==================== block 1
**src/rtl/ysyx_22040237_idu_pipe.sv**
```systemverilog
// rtl/ysyx_22040237_idu_pipe.sv - pipelined RV64I decode stage between IFU and EXU (optional word ops: YSYX_22040237_IDU_RV64W_EN)
module ysyx_22040237_idu_pipe #(
  parameter int XLEN = 64,
  parameter int OPW  = 8
) (
  input  logic            i_clk,
  input  logic            i_rst,
  input  logic            i_flush,
  input  logic            i_in_valid,
  output logic            o_in_ready,
  input  logic [31:0]     i_inst,
  input  logic [XLEN-1:0] i_pc,
  output logic            o_rs1_r_en,
  output logic            o_rs2_r_en,
  output logic [4:0]      o_rs1_r_addr,
  output logic [4:0]      o_rs2_r_addr,
  input  logic [XLEN-1:0] i_rs1_data,
  input  logic [XLEN-1:0] i_rs2_data,
  output logic            o_out_valid,
  input  logic            i_out_ready,
  output logic [OPW-1:0]  o_inst_opcode,
  output logic [XLEN-1:0] o_op1,
  output logic [XLEN-1:0] o_op2,
  output logic            o_rd_w_en,
  output logic [4:0]      o_rd_w_addr,
  output logic            o_illegal
);

  localparam logic [6:0] OPC_OP_IMM   = 7'b0010011;
  localparam logic [6:0] OPC_OP       = 7'b0110011;
  localparam logic [6:0] OPC_LUI      = 7'b0110111;
  localparam logic [6:0] OPC_AUIPC    = 7'b0010111;
  localparam logic [6:0] OPC_OP_IMM32 = 7'b0011011;
  localparam logic [6:0] OPC_OP32     = 7'b0111011;
  localparam logic [6:0] F7_BASE      = 7'b0000000;
  localparam logic [6:0] F7_ALT       = 7'b0100000;

  logic [6:0]      w_opcode;
  logic [2:0]      w_funct3;
  logic [6:0]      w_funct7;
  logic [4:0]      w_rd;
  logic [XLEN-1:0] w_imm_i;
  logic [XLEN-1:0] w_imm_u;
  logic [OPW-1:0]  w_uop;
  logic [XLEN-1:0] w_op1;
  logic [XLEN-1:0] w_op2;
  logic            w_ill;
  logic            w_rs1_use;
  logic            w_rs2_use;
  logic            w_fire_in;

  assign w_opcode = i_inst[6:0];
  assign w_funct3 = i_inst[14:12];
  assign w_funct7 = i_inst[31:25];
  assign w_rd     = i_inst[11:7];
  assign w_imm_i  = {{(XLEN-12){i_inst[31]}}, i_inst[31:20]};
  assign w_imm_u  = {{(XLEN-32){i_inst[31]}}, i_inst[31:12], 12'b0};

  // Decode the instruction word into micro-op code, operands and legality
  always_comb begin
    w_uop     = '0;
    w_op1     = '0;
    w_op2     = '0;
    w_ill     = 1'b1;
    w_rs1_use = 1'b0;
    w_rs2_use = 1'b0;
    case (w_opcode)
      OPC_OP_IMM: begin
        w_rs1_use = 1'b1;
        w_op1     = i_rs1_data;
        w_op2     = w_imm_i;
        w_ill     = 1'b0;
        case (w_funct3)
          3'b000:  w_uop = OPW'(8'h11);
          3'b010:  w_uop = OPW'(8'h12);
          3'b100:  w_uop = OPW'(8'h13);
          3'b110:  w_uop = OPW'(8'h14);
          3'b111:  w_uop = OPW'(8'h15);
          default: w_ill = 1'b1;
        endcase
      end
      OPC_OP: begin
        w_rs1_use = 1'b1;
        w_rs2_use = 1'b1;
        w_op1     = i_rs1_data;
        w_op2     = i_rs2_data;
        w_ill     = 1'b0;
        if (w_funct7 == F7_BASE) begin
          case (w_funct3)
            3'b000:  w_uop = OPW'(8'h21);
            3'b010:  w_uop = OPW'(8'h23);
            3'b100:  w_uop = OPW'(8'h24);
            3'b110:  w_uop = OPW'(8'h25);
            3'b111:  w_uop = OPW'(8'h26);
            default: w_ill = 1'b1;
          endcase
        end else if (w_funct7 == F7_ALT && w_funct3 == 3'b000) begin
          w_uop = OPW'(8'h22);
        end else begin
          w_ill = 1'b1;
        end
      end
      OPC_LUI: begin
        w_uop = OPW'(8'h31);
        w_op2 = w_imm_u;
        w_ill = 1'b0;
      end
      OPC_AUIPC: begin
        w_uop = OPW'(8'h32);
        w_op1 = i_pc;
        w_op2 = w_imm_u;
        w_ill = 1'b0;
      end
`ifdef YSYX_22040237_IDU_RV64W_EN
      OPC_OP_IMM32: begin
        w_rs1_use = 1'b1;
        w_op1     = i_rs1_data;
        w_op2     = w_imm_i;
        if (w_funct3 == 3'b000) begin
          w_uop = OPW'(8'h41);
          w_ill = 1'b0;
        end
      end
      OPC_OP32: begin
        w_rs1_use = 1'b1;
        w_rs2_use = 1'b1;
        w_op1     = i_rs1_data;
        w_op2     = i_rs2_data;
        if (w_funct3 == 3'b000 && w_funct7 == F7_BASE) begin
          w_uop = OPW'(8'h42);
          w_ill = 1'b0;
        end else if (w_funct3 == 3'b000 && w_funct7 == F7_ALT) begin
          w_uop = OPW'(8'h43);
          w_ill = 1'b0;
        end
      end
`else
      OPC_OP_IMM32, OPC_OP32: w_ill = 1'b1;
`endif
      default: w_ill = 1'b1;
    endcase
    // An undecodable word carries no payload downstream
    if (w_ill) begin
      w_uop = '0;
      w_op1 = '0;
      w_op2 = '0;
    end
  end

  assign o_in_ready   = ~o_out_valid | i_out_ready;
  assign w_fire_in    = i_in_valid & o_in_ready;
  assign o_rs1_r_en   = i_in_valid & w_rs1_use;
  assign o_rs2_r_en   = i_in_valid & w_rs2_use;
  assign o_rs1_r_addr = o_rs1_r_en ? i_inst[19:15] : 5'd0;
  assign o_rs2_r_addr = o_rs2_r_en ? i_inst[24:20] : 5'd0;

  // Valid flag: flush kills, capture sets, consumption clears
  always_ff @(posedge i_clk or posedge i_rst) begin
    if (i_rst) begin
      o_out_valid <= 1'b0;
    end else if (i_flush) begin
      o_out_valid <= 1'b0;
    end else if (w_fire_in) begin
      o_out_valid <= 1'b1;
    end else if (i_out_ready) begin
      o_out_valid <= 1'b0;
    end
  end

  // Payload register loads only on an accepted, non-flushed word
  always_ff @(posedge i_clk or posedge i_rst) begin
    if (i_rst) begin
      o_inst_opcode <= '0;
      o_op1         <= '0;
      o_op2         <= '0;
      o_rd_w_en     <= 1'b0;
      o_rd_w_addr   <= 5'd0;
      o_illegal     <= 1'b0;
    end else if (w_fire_in && !i_flush) begin
      o_inst_opcode <= w_uop;
      o_op1         <= w_op1;
      o_op2         <= w_op2;
      o_rd_w_en     <= ~w_ill & (w_rd != 5'd0);
      o_rd_w_addr   <= w_ill ? 5'd0 : w_rd;
      o_illegal     <= w_ill;
    end
  end

endmodule

```
**config.mk**
```make
export PLATFORM = sky130hd
export DESIGN_NAME = ysyx_22040237_idu_pipe
export DESIGN_NICKNAME = d
export VERILOG_FILES = /design/src/rtl/ysyx_22040237_idu_pipe.sv
export SDC_FILE = /design/constraint.sdc
export NUM_CORES = 1
export LEC_CHECK = 0
export CELL_PAD_IN_SITES_DETAIL_PLACEMENT = 0
export CELL_PAD_IN_SITES_GLOBAL_PLACEMENT = 1
export CORE_MARGIN = 1.5
export CORE_UTILIZATION = 30
export DETAILED_ROUTE_END_ITERATION = 16
export GPL_TIMING_DRIVEN = 1
export PLACE_DENSITY = 0.95
export SKIP_CTS_REPAIR_TIMING = 1
export SLEW_MARGIN = 10
export SYNTH_ARGS = -nofsm -noshare
export SYNTH_HDL_FRONTEND = slang
export SYNTH_SLANG_ARGS = --single-unit
```
**constraint.sdc**
```tcl
create_clock -name i_clk -period 6.75 [get_ports i_clk]
set_input_delay 1.0125 -clock i_clk [delete_from_list [all_inputs] [get_ports i_clk]]
set_output_delay 1.0125 -clock i_clk [all_outputs]
set_load 0.05 [all_outputs]
```
==================== block 2
[config.mk]
export PLATFORM = sky130hd
export DESIGN_NAME = gray_seq_ctrl
export DESIGN_NICKNAME = d
export VERILOG_FILES = /design/src/rtl/gray_pkg.sv /design/src/rtl/gray_core.sv /design/src/rtl/gray_seq_ctrl.sv
export SDC_FILE = /design/constraint.sdc
export NUM_CORES = 1
export LEC_CHECK = 0
export ABC_AREA = 1
export CAP_MARGIN = 20
export CORE_ASPECT_RATIO = 0.6
export CORE_MARGIN = 2
export CORE_UTILIZATION = 54
export DETAILED_ROUTE_END_ITERATION = 7
export PLACE_DENSITY_LB_ADDON = 0.25
export REMOVE_ABC_BUFFERS = 1
export SYNTH_ARGS = -nofsm -noshare
export SYNTH_HDL_FRONTEND = slang
export SYNTH_SLANG_ARGS = --single-unit
[constraint.sdc]
create_clock -name clk -period 1.7 [get_ports clk]
set_input_delay 0.17 -clock clk [delete_from_list [all_inputs] [get_ports clk]]
set_output_delay 0.17 -clock clk [all_outputs]
set_load 0.02 [all_outputs]
[src/rtl/gray_pkg.sv]
// Shared constants for the Gray-code sequencer: FSM state encoding and the
// meaning of the mode/dir control bits.
package gray_pkg;

  localparam logic [1:0] IDLE = 2'd0;
  localparam logic [1:0] RUN  = 2'd1;
  localparam logic [1:0] DONE = 2'd2;

  localparam logic MODE_ONESHOT = 1'b0;
  localparam logic MODE_CONT    = 1'b1;

  localparam logic DIR_UP   = 1'b0;
  localparam logic DIR_DOWN = 1'b1;

endpackage

[src/rtl/gray_core.sv]
// Gray counter datapath: binary register that advances up or down on adv,
// with a registered Gray encode and a registered one-cycle wrap pulse.
module gray_core
  import gray_pkg::*;
#(
  parameter int WIDTH = 2
) (
  input  logic             clk,
  input  logic             rst,
  input  logic             adv,
  input  logic             dir,
  output logic [WIDTH-1:0] gray,
  output logic             wrap
);

  localparam logic [WIDTH-1:0] BIN_ONE = WIDTH'(1);
  localparam logic [WIDTH-1:0] BIN_MAX = '1;

  logic [WIDTH-1:0] bin;
  logic [WIDTH-1:0] bin_nxt;
  logic             wrap_nxt;

  always_comb begin
    bin_nxt  = bin;
    wrap_nxt = 1'b0;
    if (adv) begin
      if (dir == DIR_DOWN) begin
        bin_nxt  = bin - BIN_ONE;
        wrap_nxt = (bin == '0);
      end else begin
        bin_nxt  = bin + BIN_ONE;
        wrap_nxt = (bin == BIN_MAX);
      end
    end
  end

  // Gray is encoded from the next binary value so it lands in the same edge.
  always_ff @(posedge clk) begin
    if (!rst) begin
      bin  <= '0;
      gray <= '0;
      wrap <= 1'b0;
    end else begin
      bin  <= bin_nxt;
      gray <= bin_nxt ^ (bin_nxt >> 1);
      wrap <= wrap_nxt;
    end
  end

endmodule

[src/rtl/gray_seq_ctrl.sv]
// Run controller for a Gray counter: bounded one-shot or continuous runs,
// up or down, with start/stop/done handshake and a remaining-steps counter.
module gray_seq_ctrl
  import gray_pkg::*;
#(
  parameter int WIDTH = 2,
  parameter int CNT_W = 8
) (
  input  logic             clk,
  input  logic             rst,
  input  logic             start,
  input  logic             stop,
  input  logic             mode,
  input  logic             dir,
  input  logic [CNT_W-1:0] steps,
  output logic             busy,
  output logic             done,
  output logic             wrap,
  output logic [WIDTH-1:0] gray_out,
  output logic [1:0]       state_dbg
);

  // Handshake: start is sampled only in IDLE, stop only in RUN; done and
  // wrap are single-cycle pulses; busy mirrors the RUN state.
  localparam logic [CNT_W-1:0] CNT_ONE = CNT_W'(1);

  logic [1:0]       state;
  logic [1:0]       state_nxt;
  logic [CNT_W-1:0] remaining;
  logic [CNT_W-1:0] remaining_nxt;
  logic [CNT_W-1:0] steps_q;
  logic             mode_q;
  logic             dir_q;
  logic             adv;
  logic             last;
  logic             done_nxt;
  logic             accept;

  assign accept    = (state == IDLE) && start && (steps != '0);
  assign state_dbg = state;

  always_ff @(posedge clk) begin
    if (!rst) begin
      state     <= IDLE;
      remaining <= '0;
      steps_q   <= '0;
      mode_q    <= 1'b0;
      dir_q     <= 1'b0;
      busy      <= 1'b0;
      done      <= 1'b0;
    end else begin
      state     <= state_nxt;
      remaining <= remaining_nxt;
      busy      <= (state_nxt == RUN);
      done      <= done_nxt;
      if (accept) begin
        steps_q <= steps;
        mode_q  <= mode;
        dir_q   <= dir;
      end
    end
  end

  always_comb begin
    state_nxt = state;
    case (state)
      IDLE: begin
        if (start) state_nxt = (steps != '0) ? RUN : DONE;
      end
      RUN: begin
        if (stop) state_nxt = IDLE;
        else if ((remaining <= CNT_ONE) && (mode_q == MODE_ONESHOT)) state_nxt = DONE;
      end
      DONE:    state_nxt = IDLE;
      default: state_nxt = IDLE;
    endcase
  end

  // A stop in RUN suppresses the advance, so it also wins over a final step.
  always_comb begin
    adv           = (state == RUN) && !stop;
    last          = adv && (remaining <= CNT_ONE);
    done_nxt      = (state_nxt == DONE) || (last && (mode_q == MODE_CONT));
    remaining_nxt = remaining;
    if (accept) begin
      remaining_nxt = steps;
    end else if (adv) begin
      if (last) remaining_nxt = (mode_q == MODE_CONT) ? steps_q : '0;
      else      remaining_nxt = remaining - CNT_ONE;
    end
  end

  gray_core #(
    .WIDTH(WIDTH)
  ) u_core (
    .clk (clk),
    .rst (rst),
    .adv (adv),
    .dir (dir_q),
    .gray(gray_out),
    .wrap(wrap)
  );

endmodule

==================== block 3
**src/rtl/mult_pkg.sv**
```systemverilog
// Shared types and constants for the shift-add multiply scheduler.
package mult_pkg;

   typedef enum logic [1:0] {
      IDLE,
      CALC,
      DONE
   } state_t;

   localparam int DEF_WIDTH = 3;

   localparam logic ID0 = 1'b0;
   localparam logic ID1 = 1'b1;

endpackage

```
**src/rtl/mult_scheduler_if.sv**
```systemverilog
// Requester / result bundle between the two clients and the scheduler.
interface mult_scheduler_if
   import mult_pkg::*;
#(
   parameter int WIDTH = DEF_WIDTH
);

   logic                 req0;
   logic                 req1;
   logic [WIDTH-1:0]     A0;
   logic [WIDTH-1:0]     B0;
   logic [WIDTH-1:0]     A1;
   logic [WIDTH-1:0]     B1;
   logic                 gnt0;
   logic                 gnt1;
   logic                 busy;
   logic [2*WIDTH-1:0]   P;
   logic                 done;
   logic                 done_id;

   modport master (
      output req0, req1, A0, B0, A1, B1,
      input  gnt0, gnt1, busy, P, done, done_id
   );

   modport slave (
      input  req0, req1, A0, B0, A1, B1,
      output gnt0, gnt1, busy, P, done, done_id
   );

endinterface

```
**src/rtl/shift_add_mult.sv**
```systemverilog
// Sequential shift-add datapath: one partial product per step strobe.
module shift_add_mult
   import mult_pkg::*;
#(
   parameter int WIDTH = DEF_WIDTH
) (
   input  logic               clk,
   input  logic               rst,
   input  logic               load,
   input  logic               step,
   input  logic [WIDTH-1:0]   a,
   input  logic [WIDTH-1:0]   b,
   output logic [2*WIDTH-1:0] acc,
   output logic               done_step
);

   localparam int CW = $clog2(WIDTH + 1);

   logic [2*WIDTH-1:0] mcand;
   logic [WIDTH-1:0]   mplier;
   logic [CW-1:0]      cnt;

   always_ff @(posedge clk or posedge rst) begin
      if (rst) begin
         mcand  <= '0;
         mplier <= '0;
         acc    <= '0;
         cnt    <= '0;
      end else if (load) begin
         mcand  <= {{WIDTH{1'b0}}, a};
         mplier <= b;
         acc    <= '0;
         cnt    <= '0;
      end else if (step) begin
         if (mplier[0]) acc <= acc + mcand;
         mcand  <= mcand << 1;
         mplier <= mplier >> 1;
         cnt    <= cnt + CW'(1);
      end
   end

   // High on the step that completes the last partial product.
   assign done_step = step && (cnt == CW'(WIDTH - 1));

endmodule

```
**src/rtl/mult_scheduler.sv**
```systemverilog
// Round-robin arbiter and IDLE/CALC/DONE sequencer for two multiply clients.
module mult_scheduler
   import mult_pkg::*;
#(
   parameter int WIDTH = DEF_WIDTH
) (
   input  logic            clk,
   input  logic            rst,
   mult_scheduler_if.slave bus
);

   state_t             state;
   logic               last;
   logic               cur;
   logic               any;
   logic               pick1;
   logic               load;
   logic               step;
   logic               done_step;
   logic [WIDTH-1:0]   a_sel;
   logic [WIDTH-1:0]   b_sel;
   logic [2*WIDTH-1:0] acc;
   logic               gnt0_q;
   logic               gnt1_q;
   logic               busy_q;
   logic               done_q;
   logic               done_id_q;
   logic [2*WIDTH-1:0] p_q;

   // A tie goes to whoever was not served last.
   assign any   = bus.req0 | bus.req1;
   assign pick1 = bus.req1 & (~bus.req0 | (last == ID0));
   assign a_sel = pick1 ? bus.A1 : bus.A0;
   assign b_sel = pick1 ? bus.B1 : bus.B0;
   assign load  = (state == IDLE) & any;
   assign step  = (state == CALC);

   shift_add_mult #(.WIDTH(WIDTH)) u_dp (
      .clk       (clk),
      .rst       (rst),
      .load      (load),
      .step      (step),
      .a         (a_sel),
      .b         (b_sel),
      .acc       (acc),
      .done_step (done_step)
   );

   always_ff @(posedge clk or posedge rst) begin
      if (rst) begin
         state     <= IDLE;
         last      <= ID1;
         cur       <= ID0;
         gnt0_q    <= 1'b0;
         gnt1_q    <= 1'b0;
         busy_q    <= 1'b0;
         done_q    <= 1'b0;
         done_id_q <= ID0;
         p_q       <= '0;
      end else begin
         gnt0_q <= 1'b0;
         gnt1_q <= 1'b0;
         done_q <= 1'b0;
         unique case (state)
            IDLE: begin
               busy_q <= any;
               if (any) begin
                  state  <= CALC;
                  cur    <= pick1;
                  gnt0_q <= ~pick1;
                  gnt1_q <= pick1;
               end
            end
            CALC: begin
               if (done_step) state <= DONE;
            end
            DONE: begin
               p_q       <= acc;
               done_q    <= 1'b1;
               done_id_q <= cur;
               last      <= cur;
               state     <= IDLE;
            end
            default: state <= IDLE;
         endcase
      end
   end

   assign bus.gnt0    = gnt0_q;
   assign bus.gnt1    = gnt1_q;
   assign bus.busy    = busy_q;
   assign bus.done    = done_q;
   assign bus.done_id = done_id_q;
   assign bus.P       = p_q;

endmodule

```
**src/flat_wrapper.sv**
```systemverilog
// flat-port wrapper written by rule: the top's interface ports become plain ports
module mult_scheduler_flat import mult_pkg::*;
#(
   parameter int WIDTH = DEF_WIDTH
)
  (clk, rst, bus_req0, bus_req1, bus_A0, bus_B0, bus_A1, bus_B1, bus_gnt0, bus_gnt1, bus_busy, bus_P, bus_done, bus_done_id);
  mult_scheduler_if #(.WIDTH(WIDTH)) bus_i ();
  input  logic clk;
  input  logic rst;
  input wire logic [$bits(bus_i.req0)-1:0] bus_req0;
  input wire logic [$bits(bus_i.req1)-1:0] bus_req1;
  input wire logic [$bits(bus_i.A0)-1:0] bus_A0;
  input wire logic [$bits(bus_i.B0)-1:0] bus_B0;
  input wire logic [$bits(bus_i.A1)-1:0] bus_A1;
  input wire logic [$bits(bus_i.B1)-1:0] bus_B1;
  output wire logic [$bits(bus_i.gnt0)-1:0] bus_gnt0;
  output wire logic [$bits(bus_i.gnt1)-1:0] bus_gnt1;
  output wire logic [$bits(bus_i.busy)-1:0] bus_busy;
  output wire logic [$bits(bus_i.P)-1:0] bus_P;
  output wire logic [$bits(bus_i.done)-1:0] bus_done;
  output wire logic [$bits(bus_i.done_id)-1:0] bus_done_id;
  assign bus_i.req0 = bus_req0;
  assign bus_i.req1 = bus_req1;
  assign bus_i.A0 = bus_A0;
  assign bus_i.B0 = bus_B0;
  assign bus_i.A1 = bus_A1;
  assign bus_i.B1 = bus_B1;
  assign bus_gnt0 = bus_i.gnt0;
  assign bus_gnt1 = bus_i.gnt1;
  assign bus_busy = bus_i.busy;
  assign bus_P = bus_i.P;
  assign bus_done = bus_i.done;
  assign bus_done_id = bus_i.done_id;
  mult_scheduler #(.WIDTH(WIDTH)) u_core (.clk(clk), .rst(rst), .bus(bus_i));
endmodule
```
**config.mk**
```make
export PLATFORM = sky130hd
export DESIGN_NAME = mult_scheduler_flat
export DESIGN_NICKNAME = d
export VERILOG_FILES = /design/src/rtl/mult_pkg.sv /design/src/rtl/mult_scheduler_if.sv /design/src/rtl/shift_add_mult.sv /design/src/rtl/mult_scheduler.sv /design/src/flat_wrapper.sv
export SDC_FILE = /design/constraint.sdc
export NUM_CORES = 1
export LEC_CHECK = 0
export ABC_AREA = 1
export CAP_MARGIN = 20
export CORE_MARGIN = 1.5
export CORE_UTILIZATION = 46
export DETAILED_ROUTE_END_ITERATION = 10
export PLACE_DENSITY = 0.81
export SYNTH_ARGS = -nofsm -noshare
export SYNTH_HDL_FRONTEND = slang
export SYNTH_SLANG_ARGS = --single-unit
```
**constraint.sdc**
```tcl
create_clock -name clk -period 1.8 [get_ports clk]
set_clock_uncertainty 0.15 [all_clocks]
set_input_delay 0.45 -clock clk [delete_from_list [all_inputs] [get_ports clk]]
set_output_delay 0.45 -clock clk [all_outputs]
set_load 0.01 [all_outputs]
```
**Block 1: clock wiring as the flow saved it**

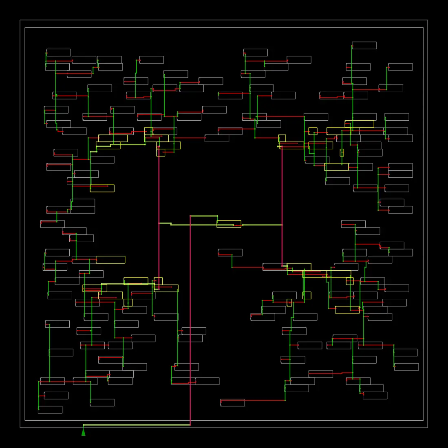
CTS sink count: 141
TritonCTS Buffers: 17
clock latency (worst-skew pair): 0.41 ns
P_clk: 0.961 mW
flop count: 141

**Block 1: placed cells, one colour a class**

Drawn at 2 px/um. Fill, decap, tap and diode cells in grey.
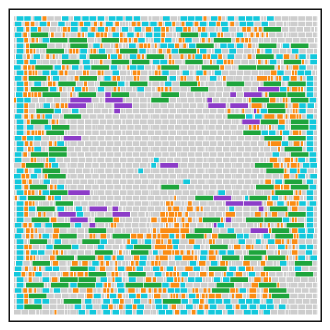
legend:
  green:
    class: flops
    cells: 141
    share_of_their_area: 32%
  purple:
    class: clock drivers and dummy loads
    cells: 30
    share_of_their_area: 5.3%
  cyan:
    class: other buffers and delay cells
    cells: 393
    share_of_their_area: 35%
  orange:
    class: combinational and other logic
    cells: 551
    share_of_their_area: 28%

==> results.sh, block 1 <==
# flow metrics
export IMPL_synthAdderAreaFrac=0
export IMPL_startpoint="i_inst[5]"
export IMPL_outcome="complete, no violations"
export IMPL_ys_sh_aoi=0.234
export IMPL_antenna_left=0
export IMPL_tightestPinTransition_ns=0.993
export IMPL_n_fill_cell=2148
export IMPL_path_clk_slew_ns=0.06
export IMPL_drc=0
export IMPL_place_gp_congestion=0.818
export IMPL_crit_required_ns=5.74
export IMPL_grt_use_total=0.201
export IMPL_hold_depth=2
export IMPL_largest_class="buffers"
export IMPL_r2r_start="o_out_valid$_DFFE_PP0P_"
export IMPL_syn_area_um2=6950
export IMPL_power_combinational_mw=0.494
export IMPL_grt_pass1_vias=6846
export IMPL_netlist_instances=762
export IMPL_maxUsedRoutingLayer="met4"
export IMPL_dieArea_um2=24100
export IMPL_finish_utilization=0.506
export IMPL_cts_root_buf="clkbuf_16"
export IMPL_topCombFamilyByArea="AND-OR/OR-AND gates"
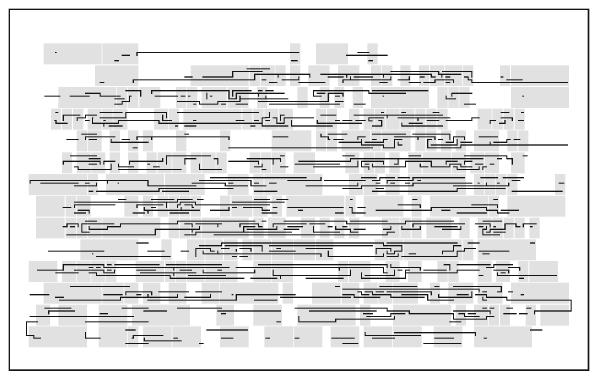
**Above:** block 2 (signal wires on met1).
Drawn at 8 px/um.
share of all routed wire: 53%
longest straight run: 21.6 um
wire length on this layer: 1790 um
main direction: horizontal
vias post-DR: 1454
drt total wl: 3390 um
grt met1 use: 0.327

==> results.sh, block 2 <==
# flow metrics
export IMPL_drive_gt1_frac=0.133
export IMPL_die_h_um=44.9
export IMPL_p_switching_mw=0.514
export IMPL_r2r_slack_ns=0.18
export IMPL_yosysChipArea_um2=1510
export IMPL_r2r_end="remaining[3]$_SDFFE_PN0P_"
export IMPL_comb_share=0.433
export IMPL_clk_share=0.0228
export IMPL_worst_setup_path_end_kind="register"
export IMPL_mux_share=0
export IMPL_viasPerCell=5.07
export IMPL_final_area_um2=1810
export IMPL_antenna_left=0
export IMPL_crit_cells=10
export IMPL_switching_share=0.334
export IMPL_num_antenna_cells=0
export IMPL_seq_area_um2=520
export IMPL_outcome="complete, no violations"
export IMPL_power_mw=1.54
export IMPL_r2r_start="remaining[1]$_SDFFE_PN0P_"
export IMPL_critical_path_top_delay_family="simple AND/OR/NAND/NOR gates"
export IMPL_final_cell_mix="nand2_1 (57), inv_1 (36), dfxtp_1 (26)"
export IMPL_buffers=30
export IMPL_p_int_mw=1.02
export IMPL_grt_busiest_layer="met2"
export IMPL_crit_required_ns=1.90
export IMPL_tool_warnings=26
export IMPL_worstPathArrival_ns=1.72
export IMPL_top_area_cell="dfxtp_1"
export IMPL_place_gp_congestion=0.831
export IMPL_slowest_delay_ns=0.33
export IMPL_cts_resized=0
export IMPL_slew_headroom=0.779
export IMPL_power_leakage_nw=0.884
export IMPL_hold_start="steps_q[0]$_SDFFE_PN0P_"
export IMPL_portBuffers=20
**Block 3: cell density map**

Drawn at 4 px/um. The die is cut into 6 by 6 equal tiles; black is low, pale yellow is high, 0 to 100% covered.
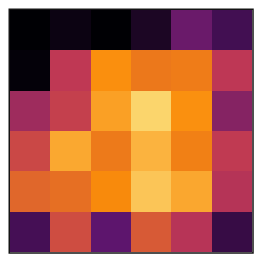
densest ninth of the die: centre
mean over tiles: 50%
emptiest ninth of the die: upper left
fullest tile: 91%

==> results.sh, block 3 <==
# flow metrics
export IMPL_outcome="complete, no violations"
export IMPL_power_leakage_nw=1.03
export IMPL_topCombFamilyByArea="simple AND/OR/NAND/NOR gates"
export IMPL_htree_levels=2
export IMPL_p_int_mw=1.78
export IMPL_grt_use_total=0.180
export IMPL_endpoint="u_core.u_dp.acc[4]$_DFFE_PP0P_"
export IMPL_use_met2=0.297
export IMPL_stdcell_count=253
export IMPL_buffers=31
export IMPL_dpl_hpwl_um=1990
export IMPL_cts_sinks=32
export IMPL_synthAdderAreaFrac=0.0624
export IMPL_drt_iter0_drc=65
export IMPL_hold_viol_final=0
export IMPL_grt_met3_usage=0.0576
export IMPL_wl_met1_um=1160
export IMPL_r2r_start="u_core.u_dp.acc[0]$_DFFE_PP0P_"
export IMPL_dpl_cell_area_um2=1850
export IMPL_worst_r2r_cell_count=9
export IMPL_cp_start_kind="register"
export IMPL_period_used=0.915
export IMPL_ir_drop_mv=0.722
export IMPL_core_um2=3100
export IMPL_yosysWarningCount=0
export IMPL_top_area_cell="dfrtp_1"
export IMPL_maxCapViolations=0
export IMPL_comb_cells=110
export IMPL_grt_overflow=0

==> notes/layouts.md <==
Pictures saved along the way, in no particular order.

A small window of the routed layout.
Plate I
Region (24, 10) to (49, 35) um. Cells in grey, sequential cells in the stronger grey; small squares are vias.
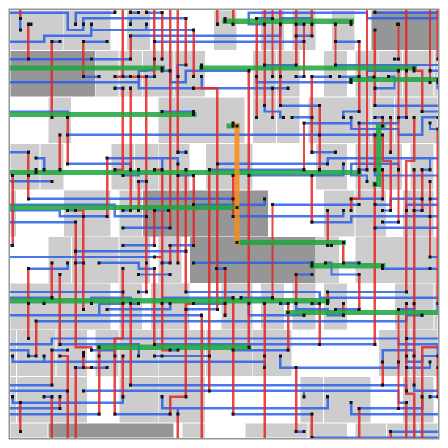
Plate II
Region (18, 18) to (43, 43) um. Cells in grey, sequential cells in the stronger grey; small squares are vias.
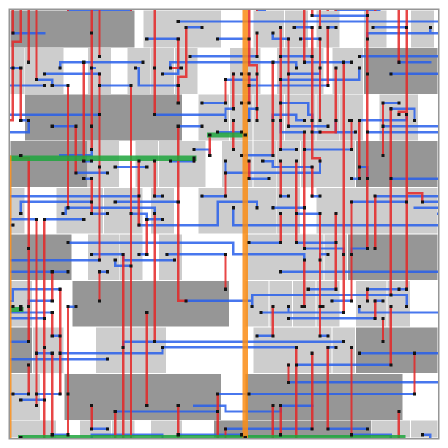
Plate III
Region (65, 65) to (90, 90) um. Cells in grey, sequential cells in the stronger grey; small squares are vias.
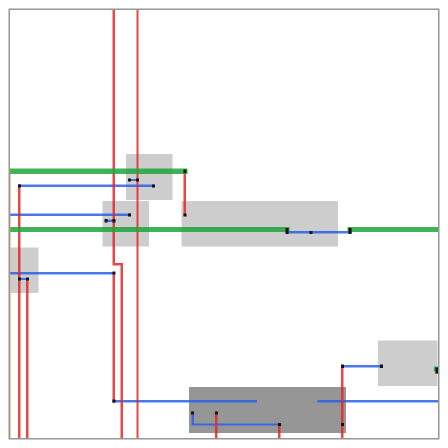
Block 3 is Plate II.
Block 1 is Plate III.
Block 2 is Plate I.

Key to Plate I:
legend:
  orange:
    layer: metal 4
  green:
    layer: metal 3
  blue:
    layer: metal 1
  red:
    layer: metal 2
most frequent: nand2_1 (19), nor2_1 (8), nand3_1 (8)
netlist names of flops here include: `remaining` (2), `steps_q` (2)
sequential cells in the window: 4
cells with their middle in the window: 72


==================== block 4
**Block 4: clock distribution**

Drawn at 2 px/um.
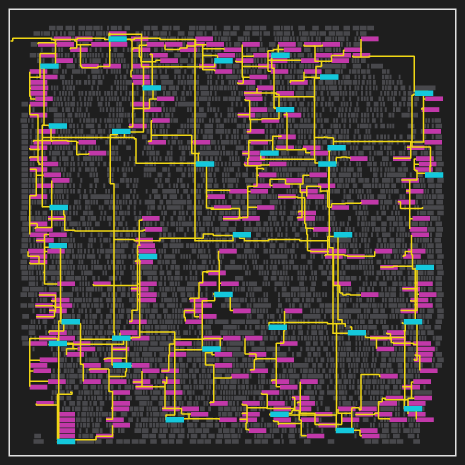

<file path="src/rtl/tile_scheduler_if.sv">
// Scheduler-to-DMA tile handshake: tile launch with addresses, completion pulse back.
interface tile_scheduler_if #(
  parameter int AXI_ADDR_W = 32
);
  logic                  tile_start;
  logic                  tile_last;
  logic [AXI_ADDR_W-1:0] ifm_base_addr;
  logic [AXI_ADDR_W-1:0] ofm_base_addr;
  logic                  tile_done;

  modport master (
    output tile_start, tile_last, ifm_base_addr, ofm_base_addr,
    input  tile_done
  );

  modport slave (
    input  tile_start, tile_last, ifm_base_addr, ofm_base_addr,
    output tile_done
  );
endinterface

</file>
<file path="src/rtl/tile_scheduler.sv">
// Walks a layer's tile grid row-major, launching one DMA tile at a time.
// Optional perf counters (tiles_completed, layer_cycles) under `TILE_SCHED_PERF_EN.
module tile_scheduler #(
  parameter int AXI_ADDR_W = 32,
  parameter int DIM_W      = 8
) (
  input  logic                  clk,
  input  logic                  rst_n,
  input  logic                  start,
  input  logic                  abort,
  input  logic [DIM_W-1:0]      num_tiles_x,
  input  logic [DIM_W-1:0]      num_tiles_y,
  input  logic [AXI_ADDR_W-1:0] ifm_base,
  input  logic [AXI_ADDR_W-1:0] ofm_base,
  input  logic [AXI_ADDR_W-1:0] ifm_col_stride,
  input  logic [AXI_ADDR_W-1:0] ifm_row_stride,
  input  logic [AXI_ADDR_W-1:0] ofm_col_stride,
  input  logic [AXI_ADDR_W-1:0] ofm_row_stride,
  tile_scheduler_if.master      dma,
  output logic                  busy,
  output logic                  done
`ifdef TILE_SCHED_PERF_EN
  ,
  output logic [2*DIM_W-1:0]    tiles_completed,
  output logic [31:0]           layer_cycles
`endif
);

  typedef enum logic [2:0] {
    IDLE,
    ISSUE,
    WAIT_DONE,
    ADVANCE,
    FINISH
  } state_e;

  state_e state_q, state_d;

  logic [DIM_W-1:0]      nx_q, ny_q, tx_q, ty_q;
  logic [AXI_ADDR_W-1:0] ifm_col_q, ifm_row_q, ofm_col_q, ofm_row_q;
  logic [AXI_ADDR_W-1:0] ifm_row_ptr_q, ofm_row_ptr_q;
  logic [AXI_ADDR_W-1:0] ifm_tile_ptr_q, ofm_tile_ptr_q;

  logic start_acc, done_acc, row_end, last_pos;

  assign start_acc = (state_q == IDLE) && start;
  assign done_acc  = (state_q == WAIT_DONE) && dma.tile_done && !abort;
  assign row_end   = (tx_q == nx_q - DIM_W'(1));
  assign last_pos  = row_end && (ty_q == ny_q - DIM_W'(1));

  assign busy              = (state_q != IDLE);
  assign done              = (state_q == FINISH);
  assign dma.tile_start    = (state_q == ISSUE);
  assign dma.tile_last     = last_pos && ((state_q == ISSUE) || (state_q == WAIT_DONE));
  assign dma.ifm_base_addr = ifm_tile_ptr_q;
  assign dma.ofm_base_addr = ofm_tile_ptr_q;

  // NOTE: flops use non-blocking assignments so every register samples pre-edge values.
  always_ff @(posedge clk or negedge rst_n) begin
    if (!rst_n) state_q <= IDLE;
    else        state_q <= state_d;
  end

  // NOTE: default assignment first so no path through the case leaves state_d unassigned (no latch).
  always_comb begin
    state_d = state_q;
    unique case (state_q)
      IDLE: begin
        if (start) begin
          if (num_tiles_x == '0 || num_tiles_y == '0) state_d = FINISH;
          else                                        state_d = ISSUE;
        end
      end
      ISSUE:     state_d = WAIT_DONE;
      WAIT_DONE: begin
        if (dma.tile_done) state_d = last_pos ? FINISH : ADVANCE;
      end
      ADVANCE:   state_d = ISSUE;
      FINISH:    state_d = IDLE;
      default:   state_d = IDLE;
    endcase
    // Abort wins over everything, including a coincident tile_done.
    if (abort && state_q != IDLE) state_d = IDLE;
  end

  always_ff @(posedge clk or negedge rst_n) begin
    if (!rst_n) begin
      nx_q           <= '0;
      ny_q           <= '0;
      tx_q           <= '0;
      ty_q           <= '0;
      ifm_col_q      <= '0;
      ifm_row_q      <= '0;
      ofm_col_q      <= '0;
      ofm_row_q      <= '0;
      ifm_row_ptr_q  <= '0;
      ofm_row_ptr_q  <= '0;
      ifm_tile_ptr_q <= '0;
      ofm_tile_ptr_q <= '0;
    end else if (start_acc) begin
      nx_q           <= num_tiles_x;
      ny_q           <= num_tiles_y;
      tx_q           <= '0;
      ty_q           <= '0;
      ifm_col_q      <= ifm_col_stride;
      ifm_row_q      <= ifm_row_stride;
      ofm_col_q      <= ofm_col_stride;
      ofm_row_q      <= ofm_row_stride;
      ifm_row_ptr_q  <= ifm_base;
      ofm_row_ptr_q  <= ofm_base;
      ifm_tile_ptr_q <= ifm_base;
      ofm_tile_ptr_q <= ofm_base;
    end else if (state_q == ADVANCE && !abort) begin
      if (row_end) begin
        // New row: tile pointers restart from the advanced row pointers.
        tx_q           <= '0;
        ty_q           <= ty_q + DIM_W'(1);
        ifm_row_ptr_q  <= ifm_row_ptr_q + ifm_row_q;
        ofm_row_ptr_q  <= ofm_row_ptr_q + ofm_row_q;
        ifm_tile_ptr_q <= ifm_row_ptr_q + ifm_row_q;
        ofm_tile_ptr_q <= ofm_row_ptr_q + ofm_row_q;
      end else begin
        tx_q           <= tx_q + DIM_W'(1);
        ifm_tile_ptr_q <= ifm_tile_ptr_q + ifm_col_q;
        ofm_tile_ptr_q <= ofm_tile_ptr_q + ofm_col_q;
      end
    end
  end

`ifdef TILE_SCHED_PERF_EN
  always_ff @(posedge clk or negedge rst_n) begin
    if (!rst_n) begin
      tiles_completed <= '0;
      layer_cycles    <= '0;
    end else if (start_acc) begin
      tiles_completed <= '0;
      layer_cycles    <= '0;
    end else begin
      if (done_acc) tiles_completed <= tiles_completed + (2*DIM_W)'(1);
      if (busy && layer_cycles != '1) layer_cycles <= layer_cycles + 32'd1;
    end
  end
`endif

endmodule
</file>
<file path="src/flat_wrapper.sv">
// flat-port wrapper written by rule: the top's interface ports become plain ports
module tile_scheduler_flat 
#(
  parameter int AXI_ADDR_W = 32,
  parameter int DIM_W      = 8
)
  (clk, rst_n, start, abort, num_tiles_x, num_tiles_y, ifm_base, ofm_base, ifm_col_stride, ifm_row_stride, ofm_col_stride, ofm_row_stride, busy, done, dma_tile_start, dma_tile_last, dma_ifm_base_addr, dma_ofm_base_addr, dma_tile_done);
  tile_scheduler_if #(.AXI_ADDR_W(AXI_ADDR_W)) dma_i ();
  input  logic clk;
  input  logic rst_n;
  input  logic start;
  input  logic abort;
  input  logic [DIM_W-1:0] num_tiles_x;
  input  logic [DIM_W-1:0] num_tiles_y;
  input  logic [AXI_ADDR_W-1:0] ifm_base;
  input  logic [AXI_ADDR_W-1:0] ofm_base;
  input  logic [AXI_ADDR_W-1:0] ifm_col_stride;
  input  logic [AXI_ADDR_W-1:0] ifm_row_stride;
  input  logic [AXI_ADDR_W-1:0] ofm_col_stride;
  input  logic [AXI_ADDR_W-1:0] ofm_row_stride;
  output logic busy;
  output logic done;
  output wire logic [$bits(dma_i.tile_start)-1:0] dma_tile_start;
  output wire logic [$bits(dma_i.tile_last)-1:0] dma_tile_last;
  output wire logic [$bits(dma_i.ifm_base_addr)-1:0] dma_ifm_base_addr;
  output wire logic [$bits(dma_i.ofm_base_addr)-1:0] dma_ofm_base_addr;
  input wire logic [$bits(dma_i.tile_done)-1:0] dma_tile_done;
  assign dma_tile_start = dma_i.tile_start;
  assign dma_tile_last = dma_i.tile_last;
  assign dma_ifm_base_addr = dma_i.ifm_base_addr;
  assign dma_ofm_base_addr = dma_i.ofm_base_addr;
  assign dma_i.tile_done = dma_tile_done;
  tile_scheduler #(.AXI_ADDR_W(AXI_ADDR_W), .DIM_W(DIM_W)) u_core (.clk(clk), .rst_n(rst_n), .start(start), .abort(abort), .num_tiles_x(num_tiles_x), .num_tiles_y(num_tiles_y), .ifm_base(ifm_base), .ofm_base(ofm_base), .ifm_col_stride(ifm_col_stride), .ifm_row_stride(ifm_row_stride), .ofm_col_stride(ofm_col_stride), .ofm_row_stride(ofm_row_stride), .dma(dma_i), .busy(busy), .done(done));
endmodule
</file>
<file path="config.mk">
export PLATFORM = sky130hd
export DESIGN_NAME = tile_scheduler_flat
export DESIGN_NICKNAME = d
export VERILOG_FILES = /design/src/rtl/tile_scheduler_if.sv /design/src/rtl/tile_scheduler.sv /design/src/flat_wrapper.sv
export SDC_FILE = /design/constraint.sdc
export NUM_CORES = 1
export LEC_CHECK = 0
export ABC_AREA = 1
export CAP_MARGIN = 20
export CORE_MARGIN = 5
export CORE_UTILIZATION = 50
export DETAILED_ROUTE_END_ITERATION = 12
export MAX_ROUTING_LAYER = met4
export PLACE_DENSITY = 0.8
export SLEW_MARGIN = 20
export SYNTH_ARGS = -nofsm -noshare
export SYNTH_HDL_FRONTEND = slang
export SYNTH_SLANG_ARGS = --single-unit
export TNS_END_PERCENT = 20
</file>
<file path="constraint.sdc">
create_clock -name clk -period 2 [get_ports clk]
set_input_delay 0.2 -clock clk [delete_from_list [all_inputs] [get_ports clk]]
set_output_delay 0.2 -clock clk [all_outputs]
set_load 0.01 [all_outputs]
</file>
==================== block 5
<file path="config.mk">
export PLATFORM = sky130hd
export DESIGN_NAME = alu_result_fifo
export DESIGN_NICKNAME = d
export VERILOG_FILES = /design/src/rtl/alu_result_fifo.sv
export SDC_FILE = /design/constraint.sdc
export NUM_CORES = 1
export LEC_CHECK = 0
export CORE_ASPECT_RATIO = 0.75
export CORE_MARGIN = 3
export CORE_UTILIZATION = 48
export CTS_CLUSTER_SIZE = 8
export DETAILED_ROUTE_END_ITERATION = 8
export PLACE_DENSITY_LB_ADDON = 0.08
export SKIP_CTS_REPAIR_TIMING = 1
export SKIP_LAST_GASP = 1
export SYNTH_ARGS = -nofsm -noshare
export SYNTH_HDL_FRONTEND = slang
export SYNTH_SLANG_ARGS = --single-unit
</file>
<file path="constraint.sdc">
create_clock -name clk -period 1.7 [get_ports clk]
set_input_delay 0.17 -clock clk [delete_from_list [all_inputs] [get_ports clk]]
set_output_delay 0.17 -clock clk [all_outputs]
set_load 0.02 [all_outputs]
</file>
<file path="src/rtl/alu_result_fifo.sv">
// -----------------------------------------------------------------------------
// alu_result_fifo
//   Small synchronous FIFO that buffers ALU results {y, cout, select} between
//   the ALU and a downstream consumer, with a valid/ready handshake on both
//   sides and a saturating counter of results offered while the FIFO is full.
//
//   Optional feature macro: ALU_RESULT_FLAGS_EN
//     defined   -> zero/neg flags are computed at push time, stored per entry
//                  and presented on out_zero / out_neg.
//     undefined -> out_zero / out_neg are tied low, no flag storage exists.
//
// Parameters
//   DEPTH   number of entries (power of two, 2..16)
//   DROP_W  width of the saturating drop counter
//
// Ports
//   clk, rst_n                      clock (rising edge), async active-low reset
//   in_valid/in_ready               producer handshake
//   in_y, in_cout, in_select        ALU result fields
//   out_valid/out_ready             consumer handshake
//   out_y, out_cout, out_select     head entry fields (0 while empty)
//   out_zero, out_neg               head entry flags (0 while empty/disabled)
//   count                           current occupancy
//   drop_cnt                        results offered while full (saturating)
// -----------------------------------------------------------------------------
module alu_result_fifo #(
    parameter int DEPTH  = 4,
    parameter int DROP_W = 8
) (
    input  logic                     clk,
    input  logic                     rst_n,
    input  logic                     in_valid,
    output logic                     in_ready,
    input  logic [15:0]              in_y,
    input  logic                     in_cout,
    input  logic [4:0]               in_select,
    output logic                     out_valid,
    input  logic                     out_ready,
    output logic [15:0]              out_y,
    output logic                     out_cout,
    output logic [4:0]               out_select,
    output logic                     out_zero,
    output logic                     out_neg,
    output logic [$clog2(DEPTH):0]   count,
    output logic [DROP_W-1:0]        drop_cnt
);

    localparam int                AW         = $clog2(DEPTH);
    localparam int                CW         = AW + 1;
    localparam logic [CW-1:0]     DEPTH_C    = CW'(DEPTH);
    localparam logic [CW-1:0]     CNT_ONE_C  = CW'(1);
    localparam logic [AW-1:0]     PTR_ONE_C  = AW'(1);
    localparam logic [DROP_W-1:0] DROP_ONE_C = DROP_W'(1);
    localparam logic [DROP_W-1:0] DROP_MAX_C = {DROP_W{1'b1}};

    logic [AW-1:0]     wr_ptr_r;
    logic [AW-1:0]     rd_ptr_r;
    logic [CW-1:0]     count_r;
    logic [CW-1:0]     count_nxt_s;
    logic [DROP_W-1:0] drop_cnt_r;

    logic              in_ready_s;
    logic              out_valid_s;
    logic              push_s;
    logic              pop_s;

    logic [15:0]       y_mem_r      [DEPTH];
    logic              cout_mem_r   [DEPTH];
    logic [4:0]        select_mem_r [DEPTH];

    // Handshake qualifiers come only from the registered occupancy, so a full
    // FIFO refuses a push even when a pop happens in the same cycle.
    assign in_ready_s  = (count_r < DEPTH_C);
    assign out_valid_s = (count_r != {CW{1'b0}});
    assign push_s      = in_valid & in_ready_s;
    assign pop_s       = out_valid_s & out_ready;

    assign in_ready  = in_ready_s;
    assign out_valid = out_valid_s;
    assign count     = count_r;
    assign drop_cnt  = drop_cnt_r;

    // Next occupancy: simultaneous push and pop leaves it unchanged.
    always_comb begin
        count_nxt_s = count_r;
        case ({push_s, pop_s})
            2'b10:   count_nxt_s = count_r + CNT_ONE_C;
            2'b01:   count_nxt_s = count_r - CNT_ONE_C;
            default: count_nxt_s = count_r;
        endcase
    end

    // Pointers, occupancy and saturating drop counter.
    always_ff @(posedge clk or negedge rst_n) begin
        if (!rst_n) begin
            wr_ptr_r   <= {AW{1'b0}};
            rd_ptr_r   <= {AW{1'b0}};
            count_r    <= {CW{1'b0}};
            drop_cnt_r <= {DROP_W{1'b0}};
        end else begin
            if (push_s) begin
                wr_ptr_r <= wr_ptr_r + PTR_ONE_C;   // wraps modulo DEPTH
            end
            if (pop_s) begin
                rd_ptr_r <= rd_ptr_r + PTR_ONE_C;
            end
            count_r <= count_nxt_s;
            if (in_valid && !in_ready_s && (drop_cnt_r != DROP_MAX_C)) begin
                drop_cnt_r <= drop_cnt_r + DROP_ONE_C;
            end
        end
    end

    // Entry storage; contents are don't-care until written, so no reset.
    always_ff @(posedge clk) begin
        if (push_s) begin
            y_mem_r[wr_ptr_r]      <= in_y;
            cout_mem_r[wr_ptr_r]   <= in_cout;
            select_mem_r[wr_ptr_r] <= in_select;
        end
    end

`ifdef ALU_RESULT_FLAGS_EN
    logic zero_mem_r [DEPTH];
    logic neg_mem_r  [DEPTH];

    // Flags are derived once at push time and stored alongside the entry.
    always_ff @(posedge clk) begin
        if (push_s) begin
            zero_mem_r[wr_ptr_r] <= (in_y == 16'h0000);
            neg_mem_r[wr_ptr_r]  <= in_y[15];
        end
    end

    // Head flags, forced low while empty.
    always_comb begin
        out_zero = 1'b0;
        out_neg  = 1'b0;
        if (out_valid_s) begin
            out_zero = zero_mem_r[rd_ptr_r];
            out_neg  = neg_mem_r[rd_ptr_r];
        end else begin
            out_zero = 1'b0;
            out_neg  = 1'b0;
        end
    end
`else
    assign out_zero = 1'b0;
    assign out_neg  = 1'b0;
`endif

    // Head entry fields, forced to zero while empty so stale storage never
    // leaks out; stable while stalled because rd_ptr_r only moves on a pop.
    always_comb begin
        out_y      = 16'h0000;
        out_cout   = 1'b0;
        out_select = 5'b00000;
        if (out_valid_s) begin
            out_y      = y_mem_r[rd_ptr_r];
            out_cout   = cout_mem_r[rd_ptr_r];
            out_select = select_mem_r[rd_ptr_r];
        end else begin
            out_y      = 16'h0000;
            out_cout   = 1'b0;
            out_select = 5'b00000;
        end
    end

endmodule

</file>
==================== block 6
--- config.mk ---
export PLATFORM = sky130hd
export DESIGN_NAME = elevator_ctrl_n
export DESIGN_NICKNAME = d
export VERILOG_FILES = /design/src/rtl/elevator_pkg.sv /design/src/rtl/elevator_ctrl_n_sec_timer.sv /design/src/rtl/elevator_ctrl_n.sv
export SDC_FILE = /design/constraint.sdc
export NUM_CORES = 1
export LEC_CHECK = 0
export CORE_AREA = 4 4 68 116
export CTS_CLUSTER_SIZE = 12
export DETAILED_ROUTE_END_ITERATION = 8
export DIE_AREA = 0 0 72 120
export GPL_TIMING_DRIVEN = 1
export PLACE_DENSITY = 0.74
export SKIP_CTS_REPAIR_TIMING = 1
export SYNTH_ARGS = -nofsm -noshare
export SYNTH_HDL_FRONTEND = slang
export SYNTH_HIERARCHICAL = 1
export SYNTH_SLANG_ARGS = --single-unit
--- constraint.sdc ---
create_clock -name sys_clk -period 3.25 [get_ports sys_clk]
set_input_delay 0.325 -clock sys_clk [delete_from_list [all_inputs] [get_ports sys_clk]]
set_output_delay 0.325 -clock sys_clk [all_outputs]
set_load 0.02 [all_outputs]
--- src/rtl/elevator_pkg.sv ---
// ============================================================================
// elevator_pkg
// ----------------------------------------------------------------------------
// Shared definitions for the N-floor elevator controller:
//   - state_t    : 4-bit controller state, its codes go straight to the
//                  BCD/7-segment display (IDLE=0, MOVE=1, DOOR=2, CLOSE=3)
//   - MAX_FLOORS : largest floor count the controller supports
//   - SEC_W      : width of the seconds limit handed to sec_timer
// ============================================================================
package elevator_pkg;

    localparam int MAX_FLOORS = 16;
    localparam int SEC_W      = 8;

    typedef enum logic [3:0] {
        IDLE  = 4'd0,
        MOVE  = 4'd1,
        DOOR  = 4'd2,
        CLOSE = 4'd3
    } state_t;

endpackage

--- src/rtl/elevator_ctrl_n_sec_timer.sv ---
// ============================================================================
// sec_timer
// ----------------------------------------------------------------------------
// One-second timebase plus a seconds counter. A prescaler counts
// 0..CLK_HZ-1 and emits a tick; the ticks are counted in seconds.
// 'done' is high during the last clock cycle of a limit_s-second interval.
// That lets the caller change state on the edge that completes the interval,
// so an N-second state lasts exactly N*CLK_HZ cycles.
//
// Ports:
//   sys_clk  in  1      : clock, rising edge
//   sys_rst  in  1      : asynchronous active-high reset
//   clear    in  1      : restart the interval (both counters to zero)
//   limit_s  in  SEC_W  : interval length in seconds
//   done     out 1      : last cycle of the interval
// ============================================================================
module sec_timer
    import elevator_pkg::*;
#(
    parameter int CLK_HZ = 50_000_000
) (
    input  logic             sys_clk,
    input  logic             sys_rst,
    input  logic             clear,
    input  logic [SEC_W-1:0] limit_s,
    output logic             done
);

    localparam int            PW       = (CLK_HZ > 1) ? $clog2(CLK_HZ) : 1;
    localparam logic [PW-1:0] PRE_LAST = PW'(CLK_HZ - 1);

    logic [PW-1:0]    r_pre;
    logic [SEC_W-1:0] r_sec;
    logic             w_tick;

    assign w_tick = (r_pre == PRE_LAST);

    // 'done' must not depend on 'clear'. The controller derives 'clear' from
    // its next state, and that next state depends on 'done'.
    assign done = w_tick && ((r_sec + SEC_W'(1)) == limit_s);

    // Prescaler and seconds counter. Clear has priority so that each state
    // entry starts a fresh interval.
    always_ff @(posedge sys_clk or posedge sys_rst) begin
        if (sys_rst) begin
            r_pre <= '0;
            r_sec <= '0;
        end else if (clear) begin
            r_pre <= '0;
            r_sec <= '0;
        end else if (w_tick) begin
            r_pre <= '0;
            r_sec <= r_sec + SEC_W'(1);
        end else begin
            r_pre <= r_pre + PW'(1);
        end
    end

endmodule

--- src/rtl/elevator_ctrl_n.sv ---
// ============================================================================
// elevator_ctrl_n
// ----------------------------------------------------------------------------
// N-floor elevator controller. Hall/car calls are latched into a pending
// bitmap and served in SCAN order: the car keeps its direction while calls
// remain ahead and reverses otherwise. Travel and door times come from one
// shared sec_timer instance.
//
// Optional feature macro: ELEV_DOOR_REOPEN_EN
//   defined   : a call to the current floor during CLOSE reopens the door
//               (back to DOOR, full door time, bit not set)
//   undefined : that call sets the pending bit. It is served from IDLE once
//               CLOSE completes.
//
// Ports:
//   sys_clk       in  1      : clock, rising edge
//   sys_rst       in  1      : asynchronous active-high reset
//   valid         in  1      : call strobe
//   call_floor    in  FW     : requested floor (ignored if >= FLOORS)
//   current_floor out FW     : floor the car is at or last passed
//   door_open     out 1      : high in DOOR and CLOSE
//   moving        out 1      : high in MOVE
//   dir_up        out 1      : SCAN direction
//   pending       out FLOORS : outstanding call bitmap
//   state         out 4      : state code for the display
// ============================================================================
module elevator_ctrl_n
    import elevator_pkg::*;
#(
    parameter int FLOORS  = 8,
    parameter int CLK_HZ  = 50_000_000,
    parameter int MOVE_S  = 2,
    parameter int DOOR_S  = 4,
    parameter int CLOSE_S = 1,
    parameter int FW      = $clog2(FLOORS)
) (
    input  logic              sys_clk,
    input  logic              sys_rst,
    input  logic              valid,
    input  logic [FW-1:0]     call_floor,
    output logic [FW-1:0]     current_floor,
    output logic              door_open,
    output logic              moving,
    output logic              dir_up,
    output logic [FLOORS-1:0] pending,
    output logic [3:0]        state
);

    localparam logic [FW:0] FLOORS_W = (FW + 1)'(FLOORS);

    state_t            r_state, w_nextState;
    logic [FW-1:0]     r_floor, w_nextFloor, w_stepFloor;
    logic              r_dirUp, w_nextDir;
    logic              r_doorOpen, r_moving;
    logic [FLOORS-1:0] r_pending, w_pendIn, w_setMask, w_clrMask;
    logic [FLOORS-1:0] w_curBit, w_stepBit;
    logic              w_callOk, w_absorb, w_restart;
    logic              w_timerClr, w_timerDone;
    logic [SEC_W-1:0]  w_limit;

    // Bits of floors strictly above (up=1) or strictly below (up=0) floor f.
    // Because a call exists ahead before the car moves, it never steps past
    // floor 0 or FLOORS-1.
    function automatic logic [FLOORS-1:0] aheadMask(input logic [FW-1:0] f,
                                                    input logic          up);
        logic [FLOORS-1:0] m;
        m = '0;
        for (int i = 0; i < FLOORS; i++) begin
            m[i] = up ? (i > int'(f)) : (i < int'(f));
        end
        return m;
    endfunction

    // A call at the current floor is swallowed while the door is already open.
    // With reopen enabled this also covers CLOSE, which goes back to DOOR.
    assign w_callOk = valid && ({1'b0, call_floor} < FLOORS_W);
`ifdef ELEV_DOOR_REOPEN_EN
    assign w_absorb = (call_floor == r_floor) && ((r_state == DOOR) || (r_state == CLOSE));
`else
    assign w_absorb = (call_floor == r_floor) && (r_state == DOOR);
`endif
    assign w_setMask   = (w_callOk && !w_absorb) ? (FLOORS'(1) << call_floor) : '0;
    assign w_pendIn    = r_pending | w_setMask;
    assign w_curBit    = FLOORS'(1) << r_floor;
    assign w_stepFloor = r_dirUp ? (r_floor + FW'(1)) : (r_floor - FW'(1));
    assign w_stepBit   = FLOORS'(1) << w_stepFloor;

    // Interval length for the state we are currently in.
    always_comb begin
        w_limit = '0;
        case (r_state)
            MOVE:    w_limit = SEC_W'(MOVE_S);
            DOOR:    w_limit = SEC_W'(DOOR_S);
            CLOSE:   w_limit = SEC_W'(CLOSE_S);
            default: w_limit = '0;
        endcase
    end

    // Next-state logic. IDLE decides on the registered bitmap, so a call
    // moves the car one edge after it was latched. A MOVE step also sees a
    // call arriving on the same edge, so the car can stop there and clear it.
    always_comb begin
        w_nextState = r_state;
        w_nextFloor = r_floor;
        w_nextDir   = r_dirUp;
        w_clrMask   = '0;
        w_restart   = 1'b0;
        unique case (r_state)
            IDLE: begin
                if (|(r_pending & w_curBit)) begin
                    w_nextState = DOOR;
                    w_clrMask   = w_curBit;
                end else if (|(r_pending & aheadMask(r_floor, r_dirUp))) begin
                    w_nextState = MOVE;
                end else if (|r_pending) begin
                    w_nextDir   = !r_dirUp;
                    w_nextState = MOVE;
                end
            end
            MOVE: begin
                if (w_timerDone) begin
                    w_nextFloor = w_stepFloor;
                    if (|(w_pendIn & w_stepBit)) begin
                        w_nextState = DOOR;
                        w_clrMask   = w_stepBit;
                    end else if (|(w_pendIn & aheadMask(w_stepFloor, r_dirUp))) begin
                        w_restart = 1'b1;
                    end else if (|w_pendIn) begin
                        w_nextDir = !r_dirUp;
                        w_restart = 1'b1;
                    end else begin
                        w_nextState = IDLE;
                    end
                end
            end
            DOOR: begin
                if (w_timerDone) begin
                    w_nextState = CLOSE;
                end
            end
            CLOSE: begin
`ifdef ELEV_DOOR_REOPEN_EN
                if (valid && (call_floor == r_floor)) begin
                    w_nextState = DOOR;
                end else if (w_timerDone) begin
                    w_nextState = IDLE;
                end
`else
                if (w_timerDone) begin
                    w_nextState = IDLE;
                end
`endif
            end
            default: w_nextState = IDLE;
        endcase
    end

    assign w_timerClr = (w_nextState != r_state) || w_restart;

    sec_timer #(
        .CLK_HZ (CLK_HZ)
    ) u_timer (
        .sys_clk (sys_clk),
        .sys_rst (sys_rst),
        .clear   (w_timerClr),
        .limit_s (w_limit),
        .done    (w_timerDone)
    );

    // State register and registered outputs. The clear mask is applied after
    // the set mask, so a same-edge set and clear of one floor counts as served.
    always_ff @(posedge sys_clk or posedge sys_rst) begin
        if (sys_rst) begin
            r_state    <= IDLE;
            r_floor    <= '0;
            r_dirUp    <= 1'b1;
            r_pending  <= '0;
            r_doorOpen <= 1'b0;
            r_moving   <= 1'b0;
        end else begin
            r_state    <= w_nextState;
            r_floor    <= w_nextFloor;
            r_dirUp    <= w_nextDir;
            r_pending  <= w_pendIn & ~w_clrMask;
            r_doorOpen <= (w_nextState == DOOR) || (w_nextState == CLOSE);
            r_moving   <= (w_nextState == MOVE);
        end
    end

    assign current_floor = r_floor;
    assign door_open     = r_doorOpen;
    assign moving        = r_moving;
    assign dir_up        = r_dirUp;
    assign pending       = r_pending;
    assign state         = r_state;

endmodule

==================== block 7
===== src/rtl/tap_controller.sv =====
// IEEE 1149.1 TAP controller with a 16-state TMS-driven FSM and Moore-decoded IR/DR strobes.
// Defining TAP_STATE_OUT_EN adds the o_state[3:0] debug port.
module tap_controller (
   input  logic       i_tck,
   input  logic       i_reset,
   input  logic       i_tms,
   output logic       o_test_reset,
   output logic       o_shift_ir,
   output logic       o_clock_ir,
   output logic       o_update_ir,
   output logic       o_shift_dr,
   output logic       o_clock_dr,
   output logic       o_update_dr,
   output logic       o_select,
   output logic       o_enable
`ifdef TAP_STATE_OUT_EN
   ,
   output logic [3:0] o_state
`endif
);

   // state    | meaning
   // TLR   F  | test-logic reset
   // RTI   C  | run-test/idle
   // SEL_DR 7 | select-DR-scan
   // CAP_DR 6 | capture-DR
   // SH_DR  2 | shift-DR
   // EX1_DR 1 | exit1-DR
   // PAU_DR 3 | pause-DR
   // EX2_DR 0 | exit2-DR
   // UPD_DR 5 | update-DR
   // SEL_IR 4 ... UPD_IR D | IR column, mirrors DR column
   typedef enum logic [3:0] {
      TLR    = 4'hF,
      RTI    = 4'hC,
      SEL_DR = 4'h7,
      CAP_DR = 4'h6,
      SH_DR  = 4'h2,
      EX1_DR = 4'h1,
      PAU_DR = 4'h3,
      EX2_DR = 4'h0,
      UPD_DR = 4'h5,
      SEL_IR = 4'h4,
      CAP_IR = 4'hE,
      SH_IR  = 4'hA,
      EX1_IR = 4'h9,
      PAU_IR = 4'hB,
      EX2_IR = 4'h8,
      UPD_IR = 4'hD
   } state_t;

   state_t r_state;
   state_t w_next;

   always_ff @(posedge i_tck) begin
      if (i_reset) r_state <= TLR;
      else         r_state <= w_next;
   end

   always_comb begin
      w_next = r_state;
      case (r_state)
         TLR:    w_next = i_tms ? TLR    : RTI;
         RTI:    w_next = i_tms ? SEL_DR : RTI;
         SEL_DR: w_next = i_tms ? SEL_IR : CAP_DR;
         CAP_DR: w_next = i_tms ? EX1_DR : SH_DR;
         SH_DR:  w_next = i_tms ? EX1_DR : SH_DR;
         EX1_DR: w_next = i_tms ? UPD_DR : PAU_DR;
         PAU_DR: w_next = i_tms ? EX2_DR : PAU_DR;
         EX2_DR: w_next = i_tms ? UPD_DR : SH_DR;
         UPD_DR: w_next = i_tms ? SEL_DR : RTI;
         SEL_IR: w_next = i_tms ? TLR    : CAP_IR;
         CAP_IR: w_next = i_tms ? EX1_IR : SH_IR;
         SH_IR:  w_next = i_tms ? EX1_IR : SH_IR;
         EX1_IR: w_next = i_tms ? UPD_IR : PAU_IR;
         PAU_IR: w_next = i_tms ? EX2_IR : PAU_IR;
         EX2_IR: w_next = i_tms ? UPD_IR : SH_IR;
         UPD_IR: w_next = i_tms ? SEL_DR : RTI;
         default: w_next = TLR;
      endcase
   end

   // Pure Moore decode: no TMS term, so strobes are stable for the whole cycle.
   always_comb begin
      o_test_reset = 1'b0;
      o_shift_ir   = 1'b0;
      o_clock_ir   = 1'b0;
      o_update_ir  = 1'b0;
      o_shift_dr   = 1'b0;
      o_clock_dr   = 1'b0;
      o_update_dr  = 1'b0;
      o_select     = 1'b0;
      o_enable     = 1'b0;
      case (r_state)
         TLR:    o_test_reset = 1'b1;
         CAP_DR: o_clock_dr   = 1'b1;
         SH_DR: begin
            o_shift_dr = 1'b1;
            o_clock_dr = 1'b1;
            o_enable   = 1'b1;
         end
         UPD_DR: o_update_dr  = 1'b1;
         CAP_IR: begin
            o_clock_ir = 1'b1;
            o_select   = 1'b1;
         end
         SH_IR: begin
            o_shift_ir = 1'b1;
            o_clock_ir = 1'b1;
            o_enable   = 1'b1;
            o_select   = 1'b1;
         end
         UPD_IR: begin
            o_update_ir = 1'b1;
            o_select    = 1'b1;
         end
         SEL_IR, EX1_IR, PAU_IR, EX2_IR: o_select = 1'b1;
         default: ;
      endcase
   end

`ifdef TAP_STATE_OUT_EN
   assign o_state = r_state;
`endif

endmodule


===== config.mk =====
export PLATFORM = sky130hd
export DESIGN_NAME = tap_controller
export DESIGN_NICKNAME = d
export VERILOG_FILES = /design/src/rtl/tap_controller.sv
export SDC_FILE = /design/constraint.sdc
export NUM_CORES = 1
export LEC_CHECK = 0
export ABC_AREA = 1
export CAP_MARGIN = 10
export CELL_PAD_IN_SITES_DETAIL_PLACEMENT = 1
export CELL_PAD_IN_SITES_GLOBAL_PLACEMENT = 2
export CORE_MARGIN = 3
export CORE_UTILIZATION = 21
export CTS_CLUSTER_DIAMETER = 150
export DETAILED_ROUTE_END_ITERATION = 8
export PLACE_DENSITY_LB_ADDON = 0.3
export SLEW_MARGIN = 20
export SYNTH_ARGS = -nofsm -noshare
export SYNTH_HDL_FRONTEND = slang
export SYNTH_SLANG_ARGS = --single-unit

===== constraint.sdc =====
create_clock -name i_tck -period 2.8 [get_ports i_tck]
set_clock_uncertainty 0.2 [all_clocks]
set_input_delay 0.28 -clock i_tck [delete_from_list [all_inputs] [get_ports i_tck]]
set_output_delay 0.28 -clock i_tck [all_outputs]
set_load 0.1 [all_outputs]


==> layout pictures side by side <==
Cell density map.
image #1
Drawn at 3 px/um. The die is cut into 7 by 12 equal tiles; black is low, pale yellow is high, 0 to 100% covered.
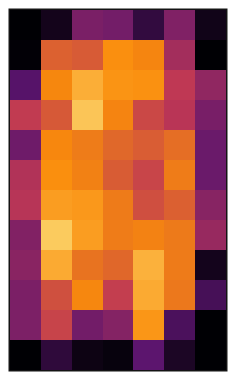
image #2
Drawn at 1 px/um. The die is cut into 22 by 22 equal tiles; black is low, pale yellow is high, 0 to 100% covered.
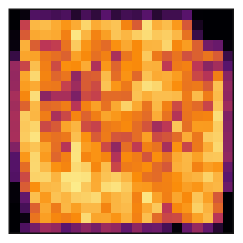
image #3
Drawn at 6 px/um. The die is cut into 9 by 9 equal tiles; black is low, pale yellow is high, 0 to 100% covered.
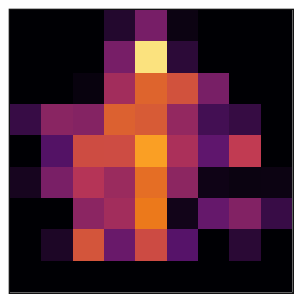
image #4
Drawn at 2 px/um. The die is cut into 11 by 9 equal tiles; black is low, pale yellow is high, 0 to 100% covered.
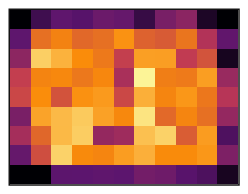
- image #2 = block 4
- image #1 = block 6
- image #4 = block 5
- image #3 = block 7
- smallest die: image #3
- largest die: image #2

**Block 6: clock wiring as the flow saved it**

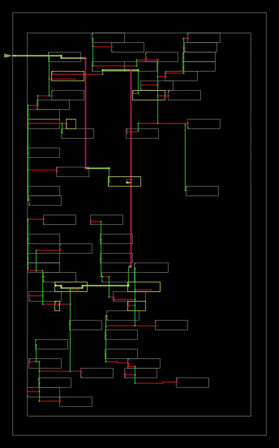
clock latency (worst-skew pair): 0.29 ns
Worst Clk Skew: 0.00738 ns
CTS sink count: 52
TritonCTS Buffers: 5

**Block 6: a small window of the routed layout**

Region (24, 48) to (49, 73) um. Cells in grey, sequential cells in the stronger grey; small squares are vias.
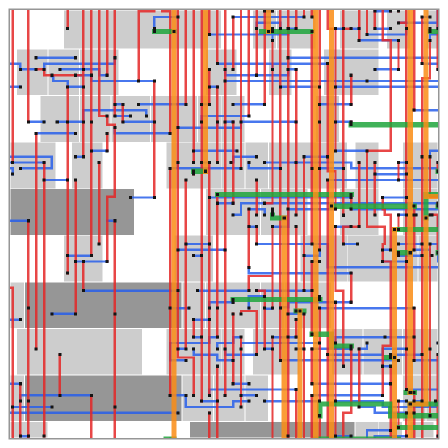
legend:
  red:
    layer: metal 2
  blue:
    layer: metal 1
  green:
    layer: metal 3
  orange:
    layer: metal 4
sequential cells in the window: 3
most frequent: nand2_1 (7), nor2_1 (6), o21ai_0 (4)
netlist names of flops here include: `u_timer/r_sec` (2), `u_timer/r_pre` (1)
cells with their middle in the window: 54

==> results.sh, block 6 <==
# flow metrics
export IMPL_outcome="complete, no violations"
export IMPL_fin_crit_ns=3.05
export IMPL_dr_pass1_iters=5
export IMPL_viasPerCell=6.24
export IMPL_area_growth_pct=17.2
export IMPL_timing_final_ws_setup_ns=0.201
export IMPL_synth_most_common_cell="nor2_1"
export IMPL_comb_cells=346
export IMPL_cts_root_buf="clkbuf_16"
export IMPL_grt_busiest_layer="met2"
export IMPL_bufAreaShareNonClock=0.0990
export IMPL_hold_viol_final=0
export IMPL_fp_util=0.528
export IMPL_tool_warnings=31
export IMPL_largest_reg_flops=26
export IMPL_area_leaders="dfrtp_1 (35%), xnor2_1 (6.5%), nor2_1 (5.9%)"
export IMPL_dpl_cell_area_um2=4120
export IMPL_yosysChipArea_um2=3650
export IMPL_period_used=0.938
export IMPL_r2r_start="u_timer/r_pre[18]$_DFF_PP0_"
export IMPL_comb_share=0.524
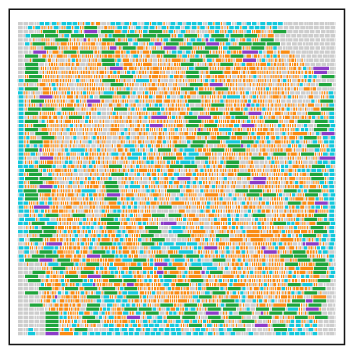
**Above:** block 4 (placed cells, one colour a class).
Drawn at 1.5 px/um. Fill, decap, tap and diode cells in grey.
legend:
  purple:
    class: clock drivers and dummy loads
    cells: 63
    share_of_their_area: 3.9%
  orange:
    class: combinational and other logic
    cells: 3251
    share_of_their_area: 51%
  cyan:
    class: other buffers and delay cells
    cells: 767
    share_of_their_area: 22%
  green:
    class: flops
    cells: 291
    share_of_their_area: 23%

## Picture notes: 'clock distribution' of block 4
legend:
  cyan:
    item: clock drivers
    count: 35
  magenta:
    item: flip-flops
    count: 291
  yellow:
    item: clock wires
    length: 4600 um
flops lie: spread over the die
routed clock nets: 36
Worst Clk Skew: 0.0189 ns
clock latency (worst-skew pair): 0.57 ns

==> results.sh, block 4 <==
# flow metrics
export IMPL_cts_path_max_buffers=3
export IMPL_worstPathBufferInverterCount=3
export IMPL_timing_final_ws_setup_ns=-0.506
export IMPL_mux_share=0
export IMPL_bufAreaShareNonClock=0.220
export IMPL_outcome="finished with violations"
export IMPL_crit_cells=13
export IMPL_ff_type="dfrtp_1"
export IMPL_grt_met1_usage=0.388
export IMPL_final_setup_viol_count=145
export IMPL_antenna_found_initial=0
export IMPL_grt_max_degree=54
export IMPL_violations="negative setup slack"
export IMPL_cp_start_kind="register"
export IMPL_critPathSlowestCell="dfrtp_1"
export IMPL_fin_crit_ns=2.51
export IMPL_hold_viol_final=0
export IMPL_largest_class="logic gates"
export IMPL_fp_util=0.509
export IMPL_crit_required_ns=1.80
export IMPL_maxCapViolations=0
export IMPL_comb_area_um2=14000
export IMPL_wl_met3_um=4750
**Block 5: clock distribution**

Drawn at 4 px/um.
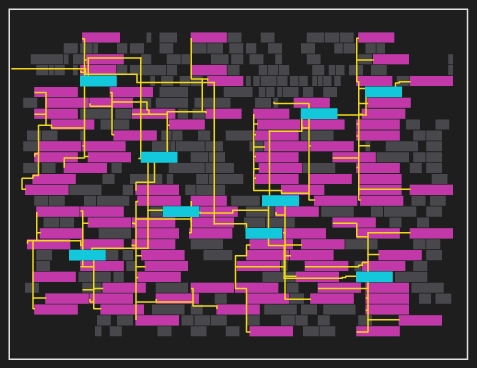
legend:
  yellow:
    item: clock wires
    length: 1030 um
  cyan:
    item: clock drivers
    count: 9
  magenta:
    item: flip-flops
    count: 103
routed clock nets: 10
Worst Clk Skew: 0.00402 ns
clock latency (worst-skew pair): 0.34 ns

==> results.sh, block 5 <==
# flow metrics
export IMPL_nClkBuffers=12
export IMPL_grt_busiest_layer="met2"
export IMPL_outcome="finished with violations"
export IMPL_dpl_cell_area_um2=5240
export IMPL_antenna_left=0
export IMPL_topCombFamilyByArea="multiplexers"
export IMPL_cts_path_max_buffers=2
export IMPL_mostFrequentLayoutCell="edfxtp_1"
export IMPL_timing_final_ws_setup_ns=-0.247
export IMPL_num_antenna_cells=0
export IMPL_final_setup_viol_count=24
export IMPL_slew_violations=0
export IMPL_violations="negative setup slack"
export IMPL_synth_most_common_cell="edfxtp_1"
**Block 7: a small window of the routed layout**

Region (11, 11) to (36, 36) um. Cells in grey, sequential cells in the stronger grey; small squares are vias.
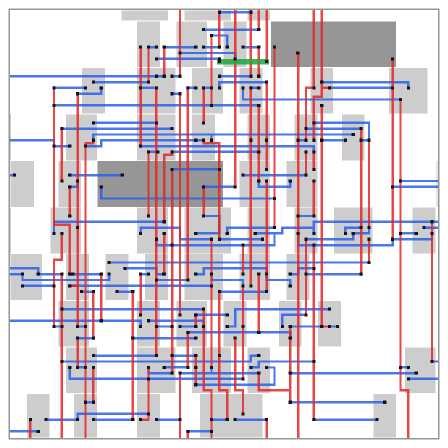
legend:
  red:
    layer: metal 2
  blue:
    layer: metal 1
  green:
    layer: metal 3
most frequent: nand2_1 (12), nor2_1 (8), nand3_1 (8)
sequential cells in the window: 2
cells with their middle in the window: 51
netlist names of flops here include: `r_state` (2)

==> results.sh, block 7 <==
# flow metrics
export IMPL_outcome="complete, no violations"
export IMPL_fin_crit_ns=2.05
export IMPL_wl_met2_um=538
export IMPL_final_cell_mix="nand2_1 (13), nor2_1 (11), buf_4 (9)"
export IMPL_drt_iter0_drc=9
export IMPL_top_cells_by_count="nand2_1 (13), nor2_1 (12), nand3_1 (8)"
export IMPL_hold_depth=3
export IMPL_dp_cells=88
export IMPL_nClkBuffers=3
export IMPL_avgSynthCellArea_um2=5.62
export IMPL_slew_violations=0
export IMPL_comb_area_um2=239
export IMPL_ys_cells=63
export IMPL_worst_setup_path_end_kind="output pin"
export IMPL_path_clk_slew_ns=0.04
export IMPL_fp_util=0.230
export IMPL_finish_utilization=0.308
export IMPL_grt_met1_usage=0.138
export IMPL_critPathSlowestCell="dfxtp_1"
export IMPL_ys_sh_aoi=0.0777
export IMPL_r2r_end="r_state[3]$_SDFF_PP1_"
export IMPL_seq_share=0.168
export IMPL_largest_class="logic gates"
export IMPL_simple_gate_share=0.590
export IMPL_slew_headroom=0.717
export IMPL_antenna_found_initial=0
export IMPL_syn_area_um2=354
export IMPL_r2r_start="r_state[2]$_SDFF_PP1_"
export IMPL_grt_busiest_layer="met2"
export IMPL_ios=12
export IMPL_period_used=0.734
export IMPL_cts_sinks=4
export IMPL_final_net_count=80
export IMPL_wl_met3_um=34
export IMPL_hold_end="r_state[1]$_SDFF_PP1_"
export IMPL_viasPerCell=4.92
export IMPL_clock_latency_ns=0.24

==================== block 8
**Block 8: cell density map**

Drawn at 4 px/um. The die is cut into 12 by 12 equal tiles; black is low, pale yellow is high, 0 to 100% covered.
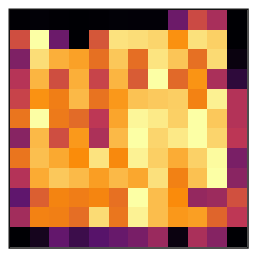

File: src/rtl/pin_pulse_gen.sv
// Turns a fine-timed pulse request (start slot + length in slots) into 8-slot words for an 8:1 serializer.
// Optional pulse counter output enabled by defining PIN_PULSE_CNT_EN.
module pin_pulse_gen #(
  parameter int LEN_W   = 8,
  parameter int HOLDOFF = 2
) (
  input  logic             clk300,
  input  logic             rst,
  input  logic             str,
  input  logic [2:0]       ptime,
  input  logic [LEN_W-1:0] plen,
  output logic             rdy,
  output logic [7:0]       ser_word,
  output logic             busy
`ifdef PIN_PULSE_CNT_EN
  ,
  output logic [15:0]      pulse_cnt
`endif
);

  typedef enum logic [1:0] {IDLE, EMIT, HOLD} state_t;

  state_t         state, state_n;
  logic [LEN_W:0] rem, rem_n;
  logic [3:0]     hcnt, hcnt_n;
  logic [7:0]     word_n;
  logic [7:0]     first_word, tail_word;
  logic [LEN_W:0] pt_ext, len_ext, room, rem_first;
  logic           accept;

  assign accept = str && rdy && (plen != '0);

  // Extended width keeps ptime+plen and plen-(8-ptime) from wrapping.
  always_comb begin
    pt_ext    = (LEN_W+1)'(ptime);
    len_ext   = (LEN_W+1)'(plen);
    room      = (LEN_W+1)'(8) - pt_ext;
    rem_first = (len_ext > room) ? (len_ext - room) : '0;
    first_word = '0;
    tail_word  = '0;
    for (int unsigned k = 0; k < 8; k++) begin
      first_word[k] = ((LEN_W+1)'(k) >= pt_ext) && ((LEN_W+1)'(k) < (pt_ext + len_ext));
      tail_word[k]  = (LEN_W+1)'(k) < rem;
    end
  end

  // rem holds the slots still owed after the word currently on ser_word.
  always_comb begin
    state_n = state;
    rem_n   = rem;
    hcnt_n  = hcnt;
    word_n  = '0;
    case (state)
      IDLE: begin
        if (accept) begin
          state_n = EMIT;
          word_n  = first_word;
          rem_n   = rem_first;
        end
      end
      EMIT: begin
        if (rem == '0) begin
          hcnt_n  = '0;
          state_n = (HOLDOFF == 0) ? IDLE : HOLD;
        end else if (rem >= (LEN_W+1)'(8)) begin
          word_n = '1;
          rem_n  = rem - (LEN_W+1)'(8);
        end else begin
          word_n = tail_word;
          rem_n  = '0;
        end
      end
      HOLD: begin
        if (int'(hcnt) + 1 >= HOLDOFF) state_n = IDLE;
        else                           hcnt_n  = hcnt + 4'd1;
      end
      default: state_n = IDLE;
    endcase
  end

  always_ff @(posedge clk300 or posedge rst) begin
    if (rst) begin
      state    <= IDLE;
      rem      <= '0;
      hcnt     <= '0;
      ser_word <= '0;
      rdy      <= 1'b1;
      busy     <= 1'b0;
    end else begin
      state    <= state_n;
      rem      <= rem_n;
      hcnt     <= hcnt_n;
      ser_word <= word_n;
      rdy      <= (state_n == IDLE);
      busy     <= (state_n != IDLE);
    end
  end

`ifdef PIN_PULSE_CNT_EN
  always_ff @(posedge clk300 or posedge rst) begin
    if (rst)         pulse_cnt <= '0;
    else if (accept) pulse_cnt <= pulse_cnt + 16'd1;
  end
`endif

endmodule
File: config.mk
export PLATFORM = sky130hd
export DESIGN_NAME = pin_pulse_gen
export DESIGN_NICKNAME = d
export VERILOG_FILES = /design/src/rtl/pin_pulse_gen.sv
export SDC_FILE = /design/constraint.sdc
export NUM_CORES = 1
export LEC_CHECK = 0
export CAP_MARGIN = 5
export CORE_MARGIN = 1
export CORE_UTILIZATION = 60
export CTS_BUF_LIST = sky130_fd_sc_hd__clkbuf_8
export DETAILED_ROUTE_END_ITERATION = 10
export PLACE_DENSITY = 0.89
export RECOVER_POWER = 50
export SLEW_MARGIN = 20
export SYNTH_ARGS = -nofsm -noshare
export SYNTH_HDL_FRONTEND = slang
export SYNTH_SLANG_ARGS = --single-unit
File: constraint.sdc
create_clock -name clk300 -period 4.6 [get_ports clk300]
set_input_delay 0.69 -clock clk300 [delete_from_list [all_inputs] [get_ports clk300]]
set_output_delay 0.69 -clock clk300 [all_outputs]
set_load 0.02 [all_outputs]
==================== block 9
`src/rtl/uart_pkg.sv`:
```
// Shared types and constants for the UART receive path.
// Parity selection: PAR_EVEN expects ^data, PAR_ODD expects ~^data.
package uart_pkg;

   localparam int DATA_WIDTH     = 8;
   localparam int PRESCALE_WIDTH = 6;

   localparam logic PAR_EVEN = 1'b0;
   localparam logic PAR_ODD  = 1'b1;

   typedef enum logic [2:0] {
      IDLE,
      START,
      DATA,
      PARITY,
      STOP
   } rx_state_e;

endpackage

```
`src/rtl/uart_rx_sampler.sv`:
```
// Bit-period timing and 3-sample majority voting for the UART receiver.
// Counters sit at zero whenever the receiver is idle, so every frame starts aligned.
module uart_rx_sampler #(
   parameter int PRESCALE_WIDTH = uart_pkg::PRESCALE_WIDTH,
   parameter int BIT_CNT_WIDTH  = 4
) (
   input  logic                      clk,
   input  logic                      rst,
   input  logic                      active,
   input  logic                      rx_in,
   input  logic [PRESCALE_WIDTH-1:0] prescale,
   output logic [BIT_CNT_WIDTH-1:0]  bit_cnt,
   output logic                      sampled_bit,
   output logic                      sample_done,
   output logic                      bit_done
);

   import uart_pkg::*;

   logic [PRESCALE_WIDTH-1:0] edge_cnt;
   logic [PRESCALE_WIDTH-1:0] half;
   logic                      s_early;
   logic                      s_mid;
   logic                      at_early;
   logic                      at_mid;
   logic                      at_late;
   logic                      at_last;

   always_comb begin
      half     = prescale >> 1;
      at_early = (edge_cnt == half - PRESCALE_WIDTH'(1));
      at_mid   = (edge_cnt == half);
      at_late  = (edge_cnt == half + PRESCALE_WIDTH'(1));
      at_last  = (edge_cnt == prescale - PRESCALE_WIDTH'(1));
   end

   always_ff @(posedge clk) begin
      if (rst || !active) begin
         edge_cnt <= '0;
         bit_cnt  <= '0;
         s_early  <= 1'b1;
         s_mid    <= 1'b1;
      end else begin
         edge_cnt <= at_last ? '0 : edge_cnt + PRESCALE_WIDTH'(1);
         if (at_last) begin
            bit_cnt <= bit_cnt + BIT_CNT_WIDTH'(1);
         end
         if (at_early) begin
            s_early <= rx_in;
         end
         if (at_mid) begin
            s_mid <= rx_in;
         end
      end
   end

   // The third sample is the live line value, so the vote resolves on the late tick.
   always_comb begin
      sampled_bit = (s_early & s_mid) | (s_early & rx_in) | (s_mid & rx_in);
      sample_done = active && at_late;
      bit_done    = active && at_last;
   end

endmodule

```
`src/rtl/uart_rx.sv`:
```
// Oversampling UART receiver: start, DATA_WIDTH data bits LSB-first, optional parity, one stop.
// A good frame loads p_data and strobes data_valid; bad frames only raise par_err/stp_err.
module uart_rx #(
   parameter int DATA_WIDTH     = uart_pkg::DATA_WIDTH,
   parameter int PRESCALE_WIDTH = uart_pkg::PRESCALE_WIDTH
) (
   input  logic                      clk,
   input  logic                      rst,
   input  logic                      rx_in,
   input  logic [PRESCALE_WIDTH-1:0] prescale,
   input  logic                      par_en,
   input  logic                      par_typ,
   output logic [DATA_WIDTH-1:0]     p_data,
   output logic                      data_valid,
   output logic                      par_err,
   output logic                      stp_err
);

   import uart_pkg::*;

   localparam int BIT_CNT_WIDTH = $clog2(DATA_WIDTH + 3);

   rx_state_e                 state;
   logic [PRESCALE_WIDTH-1:0] prescale_lat;
   logic                      par_en_lat;
   logic                      par_typ_lat;
   logic [DATA_WIDTH-1:0]     shift_reg;
   logic [BIT_CNT_WIDTH-1:0]  bit_cnt;
   logic                      sampled_bit;
   logic                      sample_done;
   logic                      bit_done;
   logic                      active;
   logic                      exp_par;
   logic                      stop_bad;
   logic                      last_data_bit;

   uart_rx_sampler #(
      .PRESCALE_WIDTH (PRESCALE_WIDTH),
      .BIT_CNT_WIDTH  (BIT_CNT_WIDTH)
   ) u_sampler (
      .clk         (clk),
      .rst         (rst),
      .active      (active),
      .rx_in       (rx_in),
      .prescale    (prescale_lat),
      .bit_cnt     (bit_cnt),
      .sampled_bit (sampled_bit),
      .sample_done (sample_done),
      .bit_done    (bit_done)
   );

   // With small prescale the stop sample and the stop bit's last tick share an edge,
   // so the frame-end decision looks at the live stop sample as well as stp_err.
   always_comb begin
      active        = (state != IDLE);
      exp_par       = (^shift_reg) ^ (par_typ_lat == PAR_ODD);
      stop_bad      = stp_err || (sample_done && !sampled_bit);
      last_data_bit = bit_done && (bit_cnt == BIT_CNT_WIDTH'(DATA_WIDTH));
   end

   always_ff @(posedge clk) begin
      if (rst) begin
         state        <= IDLE;
         prescale_lat <= '0;
         par_en_lat   <= 1'b0;
         par_typ_lat  <= 1'b0;
         shift_reg    <= '0;
         p_data       <= '0;
         data_valid   <= 1'b0;
         par_err      <= 1'b0;
         stp_err      <= 1'b0;
      end else begin
         data_valid <= 1'b0;
         case (state)
            IDLE: begin
               if (!rx_in) begin
                  state        <= START;
                  prescale_lat <= prescale;
                  par_en_lat   <= par_en;
                  par_typ_lat  <= par_typ;
                  par_err      <= 1'b0;
                  stp_err      <= 1'b0;
               end
            end
            START: begin
               if (sample_done && sampled_bit) begin
                  state <= IDLE;
               end else if (bit_done) begin
                  state <= DATA;
               end
            end
            DATA: begin
               if (sample_done) begin
                  shift_reg <= {sampled_bit, shift_reg[DATA_WIDTH-1:1]};
               end
               if (last_data_bit) begin
                  state <= par_en_lat ? PARITY : STOP;
               end
            end
            PARITY: begin
               if (sample_done && (sampled_bit != exp_par)) begin
                  par_err <= 1'b1;
               end
               if (bit_done) begin
                  state <= STOP;
               end
            end
            STOP: begin
               if (sample_done && !sampled_bit) begin
                  stp_err <= 1'b1;
               end
               if (bit_done) begin
                  state <= IDLE;
                  if (!par_err && !stop_bad) begin
                     p_data     <= shift_reg;
                     data_valid <= 1'b1;
                  end
               end
            end
            default: state <= IDLE;
         endcase
      end
   end

endmodule

```
`config.mk`:
```
export PLATFORM = sky130hd
export DESIGN_NAME = uart_rx
export DESIGN_NICKNAME = d
export VERILOG_FILES = /design/src/rtl/uart_pkg.sv /design/src/rtl/uart_rx_sampler.sv /design/src/rtl/uart_rx.sv
export SDC_FILE = /design/constraint.sdc
export NUM_CORES = 1
export LEC_CHECK = 0
export CAP_MARGIN = 20
export CELL_PAD_IN_SITES_DETAIL_PLACEMENT = 0
export CELL_PAD_IN_SITES_GLOBAL_PLACEMENT = 1
export CORE_UTILIZATION = 40
export CTS_BUF_LIST = sky130_fd_sc_hd__clkbuf_4 sky130_fd_sc_hd__clkbuf_8 sky130_fd_sc_hd__clkbuf_16
export CTS_CLUSTER_DIAMETER = 150
export DETAILED_ROUTE_END_ITERATION = 8
export GPL_ROUTABILITY_DRIVEN = 0
export GPL_TIMING_DRIVEN = 0
export PLACE_DENSITY = 0.74
export SYNTH_ARGS = -nofsm -noshare
export SYNTH_HDL_FRONTEND = slang
export SYNTH_SLANG_ARGS = --single-unit
```
`constraint.sdc`:
```
create_clock -name clk -period 2.5 [get_ports clk]
set_input_delay 0.5 -clock clk [delete_from_list [all_inputs] [get_ports clk]]
set_output_delay 0.5 -clock clk [all_outputs]
set_load 0.01 [all_outputs]
```
**Block 9: a small window of the routed layout**

Region (27, 27) to (52, 52) um. Cells in grey, sequential cells in the stronger grey; small squares are vias.
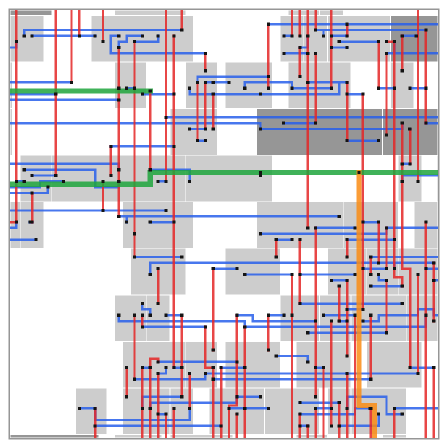
legend:
  orange:
    layer: metal 4
  blue:
    layer: metal 1
  green:
    layer: metal 3
  red:
    layer: metal 2
cells with their middle in the window: 43
sequential cells in the window: 1
netlist names of flops here include: `u_sampler.s_early` (1)
most frequent: xor2_1 (6), xnor2_1 (4), nor2_1 (4)

==> results.sh, block 9 <==
# flow metrics
export IMPL_outcome="complete, no violations"
export IMPL_dr_pass1_iters=4
export IMPL_crit_required_ns=2.70
export IMPL_clock_skew_ns=0.0111
export IMPL_die_w_um=78.6
export IMPL_comb_area_um2=1410
export IMPL_worst_setup_path_end_kind="register"
export IMPL_edf_count=0
export IMPL_seq_cell_count=42
export IMPL_top_area_cell="dfxtp_1"
export IMPL_final_setup_viol_count=0
export IMPL_hold_depth=2
export IMPL_slew_headroom=0.507
export IMPL_portBuffers=20
export IMPL_hp_class="register to register"
export IMPL_cp_start_kind="register"
export IMPL_drc=0
export IMPL_mux_share=0.119
export IMPL_startpoint="prescale_lat[2]$_SDFFE_PP0P_"
export IMPL_dp_cells=347
export IMPL_wl_met3_um=137
export IMPL_cts_hold_buf=0
export IMPL_wl_met1_um=2410
export IMPL_grt_busiest_layer="met2"
export IMPL_p_clk_frac=0.240
export IMPL_wl_met2_um=2410
export IMPL_antenna_left=0
export IMPL_cp_cell_sequence="buf_8 > inv_4 > ha_4 > xnor2_2 > or4b_4 > or3_4 > o211ai_4 > buf_6 > mux2i_2 > nor2_1"
export IMPL_htree_levels=2
export IMPL_grt_pass1_vias=1861
export IMPL_wl_um=5030
export IMPL_cts_root_buf="clkbuf_8"
export IMPL_well_tap_count=72
export IMPL_avgSynthCellArea_um2=9.20
export IMPL_fp_util=0.421
export IMPL_worst_r2r_cell_count=10
export IMPL_bufAreaShareNonClock=0.136
export IMPL_grt_pass1_wl_um=8590
export IMPL_ir_drop_mv=0.301
export IMPL_p_switching_mw=0.685
export IMPL_tool_warnings=30
export IMPL_grt_use_total=0.181
export IMPL_p_comb_frac=0.366
export IMPL_crit_cells=10
export IMPL_path_class="register to register"
export IMPL_wl_per_cell_um=13.9
export IMPL_mostFrequentLayoutCell="nor2_1"
export IMPL_drt_iter0_drc=67
export IMPL_fin_crit_ns=2.47
export IMPL_buffers=43
export IMPL_stdcell_count=362
export IMPL_area_leaders="dfxtp_1 (36%), mux2i_1 (12%), nor2_1 (7.7%)"
export IMPL_ys_cells=255
export IMPL_p_clk_mw=0.464
export IMPL_switching_share=0.354
export IMPL_hold_ws_ns=0.507
export IMPL_dieArea_um2=6180
export IMPL_slowest_delay_ns=0.50
export IMPL_rsz0062_at_grt="yes"
export IMPL_crit_fanout=5
export IMPL_timing_final_ws_setup_ns=0.0348
**Block 8: clock wiring as the flow saved it**

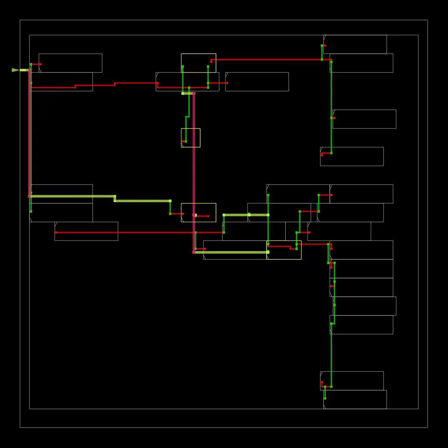
TritonCTS Buffers: 3
clock latency (worst-skew pair): 0.27 ns
CTS sink count: 25
Worst Clk Skew: 0.00237 ns

About 'cell density map' of block 8:
fullest tile: 100%
nearly empty tiles: 9.0%
mean over tiles: 63%
tiles over 75% full: 45%
core area: 3080 um2
fp util: 0.640
post-layout util: 0.741

==> results.sh, block 8 <==
# flow metrics
export IMPL_drive_gt1_frac=0.0513
export IMPL_slew_violations=0
export IMPL_switching_share=0.448
export IMPL_die_h_um=59.3
export IMPL_cts_path_max_buffers=2
export IMPL_crit_top_cell="ha_1"
export IMPL_critical_path_top_delay_family="AND-OR/OR-AND gates"
export IMPL_power_mw=1.22
export IMPL_crit_fanout=6
export IMPL_synth_most_common_cell="dfrtp_1"
export IMPL_die_w_um=59.3
export IMPL_final_setup_viol_count=0
export IMPL_cts_resized=0
export IMPL_yosysWarningCount=0
export IMPL_rows=20
export IMPL_dpl_cell_area_um2=2230
export IMPL_slew_headroom=0.411
export IMPL_power_leakage_nw=1.02
export IMPL_startpoint="ptime[1]"
export IMPL_period_used=0.731
export IMPL_largest_class="logic gates"
export IMPL_seq_share=0.275
export IMPL_p_switching_mw=0.545
export IMPL_clk_share=0.0214
export IMPL_htree_levels=1
export IMPL_rsz0062_at_grt="no"
export IMPL_synthAdderAreaFrac=0.147
export IMPL_drc=0
export IMPL_use_met2=0.425
export IMPL_wl_per_cell_um=14.9
export IMPL_hold_depth=1
export IMPL_slowest_delay_ns=0.60
export IMPL_grt_pass1_wl_um=7100
export IMPL_wl_met2_um=1940
export IMPL_tool_warnings=35
export IMPL_comb_share=0.554
export IMPL_wl_met3_um=200
export IMPL_inverters=15
export IMPL_antenna_found_initial=0
export IMPL_hold_start="hcnt[3]$_DFFE_PP0P_"
export IMPL_grt_busiest_layer="met2"
export IMPL_timing_fmax_mhz=297
export IMPL_fin_crit_ns=3.36
export IMPL_dpl_hpwl_um=3280
export IMPL_ys_cells=212
export IMPL_hold_end="hcnt[3]$_DFFE_PP0P_"
export IMPL_final_area_um2=2280
export IMPL_power_combinational_mw=0.704
export IMPL_post_cts_buffers=0
export IMPL_netlist_instances=212
export IMPL_outcome="complete, no violations"
export IMPL_grt_overflow=0
export IMPL_simple_gate_share=0.190
export IMPL_final_cell_mix="dfrtp_1 (24), ha_1 (20), clkdlybuf4s50_1 (17)"
export IMPL_drt_iter0_drc=76
export IMPL_area_growth_pct=15.7
export IMPL_antenna_left=0
export IMPL_maxPowerGroup="combinational logic"
export IMPL_critPathSlowestCell="clkdlybuf4s50_1"
export IMPL_place_gp_congestion=0.912
export IMPL_comb_cells=167
export IMPL_final_net_count=271
export IMPL_maxUsedRoutingLayer="met4"
export IMPL_grt_use_total=0.271
export IMPL_syn_area_um2=1970

==> notes/layouts.md <==
Pictures saved along the way, in no particular order.

Clock distribution.
shot_01.png
Drawn at 8 px/um.
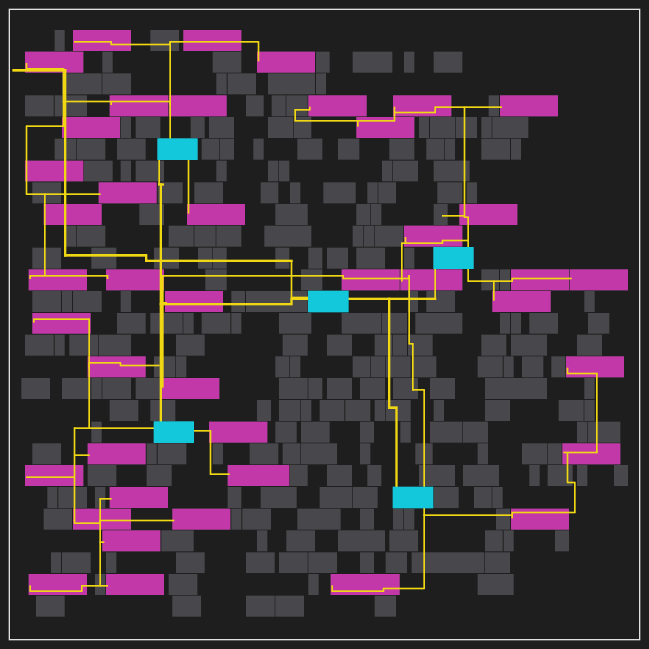
shot_02.png
Drawn at 10 px/um.
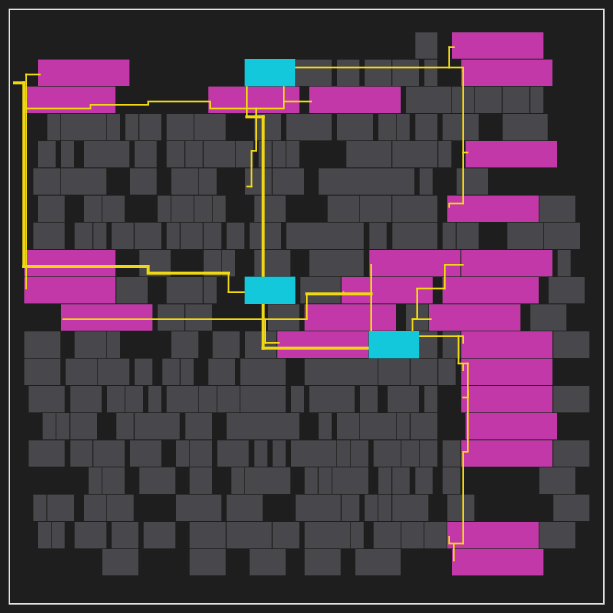
Block 8 is shot_02.png.
Block 9 is shot_01.png.
Of these, largest die: shot_01.png
Of these, most sequential cells: shot_01.png


==================== block 10
[src/rtl/scanchain_ctrl_mc_if.sv]
// DMA-side bundle of the scan controller: command channel, read stream, write stream.
// master: the scan controller (issues commands, sinks rd beats, sources wr beats).
// slave : the DMA engine (accepts commands, sources rd beats, sinks wr beats).
interface scanchain_ctrl_mc_if #(
  parameter int DATA_WIDTH = 64,
  parameter int ADDR_WIDTH = 32,
  parameter int LEN_WIDTH  = 16
);
  logic                  cmd_valid;
  logic                  cmd_ready;
  logic                  cmd_dir;
  logic [ADDR_WIDTH-1:0] cmd_addr;
  logic [LEN_WIDTH-1:0]  cmd_count;
  logic                  rd_valid;
  logic                  rd_ready;
  logic [DATA_WIDTH-1:0] rd_data;
  logic                  wr_valid;
  logic                  wr_ready;
  logic [DATA_WIDTH-1:0] wr_data;

  modport master (
    output cmd_valid, cmd_dir, cmd_addr, cmd_count, rd_ready, wr_valid, wr_data,
    input  cmd_ready, rd_valid, rd_data, wr_ready
  );

  modport slave (
    input  cmd_valid, cmd_dir, cmd_addr, cmd_count, rd_ready, wr_valid, wr_data,
    output cmd_ready, rd_valid, rd_data, wr_ready
  );
endinterface

[src/rtl/scanchain_ctrl_mc.sv]
// Multi-chain checkpoint scan controller: moves CHAIN_COUNT scan chains to/from one DMA engine.
// Ports: host_clk/host_rst; start/direction/base_addr/chain_mask/abort control in; busy/done/aborted
// status out; dma (command + rd/wr streams, master side); sc_se/sc_sr/sc_sd/sc_di/sc_do chain side.
module scanchain_ctrl_mc #(
  parameter int CHAIN_COUNT = 2,
  parameter int DATA_WIDTH  = 64,
  parameter int ADDR_WIDTH  = 32,
  parameter int LEN_WIDTH   = 16,
  parameter logic [CHAIN_COUNT*LEN_WIDTH-1:0] CHAIN_LENS = {16'd4, 16'd3},
  parameter logic [CHAIN_COUNT*4-1:0]         CHAIN_PREP = {4'd2, 4'd0}
) (
  input  logic                              host_clk,
  input  logic                              host_rst,
  input  logic                              start,
  input  logic                              direction,
  input  logic [ADDR_WIDTH-1:0]             base_addr,
  input  logic [CHAIN_COUNT-1:0]            chain_mask,
  input  logic                              abort,
  output logic                              busy,
  output logic                              done,
  output logic                              aborted,
  output logic [CHAIN_COUNT-1:0]            sc_se,
  output logic [CHAIN_COUNT-1:0]            sc_sr,
  output logic                              sc_sd,
  output logic [DATA_WIDTH-1:0]             sc_di,
  input  logic [CHAIN_COUNT*DATA_WIDTH-1:0] sc_do,
  scanchain_ctrl_mc_if.master               dma
);

  localparam int IDXW = (CHAIN_COUNT > 1) ? $clog2(CHAIN_COUNT) : 1;

  typedef enum logic [2:0] {
    ST_IDLE, ST_CMD, ST_SEL, ST_RST, ST_PREP, ST_SCAN, ST_DONE
  } state_t;

  state_t                 state;
  logic                   dir_q;
  logic [ADDR_WIDTH-1:0]  addr_q;
  logic [LEN_WIDTH-1:0]   total_q;
  logic [CHAIN_COUNT-1:0] rem_q;
  logic [IDXW-1:0]        cur_q;
  logic [LEN_WIDTH-1:0]   cnt_q;
  logic [3:0]             pcnt_q;
  logic                   done_q;
  logic                   aborted_q;
  logic                   cmd_valid_q;
  logic [CHAIN_COUNT-1:0] sc_sr_q;

  // Chains with a zero length are dropped from the mask; total wraps at LEN_WIDTH.
  logic [CHAIN_COUNT-1:0] eff_mask;
  logic [LEN_WIDTH-1:0]   total;
  always_comb begin
    eff_mask = '0;
    total    = '0;
    for (int i = 0; i < CHAIN_COUNT; i++) begin
      if (chain_mask[i] && (CHAIN_LENS[i*LEN_WIDTH +: LEN_WIDTH] != '0)) begin
        eff_mask[i] = 1'b1;
        total       = total + CHAIN_LENS[i*LEN_WIDTH +: LEN_WIDTH];
      end
    end
  end

  // Lowest remaining chain; scanning downwards lets the lowest index win.
  logic [IDXW-1:0]        sel_idx;
  logic [CHAIN_COUNT-1:0] sel_onehot;
  logic                   sel_any;
  always_comb begin
    sel_idx    = '0;
    sel_onehot = '0;
    for (int i = CHAIN_COUNT - 1; i >= 0; i--) begin
      if (rem_q[i]) begin
        sel_idx    = IDXW'(i);
        sel_onehot = '0;
        sel_onehot[i] = 1'b1;
      end
    end
    sel_any = |rem_q;
  end

  // Per-chain attributes of the chain currently being serviced.
  logic [LEN_WIDTH-1:0]   cur_len;
  logic [3:0]             cur_prep;
  logic [DATA_WIDTH-1:0]  cur_do;
  logic [CHAIN_COUNT-1:0] cur_onehot;
  always_comb begin
    cur_len    = '0;
    cur_prep   = '0;
    cur_do     = '0;
    cur_onehot = '0;
    for (int i = 0; i < CHAIN_COUNT; i++) begin
      if (cur_q == IDXW'(i)) begin
        cur_len       = CHAIN_LENS[i*LEN_WIDTH +: LEN_WIDTH];
        cur_prep      = CHAIN_PREP[i*4 +: 4];
        cur_do        = sc_do[i*DATA_WIDTH +: DATA_WIDTH];
        cur_onehot[i] = 1'b1;
      end
    end
  end

  logic in_scan;
  logic beat;
  logic last_beat;
  assign in_scan   = (state == ST_SCAN);
  // Our side of the active stream is always ready/valid in SCAN, so the peer alone decides a beat.
  assign beat      = in_scan && (dir_q ? dma.rd_valid : dma.wr_ready);
  assign last_beat = (cnt_q == (cur_len - LEN_WIDTH'(1)));

  always_ff @(posedge host_clk or posedge host_rst) begin
    if (host_rst) begin
      state       <= ST_IDLE;
      dir_q       <= 1'b0;
      addr_q      <= '0;
      total_q     <= '0;
      rem_q       <= '0;
      cur_q       <= '0;
      cnt_q       <= '0;
      pcnt_q      <= '0;
      done_q      <= 1'b0;
      aborted_q   <= 1'b0;
      cmd_valid_q <= 1'b0;
      sc_sr_q     <= '0;
    end else begin
      done_q    <= 1'b0;
      aborted_q <= 1'b0;
      sc_sr_q   <= '0;
      if ((state != ST_IDLE) && abort) begin
        // A beat in this cycle is still taken by the stream, but the chain stops here.
        state       <= ST_IDLE;
        aborted_q   <= 1'b1;
        cmd_valid_q <= 1'b0;
      end else begin
        case (state)
          ST_IDLE: begin
            if (start) begin
              dir_q   <= direction;
              addr_q  <= base_addr;
              total_q <= total;
              rem_q   <= eff_mask;
              if (|eff_mask) begin
                state       <= ST_CMD;
                cmd_valid_q <= 1'b1;
              end else begin
                state  <= ST_DONE;
                done_q <= 1'b1;
              end
            end
          end
          ST_CMD: begin
            if (dma.cmd_ready) begin
              cmd_valid_q <= 1'b0;
              state       <= ST_SEL;
            end
          end
          ST_SEL: begin
            if (sel_any) begin
              cur_q   <= sel_idx;
              sc_sr_q <= sel_onehot;
              state   <= ST_RST;
            end else begin
              state  <= ST_DONE;
              done_q <= 1'b1;
            end
          end
          ST_RST: begin
            cnt_q <= '0;
            // Prep only primes the read pipe of RAM chains; scan-in has nothing to prime.
            if (!dir_q && (cur_prep != 4'd0)) begin
              pcnt_q <= cur_prep;
              state  <= ST_PREP;
            end else begin
              state <= ST_SCAN;
            end
          end
          ST_PREP: begin
            pcnt_q <= pcnt_q - 4'd1;
            if (pcnt_q == 4'd1) state <= ST_SCAN;
          end
          ST_SCAN: begin
            if (beat) begin
              if (last_beat) begin
                rem_q[cur_q] <= 1'b0;
                state        <= ST_SEL;
              end else begin
                cnt_q <= cnt_q + LEN_WIDTH'(1);
              end
            end
          end
          ST_DONE: state <= ST_IDLE;
          default: state <= ST_IDLE;
        endcase
      end
    end
  end

  assign busy    = (state != ST_IDLE);
  assign done    = done_q;
  assign aborted = aborted_q;
  assign sc_sr   = sc_sr_q;
  assign sc_sd   = dir_q;

  assign dma.cmd_valid = cmd_valid_q;
  assign dma.cmd_dir   = dir_q;
  assign dma.cmd_addr  = addr_q;
  assign dma.cmd_count = total_q;
  assign dma.rd_ready  = in_scan && dir_q;
  assign dma.wr_valid  = in_scan && !dir_q;
  assign dma.wr_data   = (in_scan && !dir_q) ? cur_do : '0;
  assign sc_di         = (in_scan && dir_q) ? dma.rd_data : '0;

  // The chain only shifts on a taken beat (never during a stall or an aborting cycle).
  assign sc_se = (state == ST_PREP)           ? cur_onehot :
                 (beat && !abort)             ? cur_onehot : '0;

endmodule

[src/flat_wrapper.sv]
// flat-port wrapper written by rule: the top's interface ports become plain ports
module scanchain_ctrl_mc_flat 
#(
  parameter int CHAIN_COUNT = 2,
  parameter int DATA_WIDTH  = 64,
  parameter int ADDR_WIDTH  = 32,
  parameter int LEN_WIDTH   = 16,
  parameter logic [CHAIN_COUNT*LEN_WIDTH-1:0] CHAIN_LENS = {16'd4, 16'd3},
  parameter logic [CHAIN_COUNT*4-1:0]         CHAIN_PREP = {4'd2, 4'd0}
)
  (host_clk, host_rst, start, direction, base_addr, chain_mask, abort, busy, done, aborted, sc_se, sc_sr, sc_sd, sc_di, sc_do, dma_cmd_valid, dma_cmd_dir, dma_cmd_addr, dma_cmd_count, dma_rd_ready, dma_wr_valid, dma_wr_data, dma_cmd_ready, dma_rd_valid, dma_rd_data, dma_wr_ready);
  scanchain_ctrl_mc_if #(.DATA_WIDTH(DATA_WIDTH), .ADDR_WIDTH(ADDR_WIDTH), .LEN_WIDTH(LEN_WIDTH)) dma_i ();
  input  logic host_clk;
  input  logic host_rst;
  input  logic start;
  input  logic direction;
  input  logic [ADDR_WIDTH-1:0] base_addr;
  input  logic [CHAIN_COUNT-1:0] chain_mask;
  input  logic abort;
  output logic busy;
  output logic done;
  output logic aborted;
  output logic [CHAIN_COUNT-1:0] sc_se;
  output logic [CHAIN_COUNT-1:0] sc_sr;
  output logic sc_sd;
  output logic [DATA_WIDTH-1:0] sc_di;
  input  logic [CHAIN_COUNT*DATA_WIDTH-1:0] sc_do;
  output wire logic [$bits(dma_i.cmd_valid)-1:0] dma_cmd_valid;
  output wire logic [$bits(dma_i.cmd_dir)-1:0] dma_cmd_dir;
  output wire logic [$bits(dma_i.cmd_addr)-1:0] dma_cmd_addr;
  output wire logic [$bits(dma_i.cmd_count)-1:0] dma_cmd_count;
  output wire logic [$bits(dma_i.rd_ready)-1:0] dma_rd_ready;
  output wire logic [$bits(dma_i.wr_valid)-1:0] dma_wr_valid;
  output wire logic [$bits(dma_i.wr_data)-1:0] dma_wr_data;
  input wire logic [$bits(dma_i.cmd_ready)-1:0] dma_cmd_ready;
  input wire logic [$bits(dma_i.rd_valid)-1:0] dma_rd_valid;
  input wire logic [$bits(dma_i.rd_data)-1:0] dma_rd_data;
  input wire logic [$bits(dma_i.wr_ready)-1:0] dma_wr_ready;
  assign dma_cmd_valid = dma_i.cmd_valid;
  assign dma_cmd_dir = dma_i.cmd_dir;
  assign dma_cmd_addr = dma_i.cmd_addr;
  assign dma_cmd_count = dma_i.cmd_count;
  assign dma_rd_ready = dma_i.rd_ready;
  assign dma_wr_valid = dma_i.wr_valid;
  assign dma_wr_data = dma_i.wr_data;
  assign dma_i.cmd_ready = dma_cmd_ready;
  assign dma_i.rd_valid = dma_rd_valid;
  assign dma_i.rd_data = dma_rd_data;
  assign dma_i.wr_ready = dma_wr_ready;
  scanchain_ctrl_mc #(.CHAIN_COUNT(CHAIN_COUNT), .DATA_WIDTH(DATA_WIDTH), .ADDR_WIDTH(ADDR_WIDTH), .LEN_WIDTH(LEN_WIDTH), .CHAIN_LENS(CHAIN_LENS), .CHAIN_PREP(CHAIN_PREP)) u_core (.host_clk(host_clk), .host_rst(host_rst), .start(start), .direction(direction), .base_addr(base_addr), .chain_mask(chain_mask), .abort(abort), .busy(busy), .done(done), .aborted(aborted), .sc_se(sc_se), .sc_sr(sc_sr), .sc_sd(sc_sd), .sc_di(sc_di), .sc_do(sc_do), .dma(dma_i));
endmodule
[config.mk]
export PLATFORM = sky130hd
export DESIGN_NAME = scanchain_ctrl_mc_flat
export DESIGN_NICKNAME = d
export VERILOG_FILES = /design/src/rtl/scanchain_ctrl_mc_if.sv /design/src/rtl/scanchain_ctrl_mc.sv /design/src/flat_wrapper.sv
export SDC_FILE = /design/constraint.sdc
export NUM_CORES = 1
export LEC_CHECK = 0
export ABC_CLOCK_PERIOD_IN_PS = 3600
export CELL_PAD_IN_SITES_DETAIL_PLACEMENT = 2
export CELL_PAD_IN_SITES_GLOBAL_PLACEMENT = 2
export CORE_UTILIZATION = 16
export CTS_CLUSTER_DIAMETER = 200
export DETAILED_ROUTE_END_ITERATION = 10
export PLACE_DENSITY_LB_ADDON = 0.2
export SETUP_SLACK_MARGIN = 0.05
export SKIP_LAST_GASP = 1
export SYNTH_ARGS = -nofsm -noshare
export SYNTH_HDL_FRONTEND = slang
export SYNTH_SLANG_ARGS = --single-unit
export TNS_END_PERCENT = 1
[constraint.sdc]
create_clock -name host_clk -period 3.6 [get_ports host_clk]
set_clock_uncertainty 0.05 [all_clocks]
set_input_delay 1.08 -clock host_clk [delete_from_list [all_inputs] [get_ports host_clk]]
set_output_delay 1.08 -clock host_clk [all_outputs]
set_load 0.005 [all_outputs]
==================== block 11
### config.mk
export PLATFORM = sky130hd
export DESIGN_NAME = data_mem_access_unit
export DESIGN_NICKNAME = d
export VERILOG_FILES = /design/src/rtl/data_mem_access_unit.sv
export SDC_FILE = /design/constraint.sdc
export NUM_CORES = 1
export LEC_CHECK = 0
export ABC_AREA = 1
export CAP_MARGIN = 20
export CORE_ASPECT_RATIO = 0.6
export CORE_MARGIN = 8
export CORE_UTILIZATION = 41
export CTS_BUF_LIST = sky130_fd_sc_hd__clkbuf_4
export DETAILED_ROUTE_END_ITERATION = 6
export PLACE_DENSITY = 0.74
export SLEW_MARGIN = 20
export SYNTH_ARGS = -nofsm -noshare
export SYNTH_HDL_FRONTEND = slang
export SYNTH_SLANG_ARGS = --single-unit
### constraint.sdc
create_clock -name clk -period 2 [get_ports clk]
set_clock_uncertainty 0.1 [all_clocks]
set_input_delay 0.6 -clock clk [delete_from_list [all_inputs] [get_ports clk]]
set_output_delay 0.6 -clock clk [all_outputs]
set_load 0.01 [all_outputs]
### src/rtl/data_mem_access_unit.sv
// data_mem_access_unit: load/store front end for a single-port word RAM with sub-word read-modify-write.
module data_mem_access_unit #(
  parameter int DATA_WIDTH = 32,
  parameter int MEMORY_DEPTH = 64,
  parameter logic [31:0] BASE_ADDR = 32'h1001_0000
) (
  input  logic                  clk,
  input  logic                  reset,
  input  logic                  req_valid,
  output logic                  req_ready,
  input  logic                  req_write,
  input  logic [1:0]            req_size,
  input  logic                  req_unsigned,
  input  logic [DATA_WIDTH-1:0] req_addr,
  input  logic [DATA_WIDTH-1:0] req_wdata,
  output logic                  resp_valid,
  output logic [DATA_WIDTH-1:0] resp_rdata,
  output logic                  resp_error,
  output logic                  mem_write_enable,
  output logic [DATA_WIDTH-1:0] mem_address,
  output logic [DATA_WIDTH-1:0] mem_write_data,
  input  logic [DATA_WIDTH-1:0] mem_read_data
);
  localparam logic [32:0] LIMIT = 33'(BASE_ADDR) + 33'(4 * MEMORY_DEPTH);
  typedef enum logic [1:0] {IDLE, ACCESS, WRITE, RESP} state_t;
  state_t state, next_state;
  logic        write_q, uns_q, err_q, req_err, word_st;
  logic [1:0]  size_q, off_q;
  logic [31:0] wdata_q, rdata_q, merged_q, addr_q;
  logic [31:0] load_data, mask, ins, merged;
  logic [7:0]  lane_b;
  logic [15:0] lane_h;
  assign req_err = req_size == 2'b11 || (req_size == 2'b01 && req_addr[0]) ||
                   (req_size == 2'b10 && req_addr[1:0] != 2'b00) ||
                   req_addr < BASE_ADDR || {1'b0, req_addr} >= LIMIT;
  // Little-endian lane selection from the word currently presented by the RAM
  assign lane_b = 8'(mem_read_data >> {off_q, 3'b000});
  assign lane_h = 16'(mem_read_data >> {off_q[1], 4'b0000});
  assign load_data = size_q == 2'b00 ? {{24{~uns_q & lane_b[7]}}, lane_b} :
                     size_q == 2'b01 ? {{16{~uns_q & lane_h[15]}}, lane_h} : mem_read_data;
  assign mask = size_q == 2'b00 ? 32'h0000_00FF << {off_q, 3'b000} : 32'h0000_FFFF << {off_q[1], 4'b0000};
  assign ins = size_q == 2'b00 ? {4{wdata_q[7:0]}} : {2{wdata_q[15:0]}};
  assign merged = (mem_read_data & ~mask) | (ins & mask);
  assign word_st = state == ACCESS && write_q && size_q == 2'b10;
  assign req_ready = state == IDLE;
  assign resp_valid = state == RESP;
  assign resp_error = err_q & resp_valid;
  assign resp_rdata = rdata_q;
  assign mem_address = addr_q;
  assign mem_write_enable = word_st || state == WRITE;
  assign mem_write_data = word_st ? wdata_q : state == WRITE ? merged_q : '0;
  always_ff @(posedge clk or negedge reset) begin
    if (!reset) state <= IDLE;
    else state <= next_state;
  end
  always_comb begin
    next_state = state;
    case (state)
      IDLE:    next_state = req_valid ? (req_err ? RESP : ACCESS) : IDLE;
      ACCESS:  next_state = (write_q && size_q != 2'b10) ? WRITE : RESP;
      WRITE:   next_state = RESP;
      default: next_state = IDLE;
    endcase
  end
  always_ff @(posedge clk or negedge reset) begin
    if (!reset) begin
      write_q  <= 1'b0;
      uns_q    <= 1'b0;
      err_q    <= 1'b0;
      size_q   <= 2'b00;
      off_q    <= 2'b00;
      wdata_q  <= '0;
      rdata_q  <= '0;
      merged_q <= '0;
      addr_q   <= BASE_ADDR;
    end else if (state == IDLE && req_valid) begin
      write_q <= req_write;
      uns_q   <= req_unsigned;
      err_q   <= req_err;
      size_q  <= req_size;
      off_q   <= req_addr[1:0];
      wdata_q <= req_wdata;
      rdata_q <= '0;
      if (!req_err) addr_q <= {req_addr[31:2], 2'b00};
    end else if (state == ACCESS) begin
      if (!write_q) rdata_q <= load_data;
      merged_q <= merged;
    end
  end
endmodule
**Block 11: cell density map**

Drawn at 1.5 px/um. The die is cut into 18 by 12 equal tiles; black is low, pale yellow is high, 0 to 100% covered.
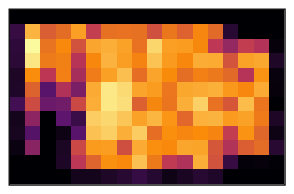
fullest tile: 99%
nearly empty tiles: 19%
densest ninth of the die: centre
tiles over 75% full: 30%
post-layout util: 0.644
fp util: 0.420
core area: 16300 um2

**Block 11: a small window of the routed layout**

Region (79, 46) to (104, 71) um. Cells in grey, sequential cells in the stronger grey; small squares are vias.
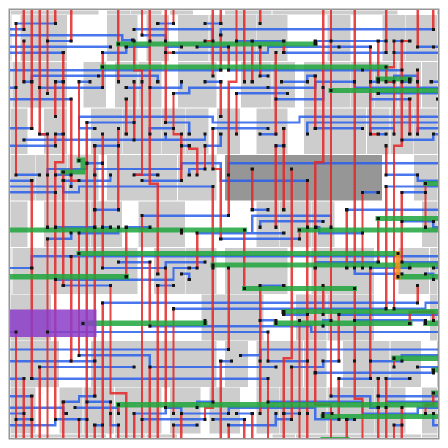
legend:
  red:
    layer: metal 2
  purple:
    layer: metal 5
  green:
    layer: metal 3
  blue:
    layer: metal 1
  orange:
    layer: metal 4
sequential cells in the window: 1
netlist names of flops here include: `merged_q` (1)
cells with their middle in the window: 72
most frequent: nand2_1 (12), buf_4 (11), o21ai_0 (10)

==> results.sh, block 11 <==
# flow metrics
export IMPL_outcome="finished with violations"
export IMPL_violations="design-rule violations, negative setup slack"
export IMPL_tns_ns=-21.61
export IMPL_stdcell_count=1423
export IMPL_viasPerCell=5.13
export IMPL_p_clk_mw=1.87
export IMPL_edf_count=0
export IMPL_worstPathBufferInverterCount=4
export IMPL_avgSynthCellArea_um2=7.52
export IMPL_drc=2
export IMPL_power_mw=14.2
export IMPL_ys_seq_share=0.493
export IMPL_well_tap_count=228
export IMPL_hold_depth=2
export IMPL_wl_met1_um=11300
export IMPL_startpoint="state[1]$_DFF_PN0_"
export IMPL_dp_cells=1355
export IMPL_timing_final_ws_setup_ns=-0.707
export IMPL_grt_overflow=0
export IMPL_dr_pass1_iters=7
export IMPL_die_h_um=116
export IMPL_final_setup_viol_count=36
export IMPL_ys_types=30
export IMPL_worst_setup_path_end_kind="output pin"
export IMPL_wl_per_cell_um=18.5
export IMPL_slew_violations=0
export IMPL_synth_most_common_cell="nand2_1"
export IMPL_r2r_start="state[1]$_DFF_PN0_"
export IMPL_ios=203
export IMPL_powerDensity_nw_per_um2=1350
export IMPL_area_leaders="dfrtp_1 (49%), nand2_1 (19%), a21oi_1 (5.3%)"
export IMPL_largest_class="flip-flops and latches"
export IMPL_drive_gt1_frac=0.231
**Block 10: a small window of the routed layout**

Region (73, 73) to (98, 98) um. Cells in grey, sequential cells in the stronger grey; small squares are vias.
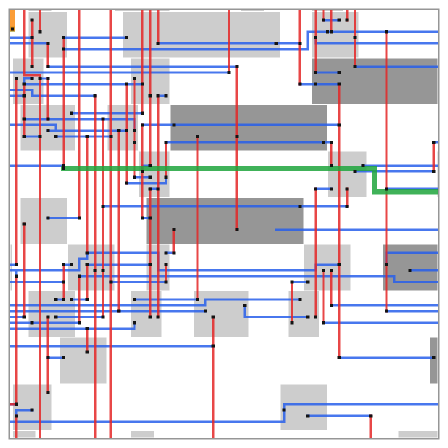
legend:
  blue:
    layer: metal 1
  orange:
    layer: metal 4
  green:
    layer: metal 3
  red:
    layer: metal 2
cells with their middle in the window: 23
most frequent: nand3_1 (3), buf_4 (3), dfrtp_1 (3)
netlist names of flops here include: `u_core.cnt_q` (3)
sequential cells in the window: 3

**Block 10: cell density map**

Drawn at 1.5 px/um. The die is cut into 17 by 17 equal tiles; black is low, pale yellow is high, 0 to 100% covered.
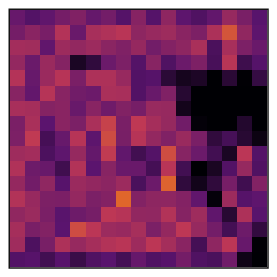
emptiest ninth of the die: middle right
nearly empty tiles: 6.9%
mean over tiles: 31%
fullest tile: 64%
post-layout util: 0.339
fp util: 0.164
core area: 28000 um2

==> results.sh, block 10 <==
# flow metrics
export IMPL_antenna_left=0
export IMPL_top_cells_by_count="nand2_1 (119), nor2_1 (96), and2_1 (67)"
export IMPL_slowest_delay_ns=0.58
export IMPL_final_net_count=1225
export IMPL_switching_share=0.361
export IMPL_post_cts_buffers=0
export IMPL_ir_drop_mv=0.201
export IMPL_outcome="complete, no violations"
export IMPL_cts_path_max_buffers=2
export IMPL_ys_seq_share=0.360
export IMPL_fin_crit_ns=3.54
export IMPL_cp_cell_sequence="clkdlybuf4s50_1 > mux2i_1 > nor2_1 > clkdlybuf4s50_1"
export IMPL_comb_area_um2=2700
export IMPL_die_w_um=171
export IMPL_grt_use_total=0.182
export IMPL_grt_pass1_vias=6250


==> notes/layouts.md <==
Pictures saved along the way, in no particular order.

Clock distribution.
panel A
Drawn at 12 px/um.
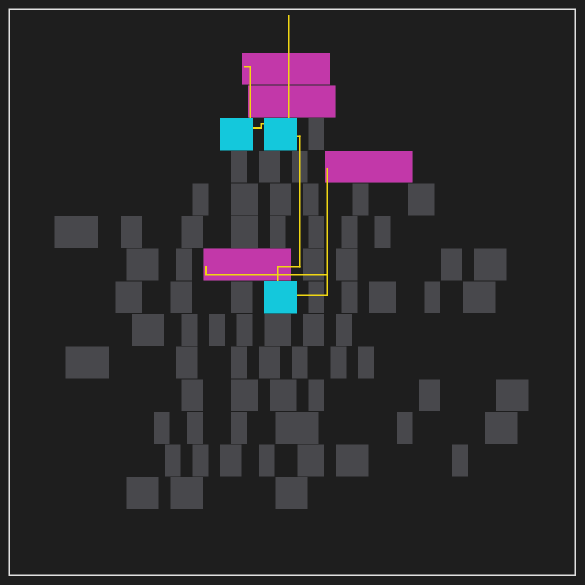
panel B
Drawn at 6 px/um.
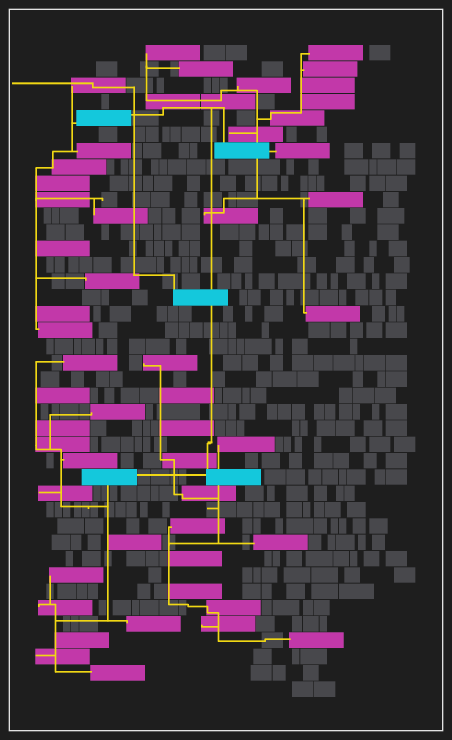
panel C
Drawn at 3 px/um.
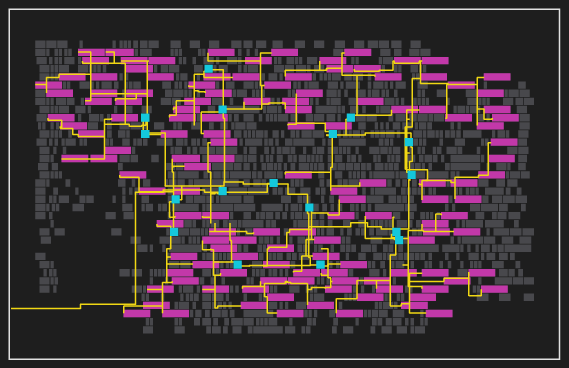
panel D
Drawn at 4 px/um.
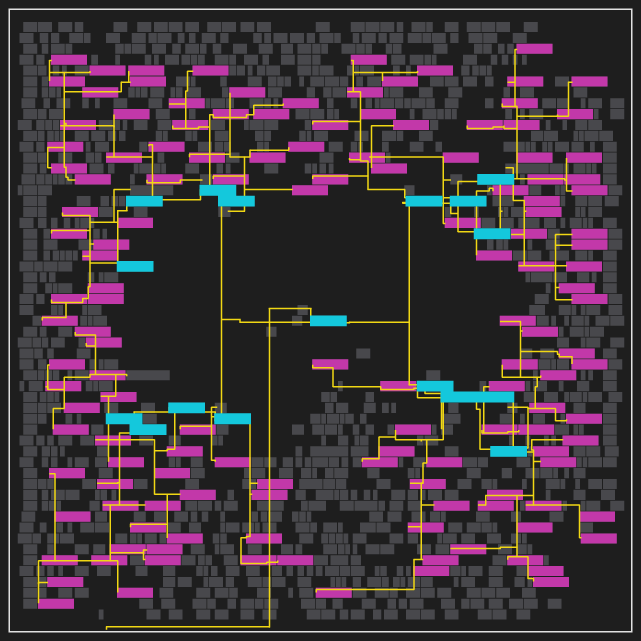
panel E
Drawn at 10 px/um.
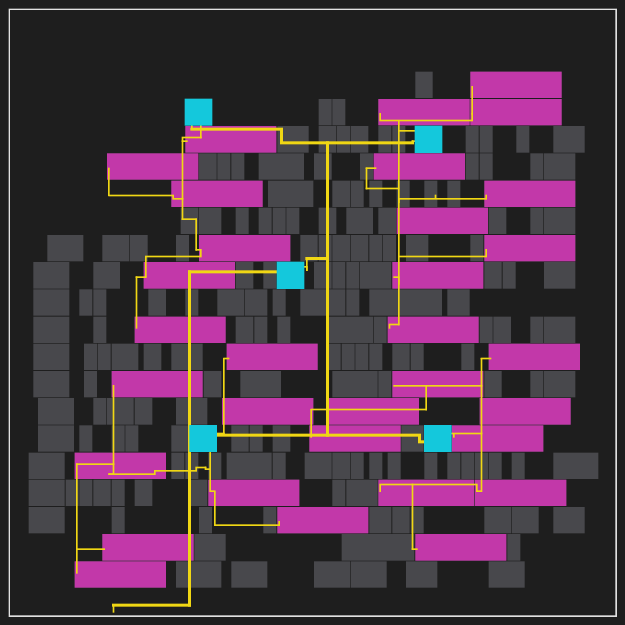
panel F
Drawn at 3 px/um.
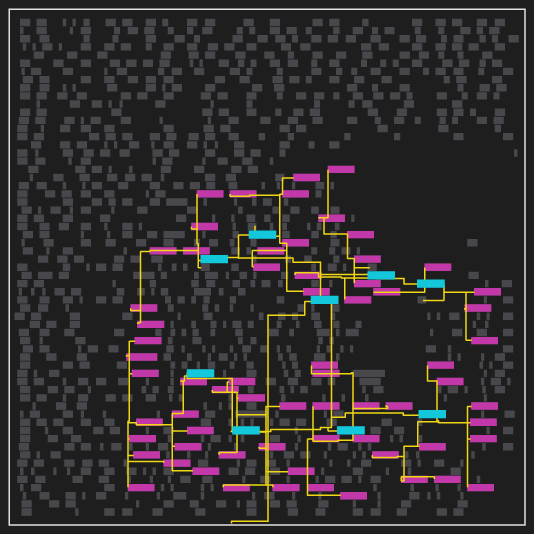
- block 3 = panel E
- block 10 = panel F
- block 7 = panel A
- block 6 = panel B
- block 11 = panel C
- block 1 = panel D

Key to panel D:
legend:
  cyan:
    item: clock drivers
    count: 17
  yellow:
    item: clock wires
    length: 2020 um
  magenta:
    item: flip-flops
    count: 141
routed clock nets: 18


## Gallery

Placed cells, one colour a class.
picture 1
Drawn at 3 px/um. Fill, decap, tap and diode cells in grey.
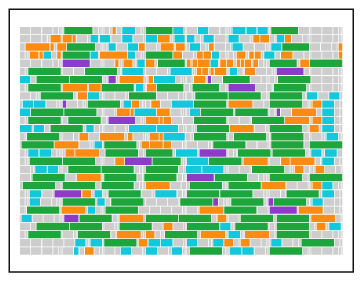
picture 2
Drawn at 2 px/um. Fill, decap, tap and diode cells in grey.
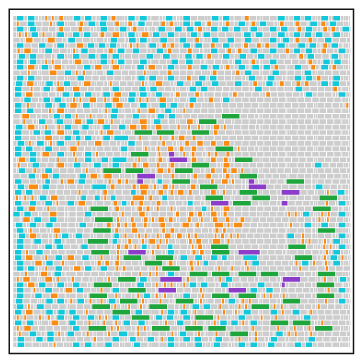
picture 3
Drawn at 2 px/um. Fill, decap, tap and diode cells in grey.
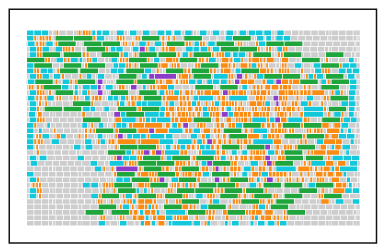
picture 4
Drawn at 8 px/um. Fill, decap, tap and diode cells in grey.
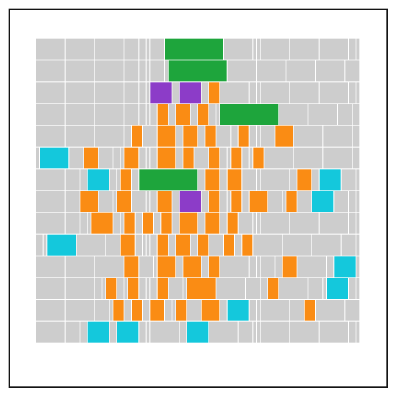
picture 5
Drawn at 6 px/um. Fill, decap, tap and diode cells in grey.
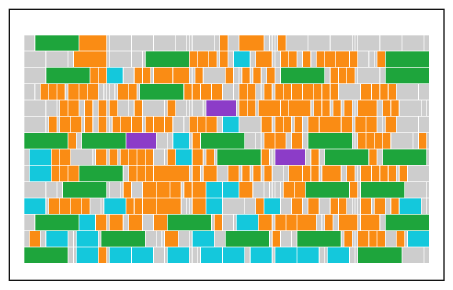
picture 6
Drawn at 4 px/um. Fill, decap, tap and diode cells in grey.
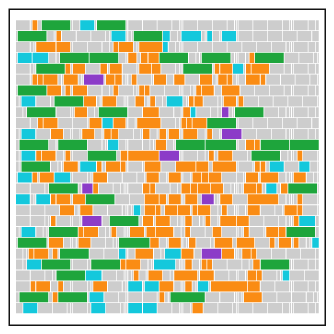
- largest die: picture 2
Picture 2 is block 10.
Picture 5 is block 2.
Picture 4 is block 7.
Picture 3 is block 11.
Picture 1 is block 5.
Picture 6 is block 9.

Key to picture 2:
legend:
  orange:
    class: combinational and other logic
    cells: 482
    share_of_their_area: 30%
  green:
    class: flops
    cells: 66
    share_of_their_area: 18%
  purple:
    class: clock drivers and dummy loads
    cells: 16
    share_of_their_area: 3.6%
  cyan:
    class: other buffers and delay cells
    cells: 429
    share_of_their_area: 48%

Power figures rest on the tool's default switching activity, not on a simulated workload.
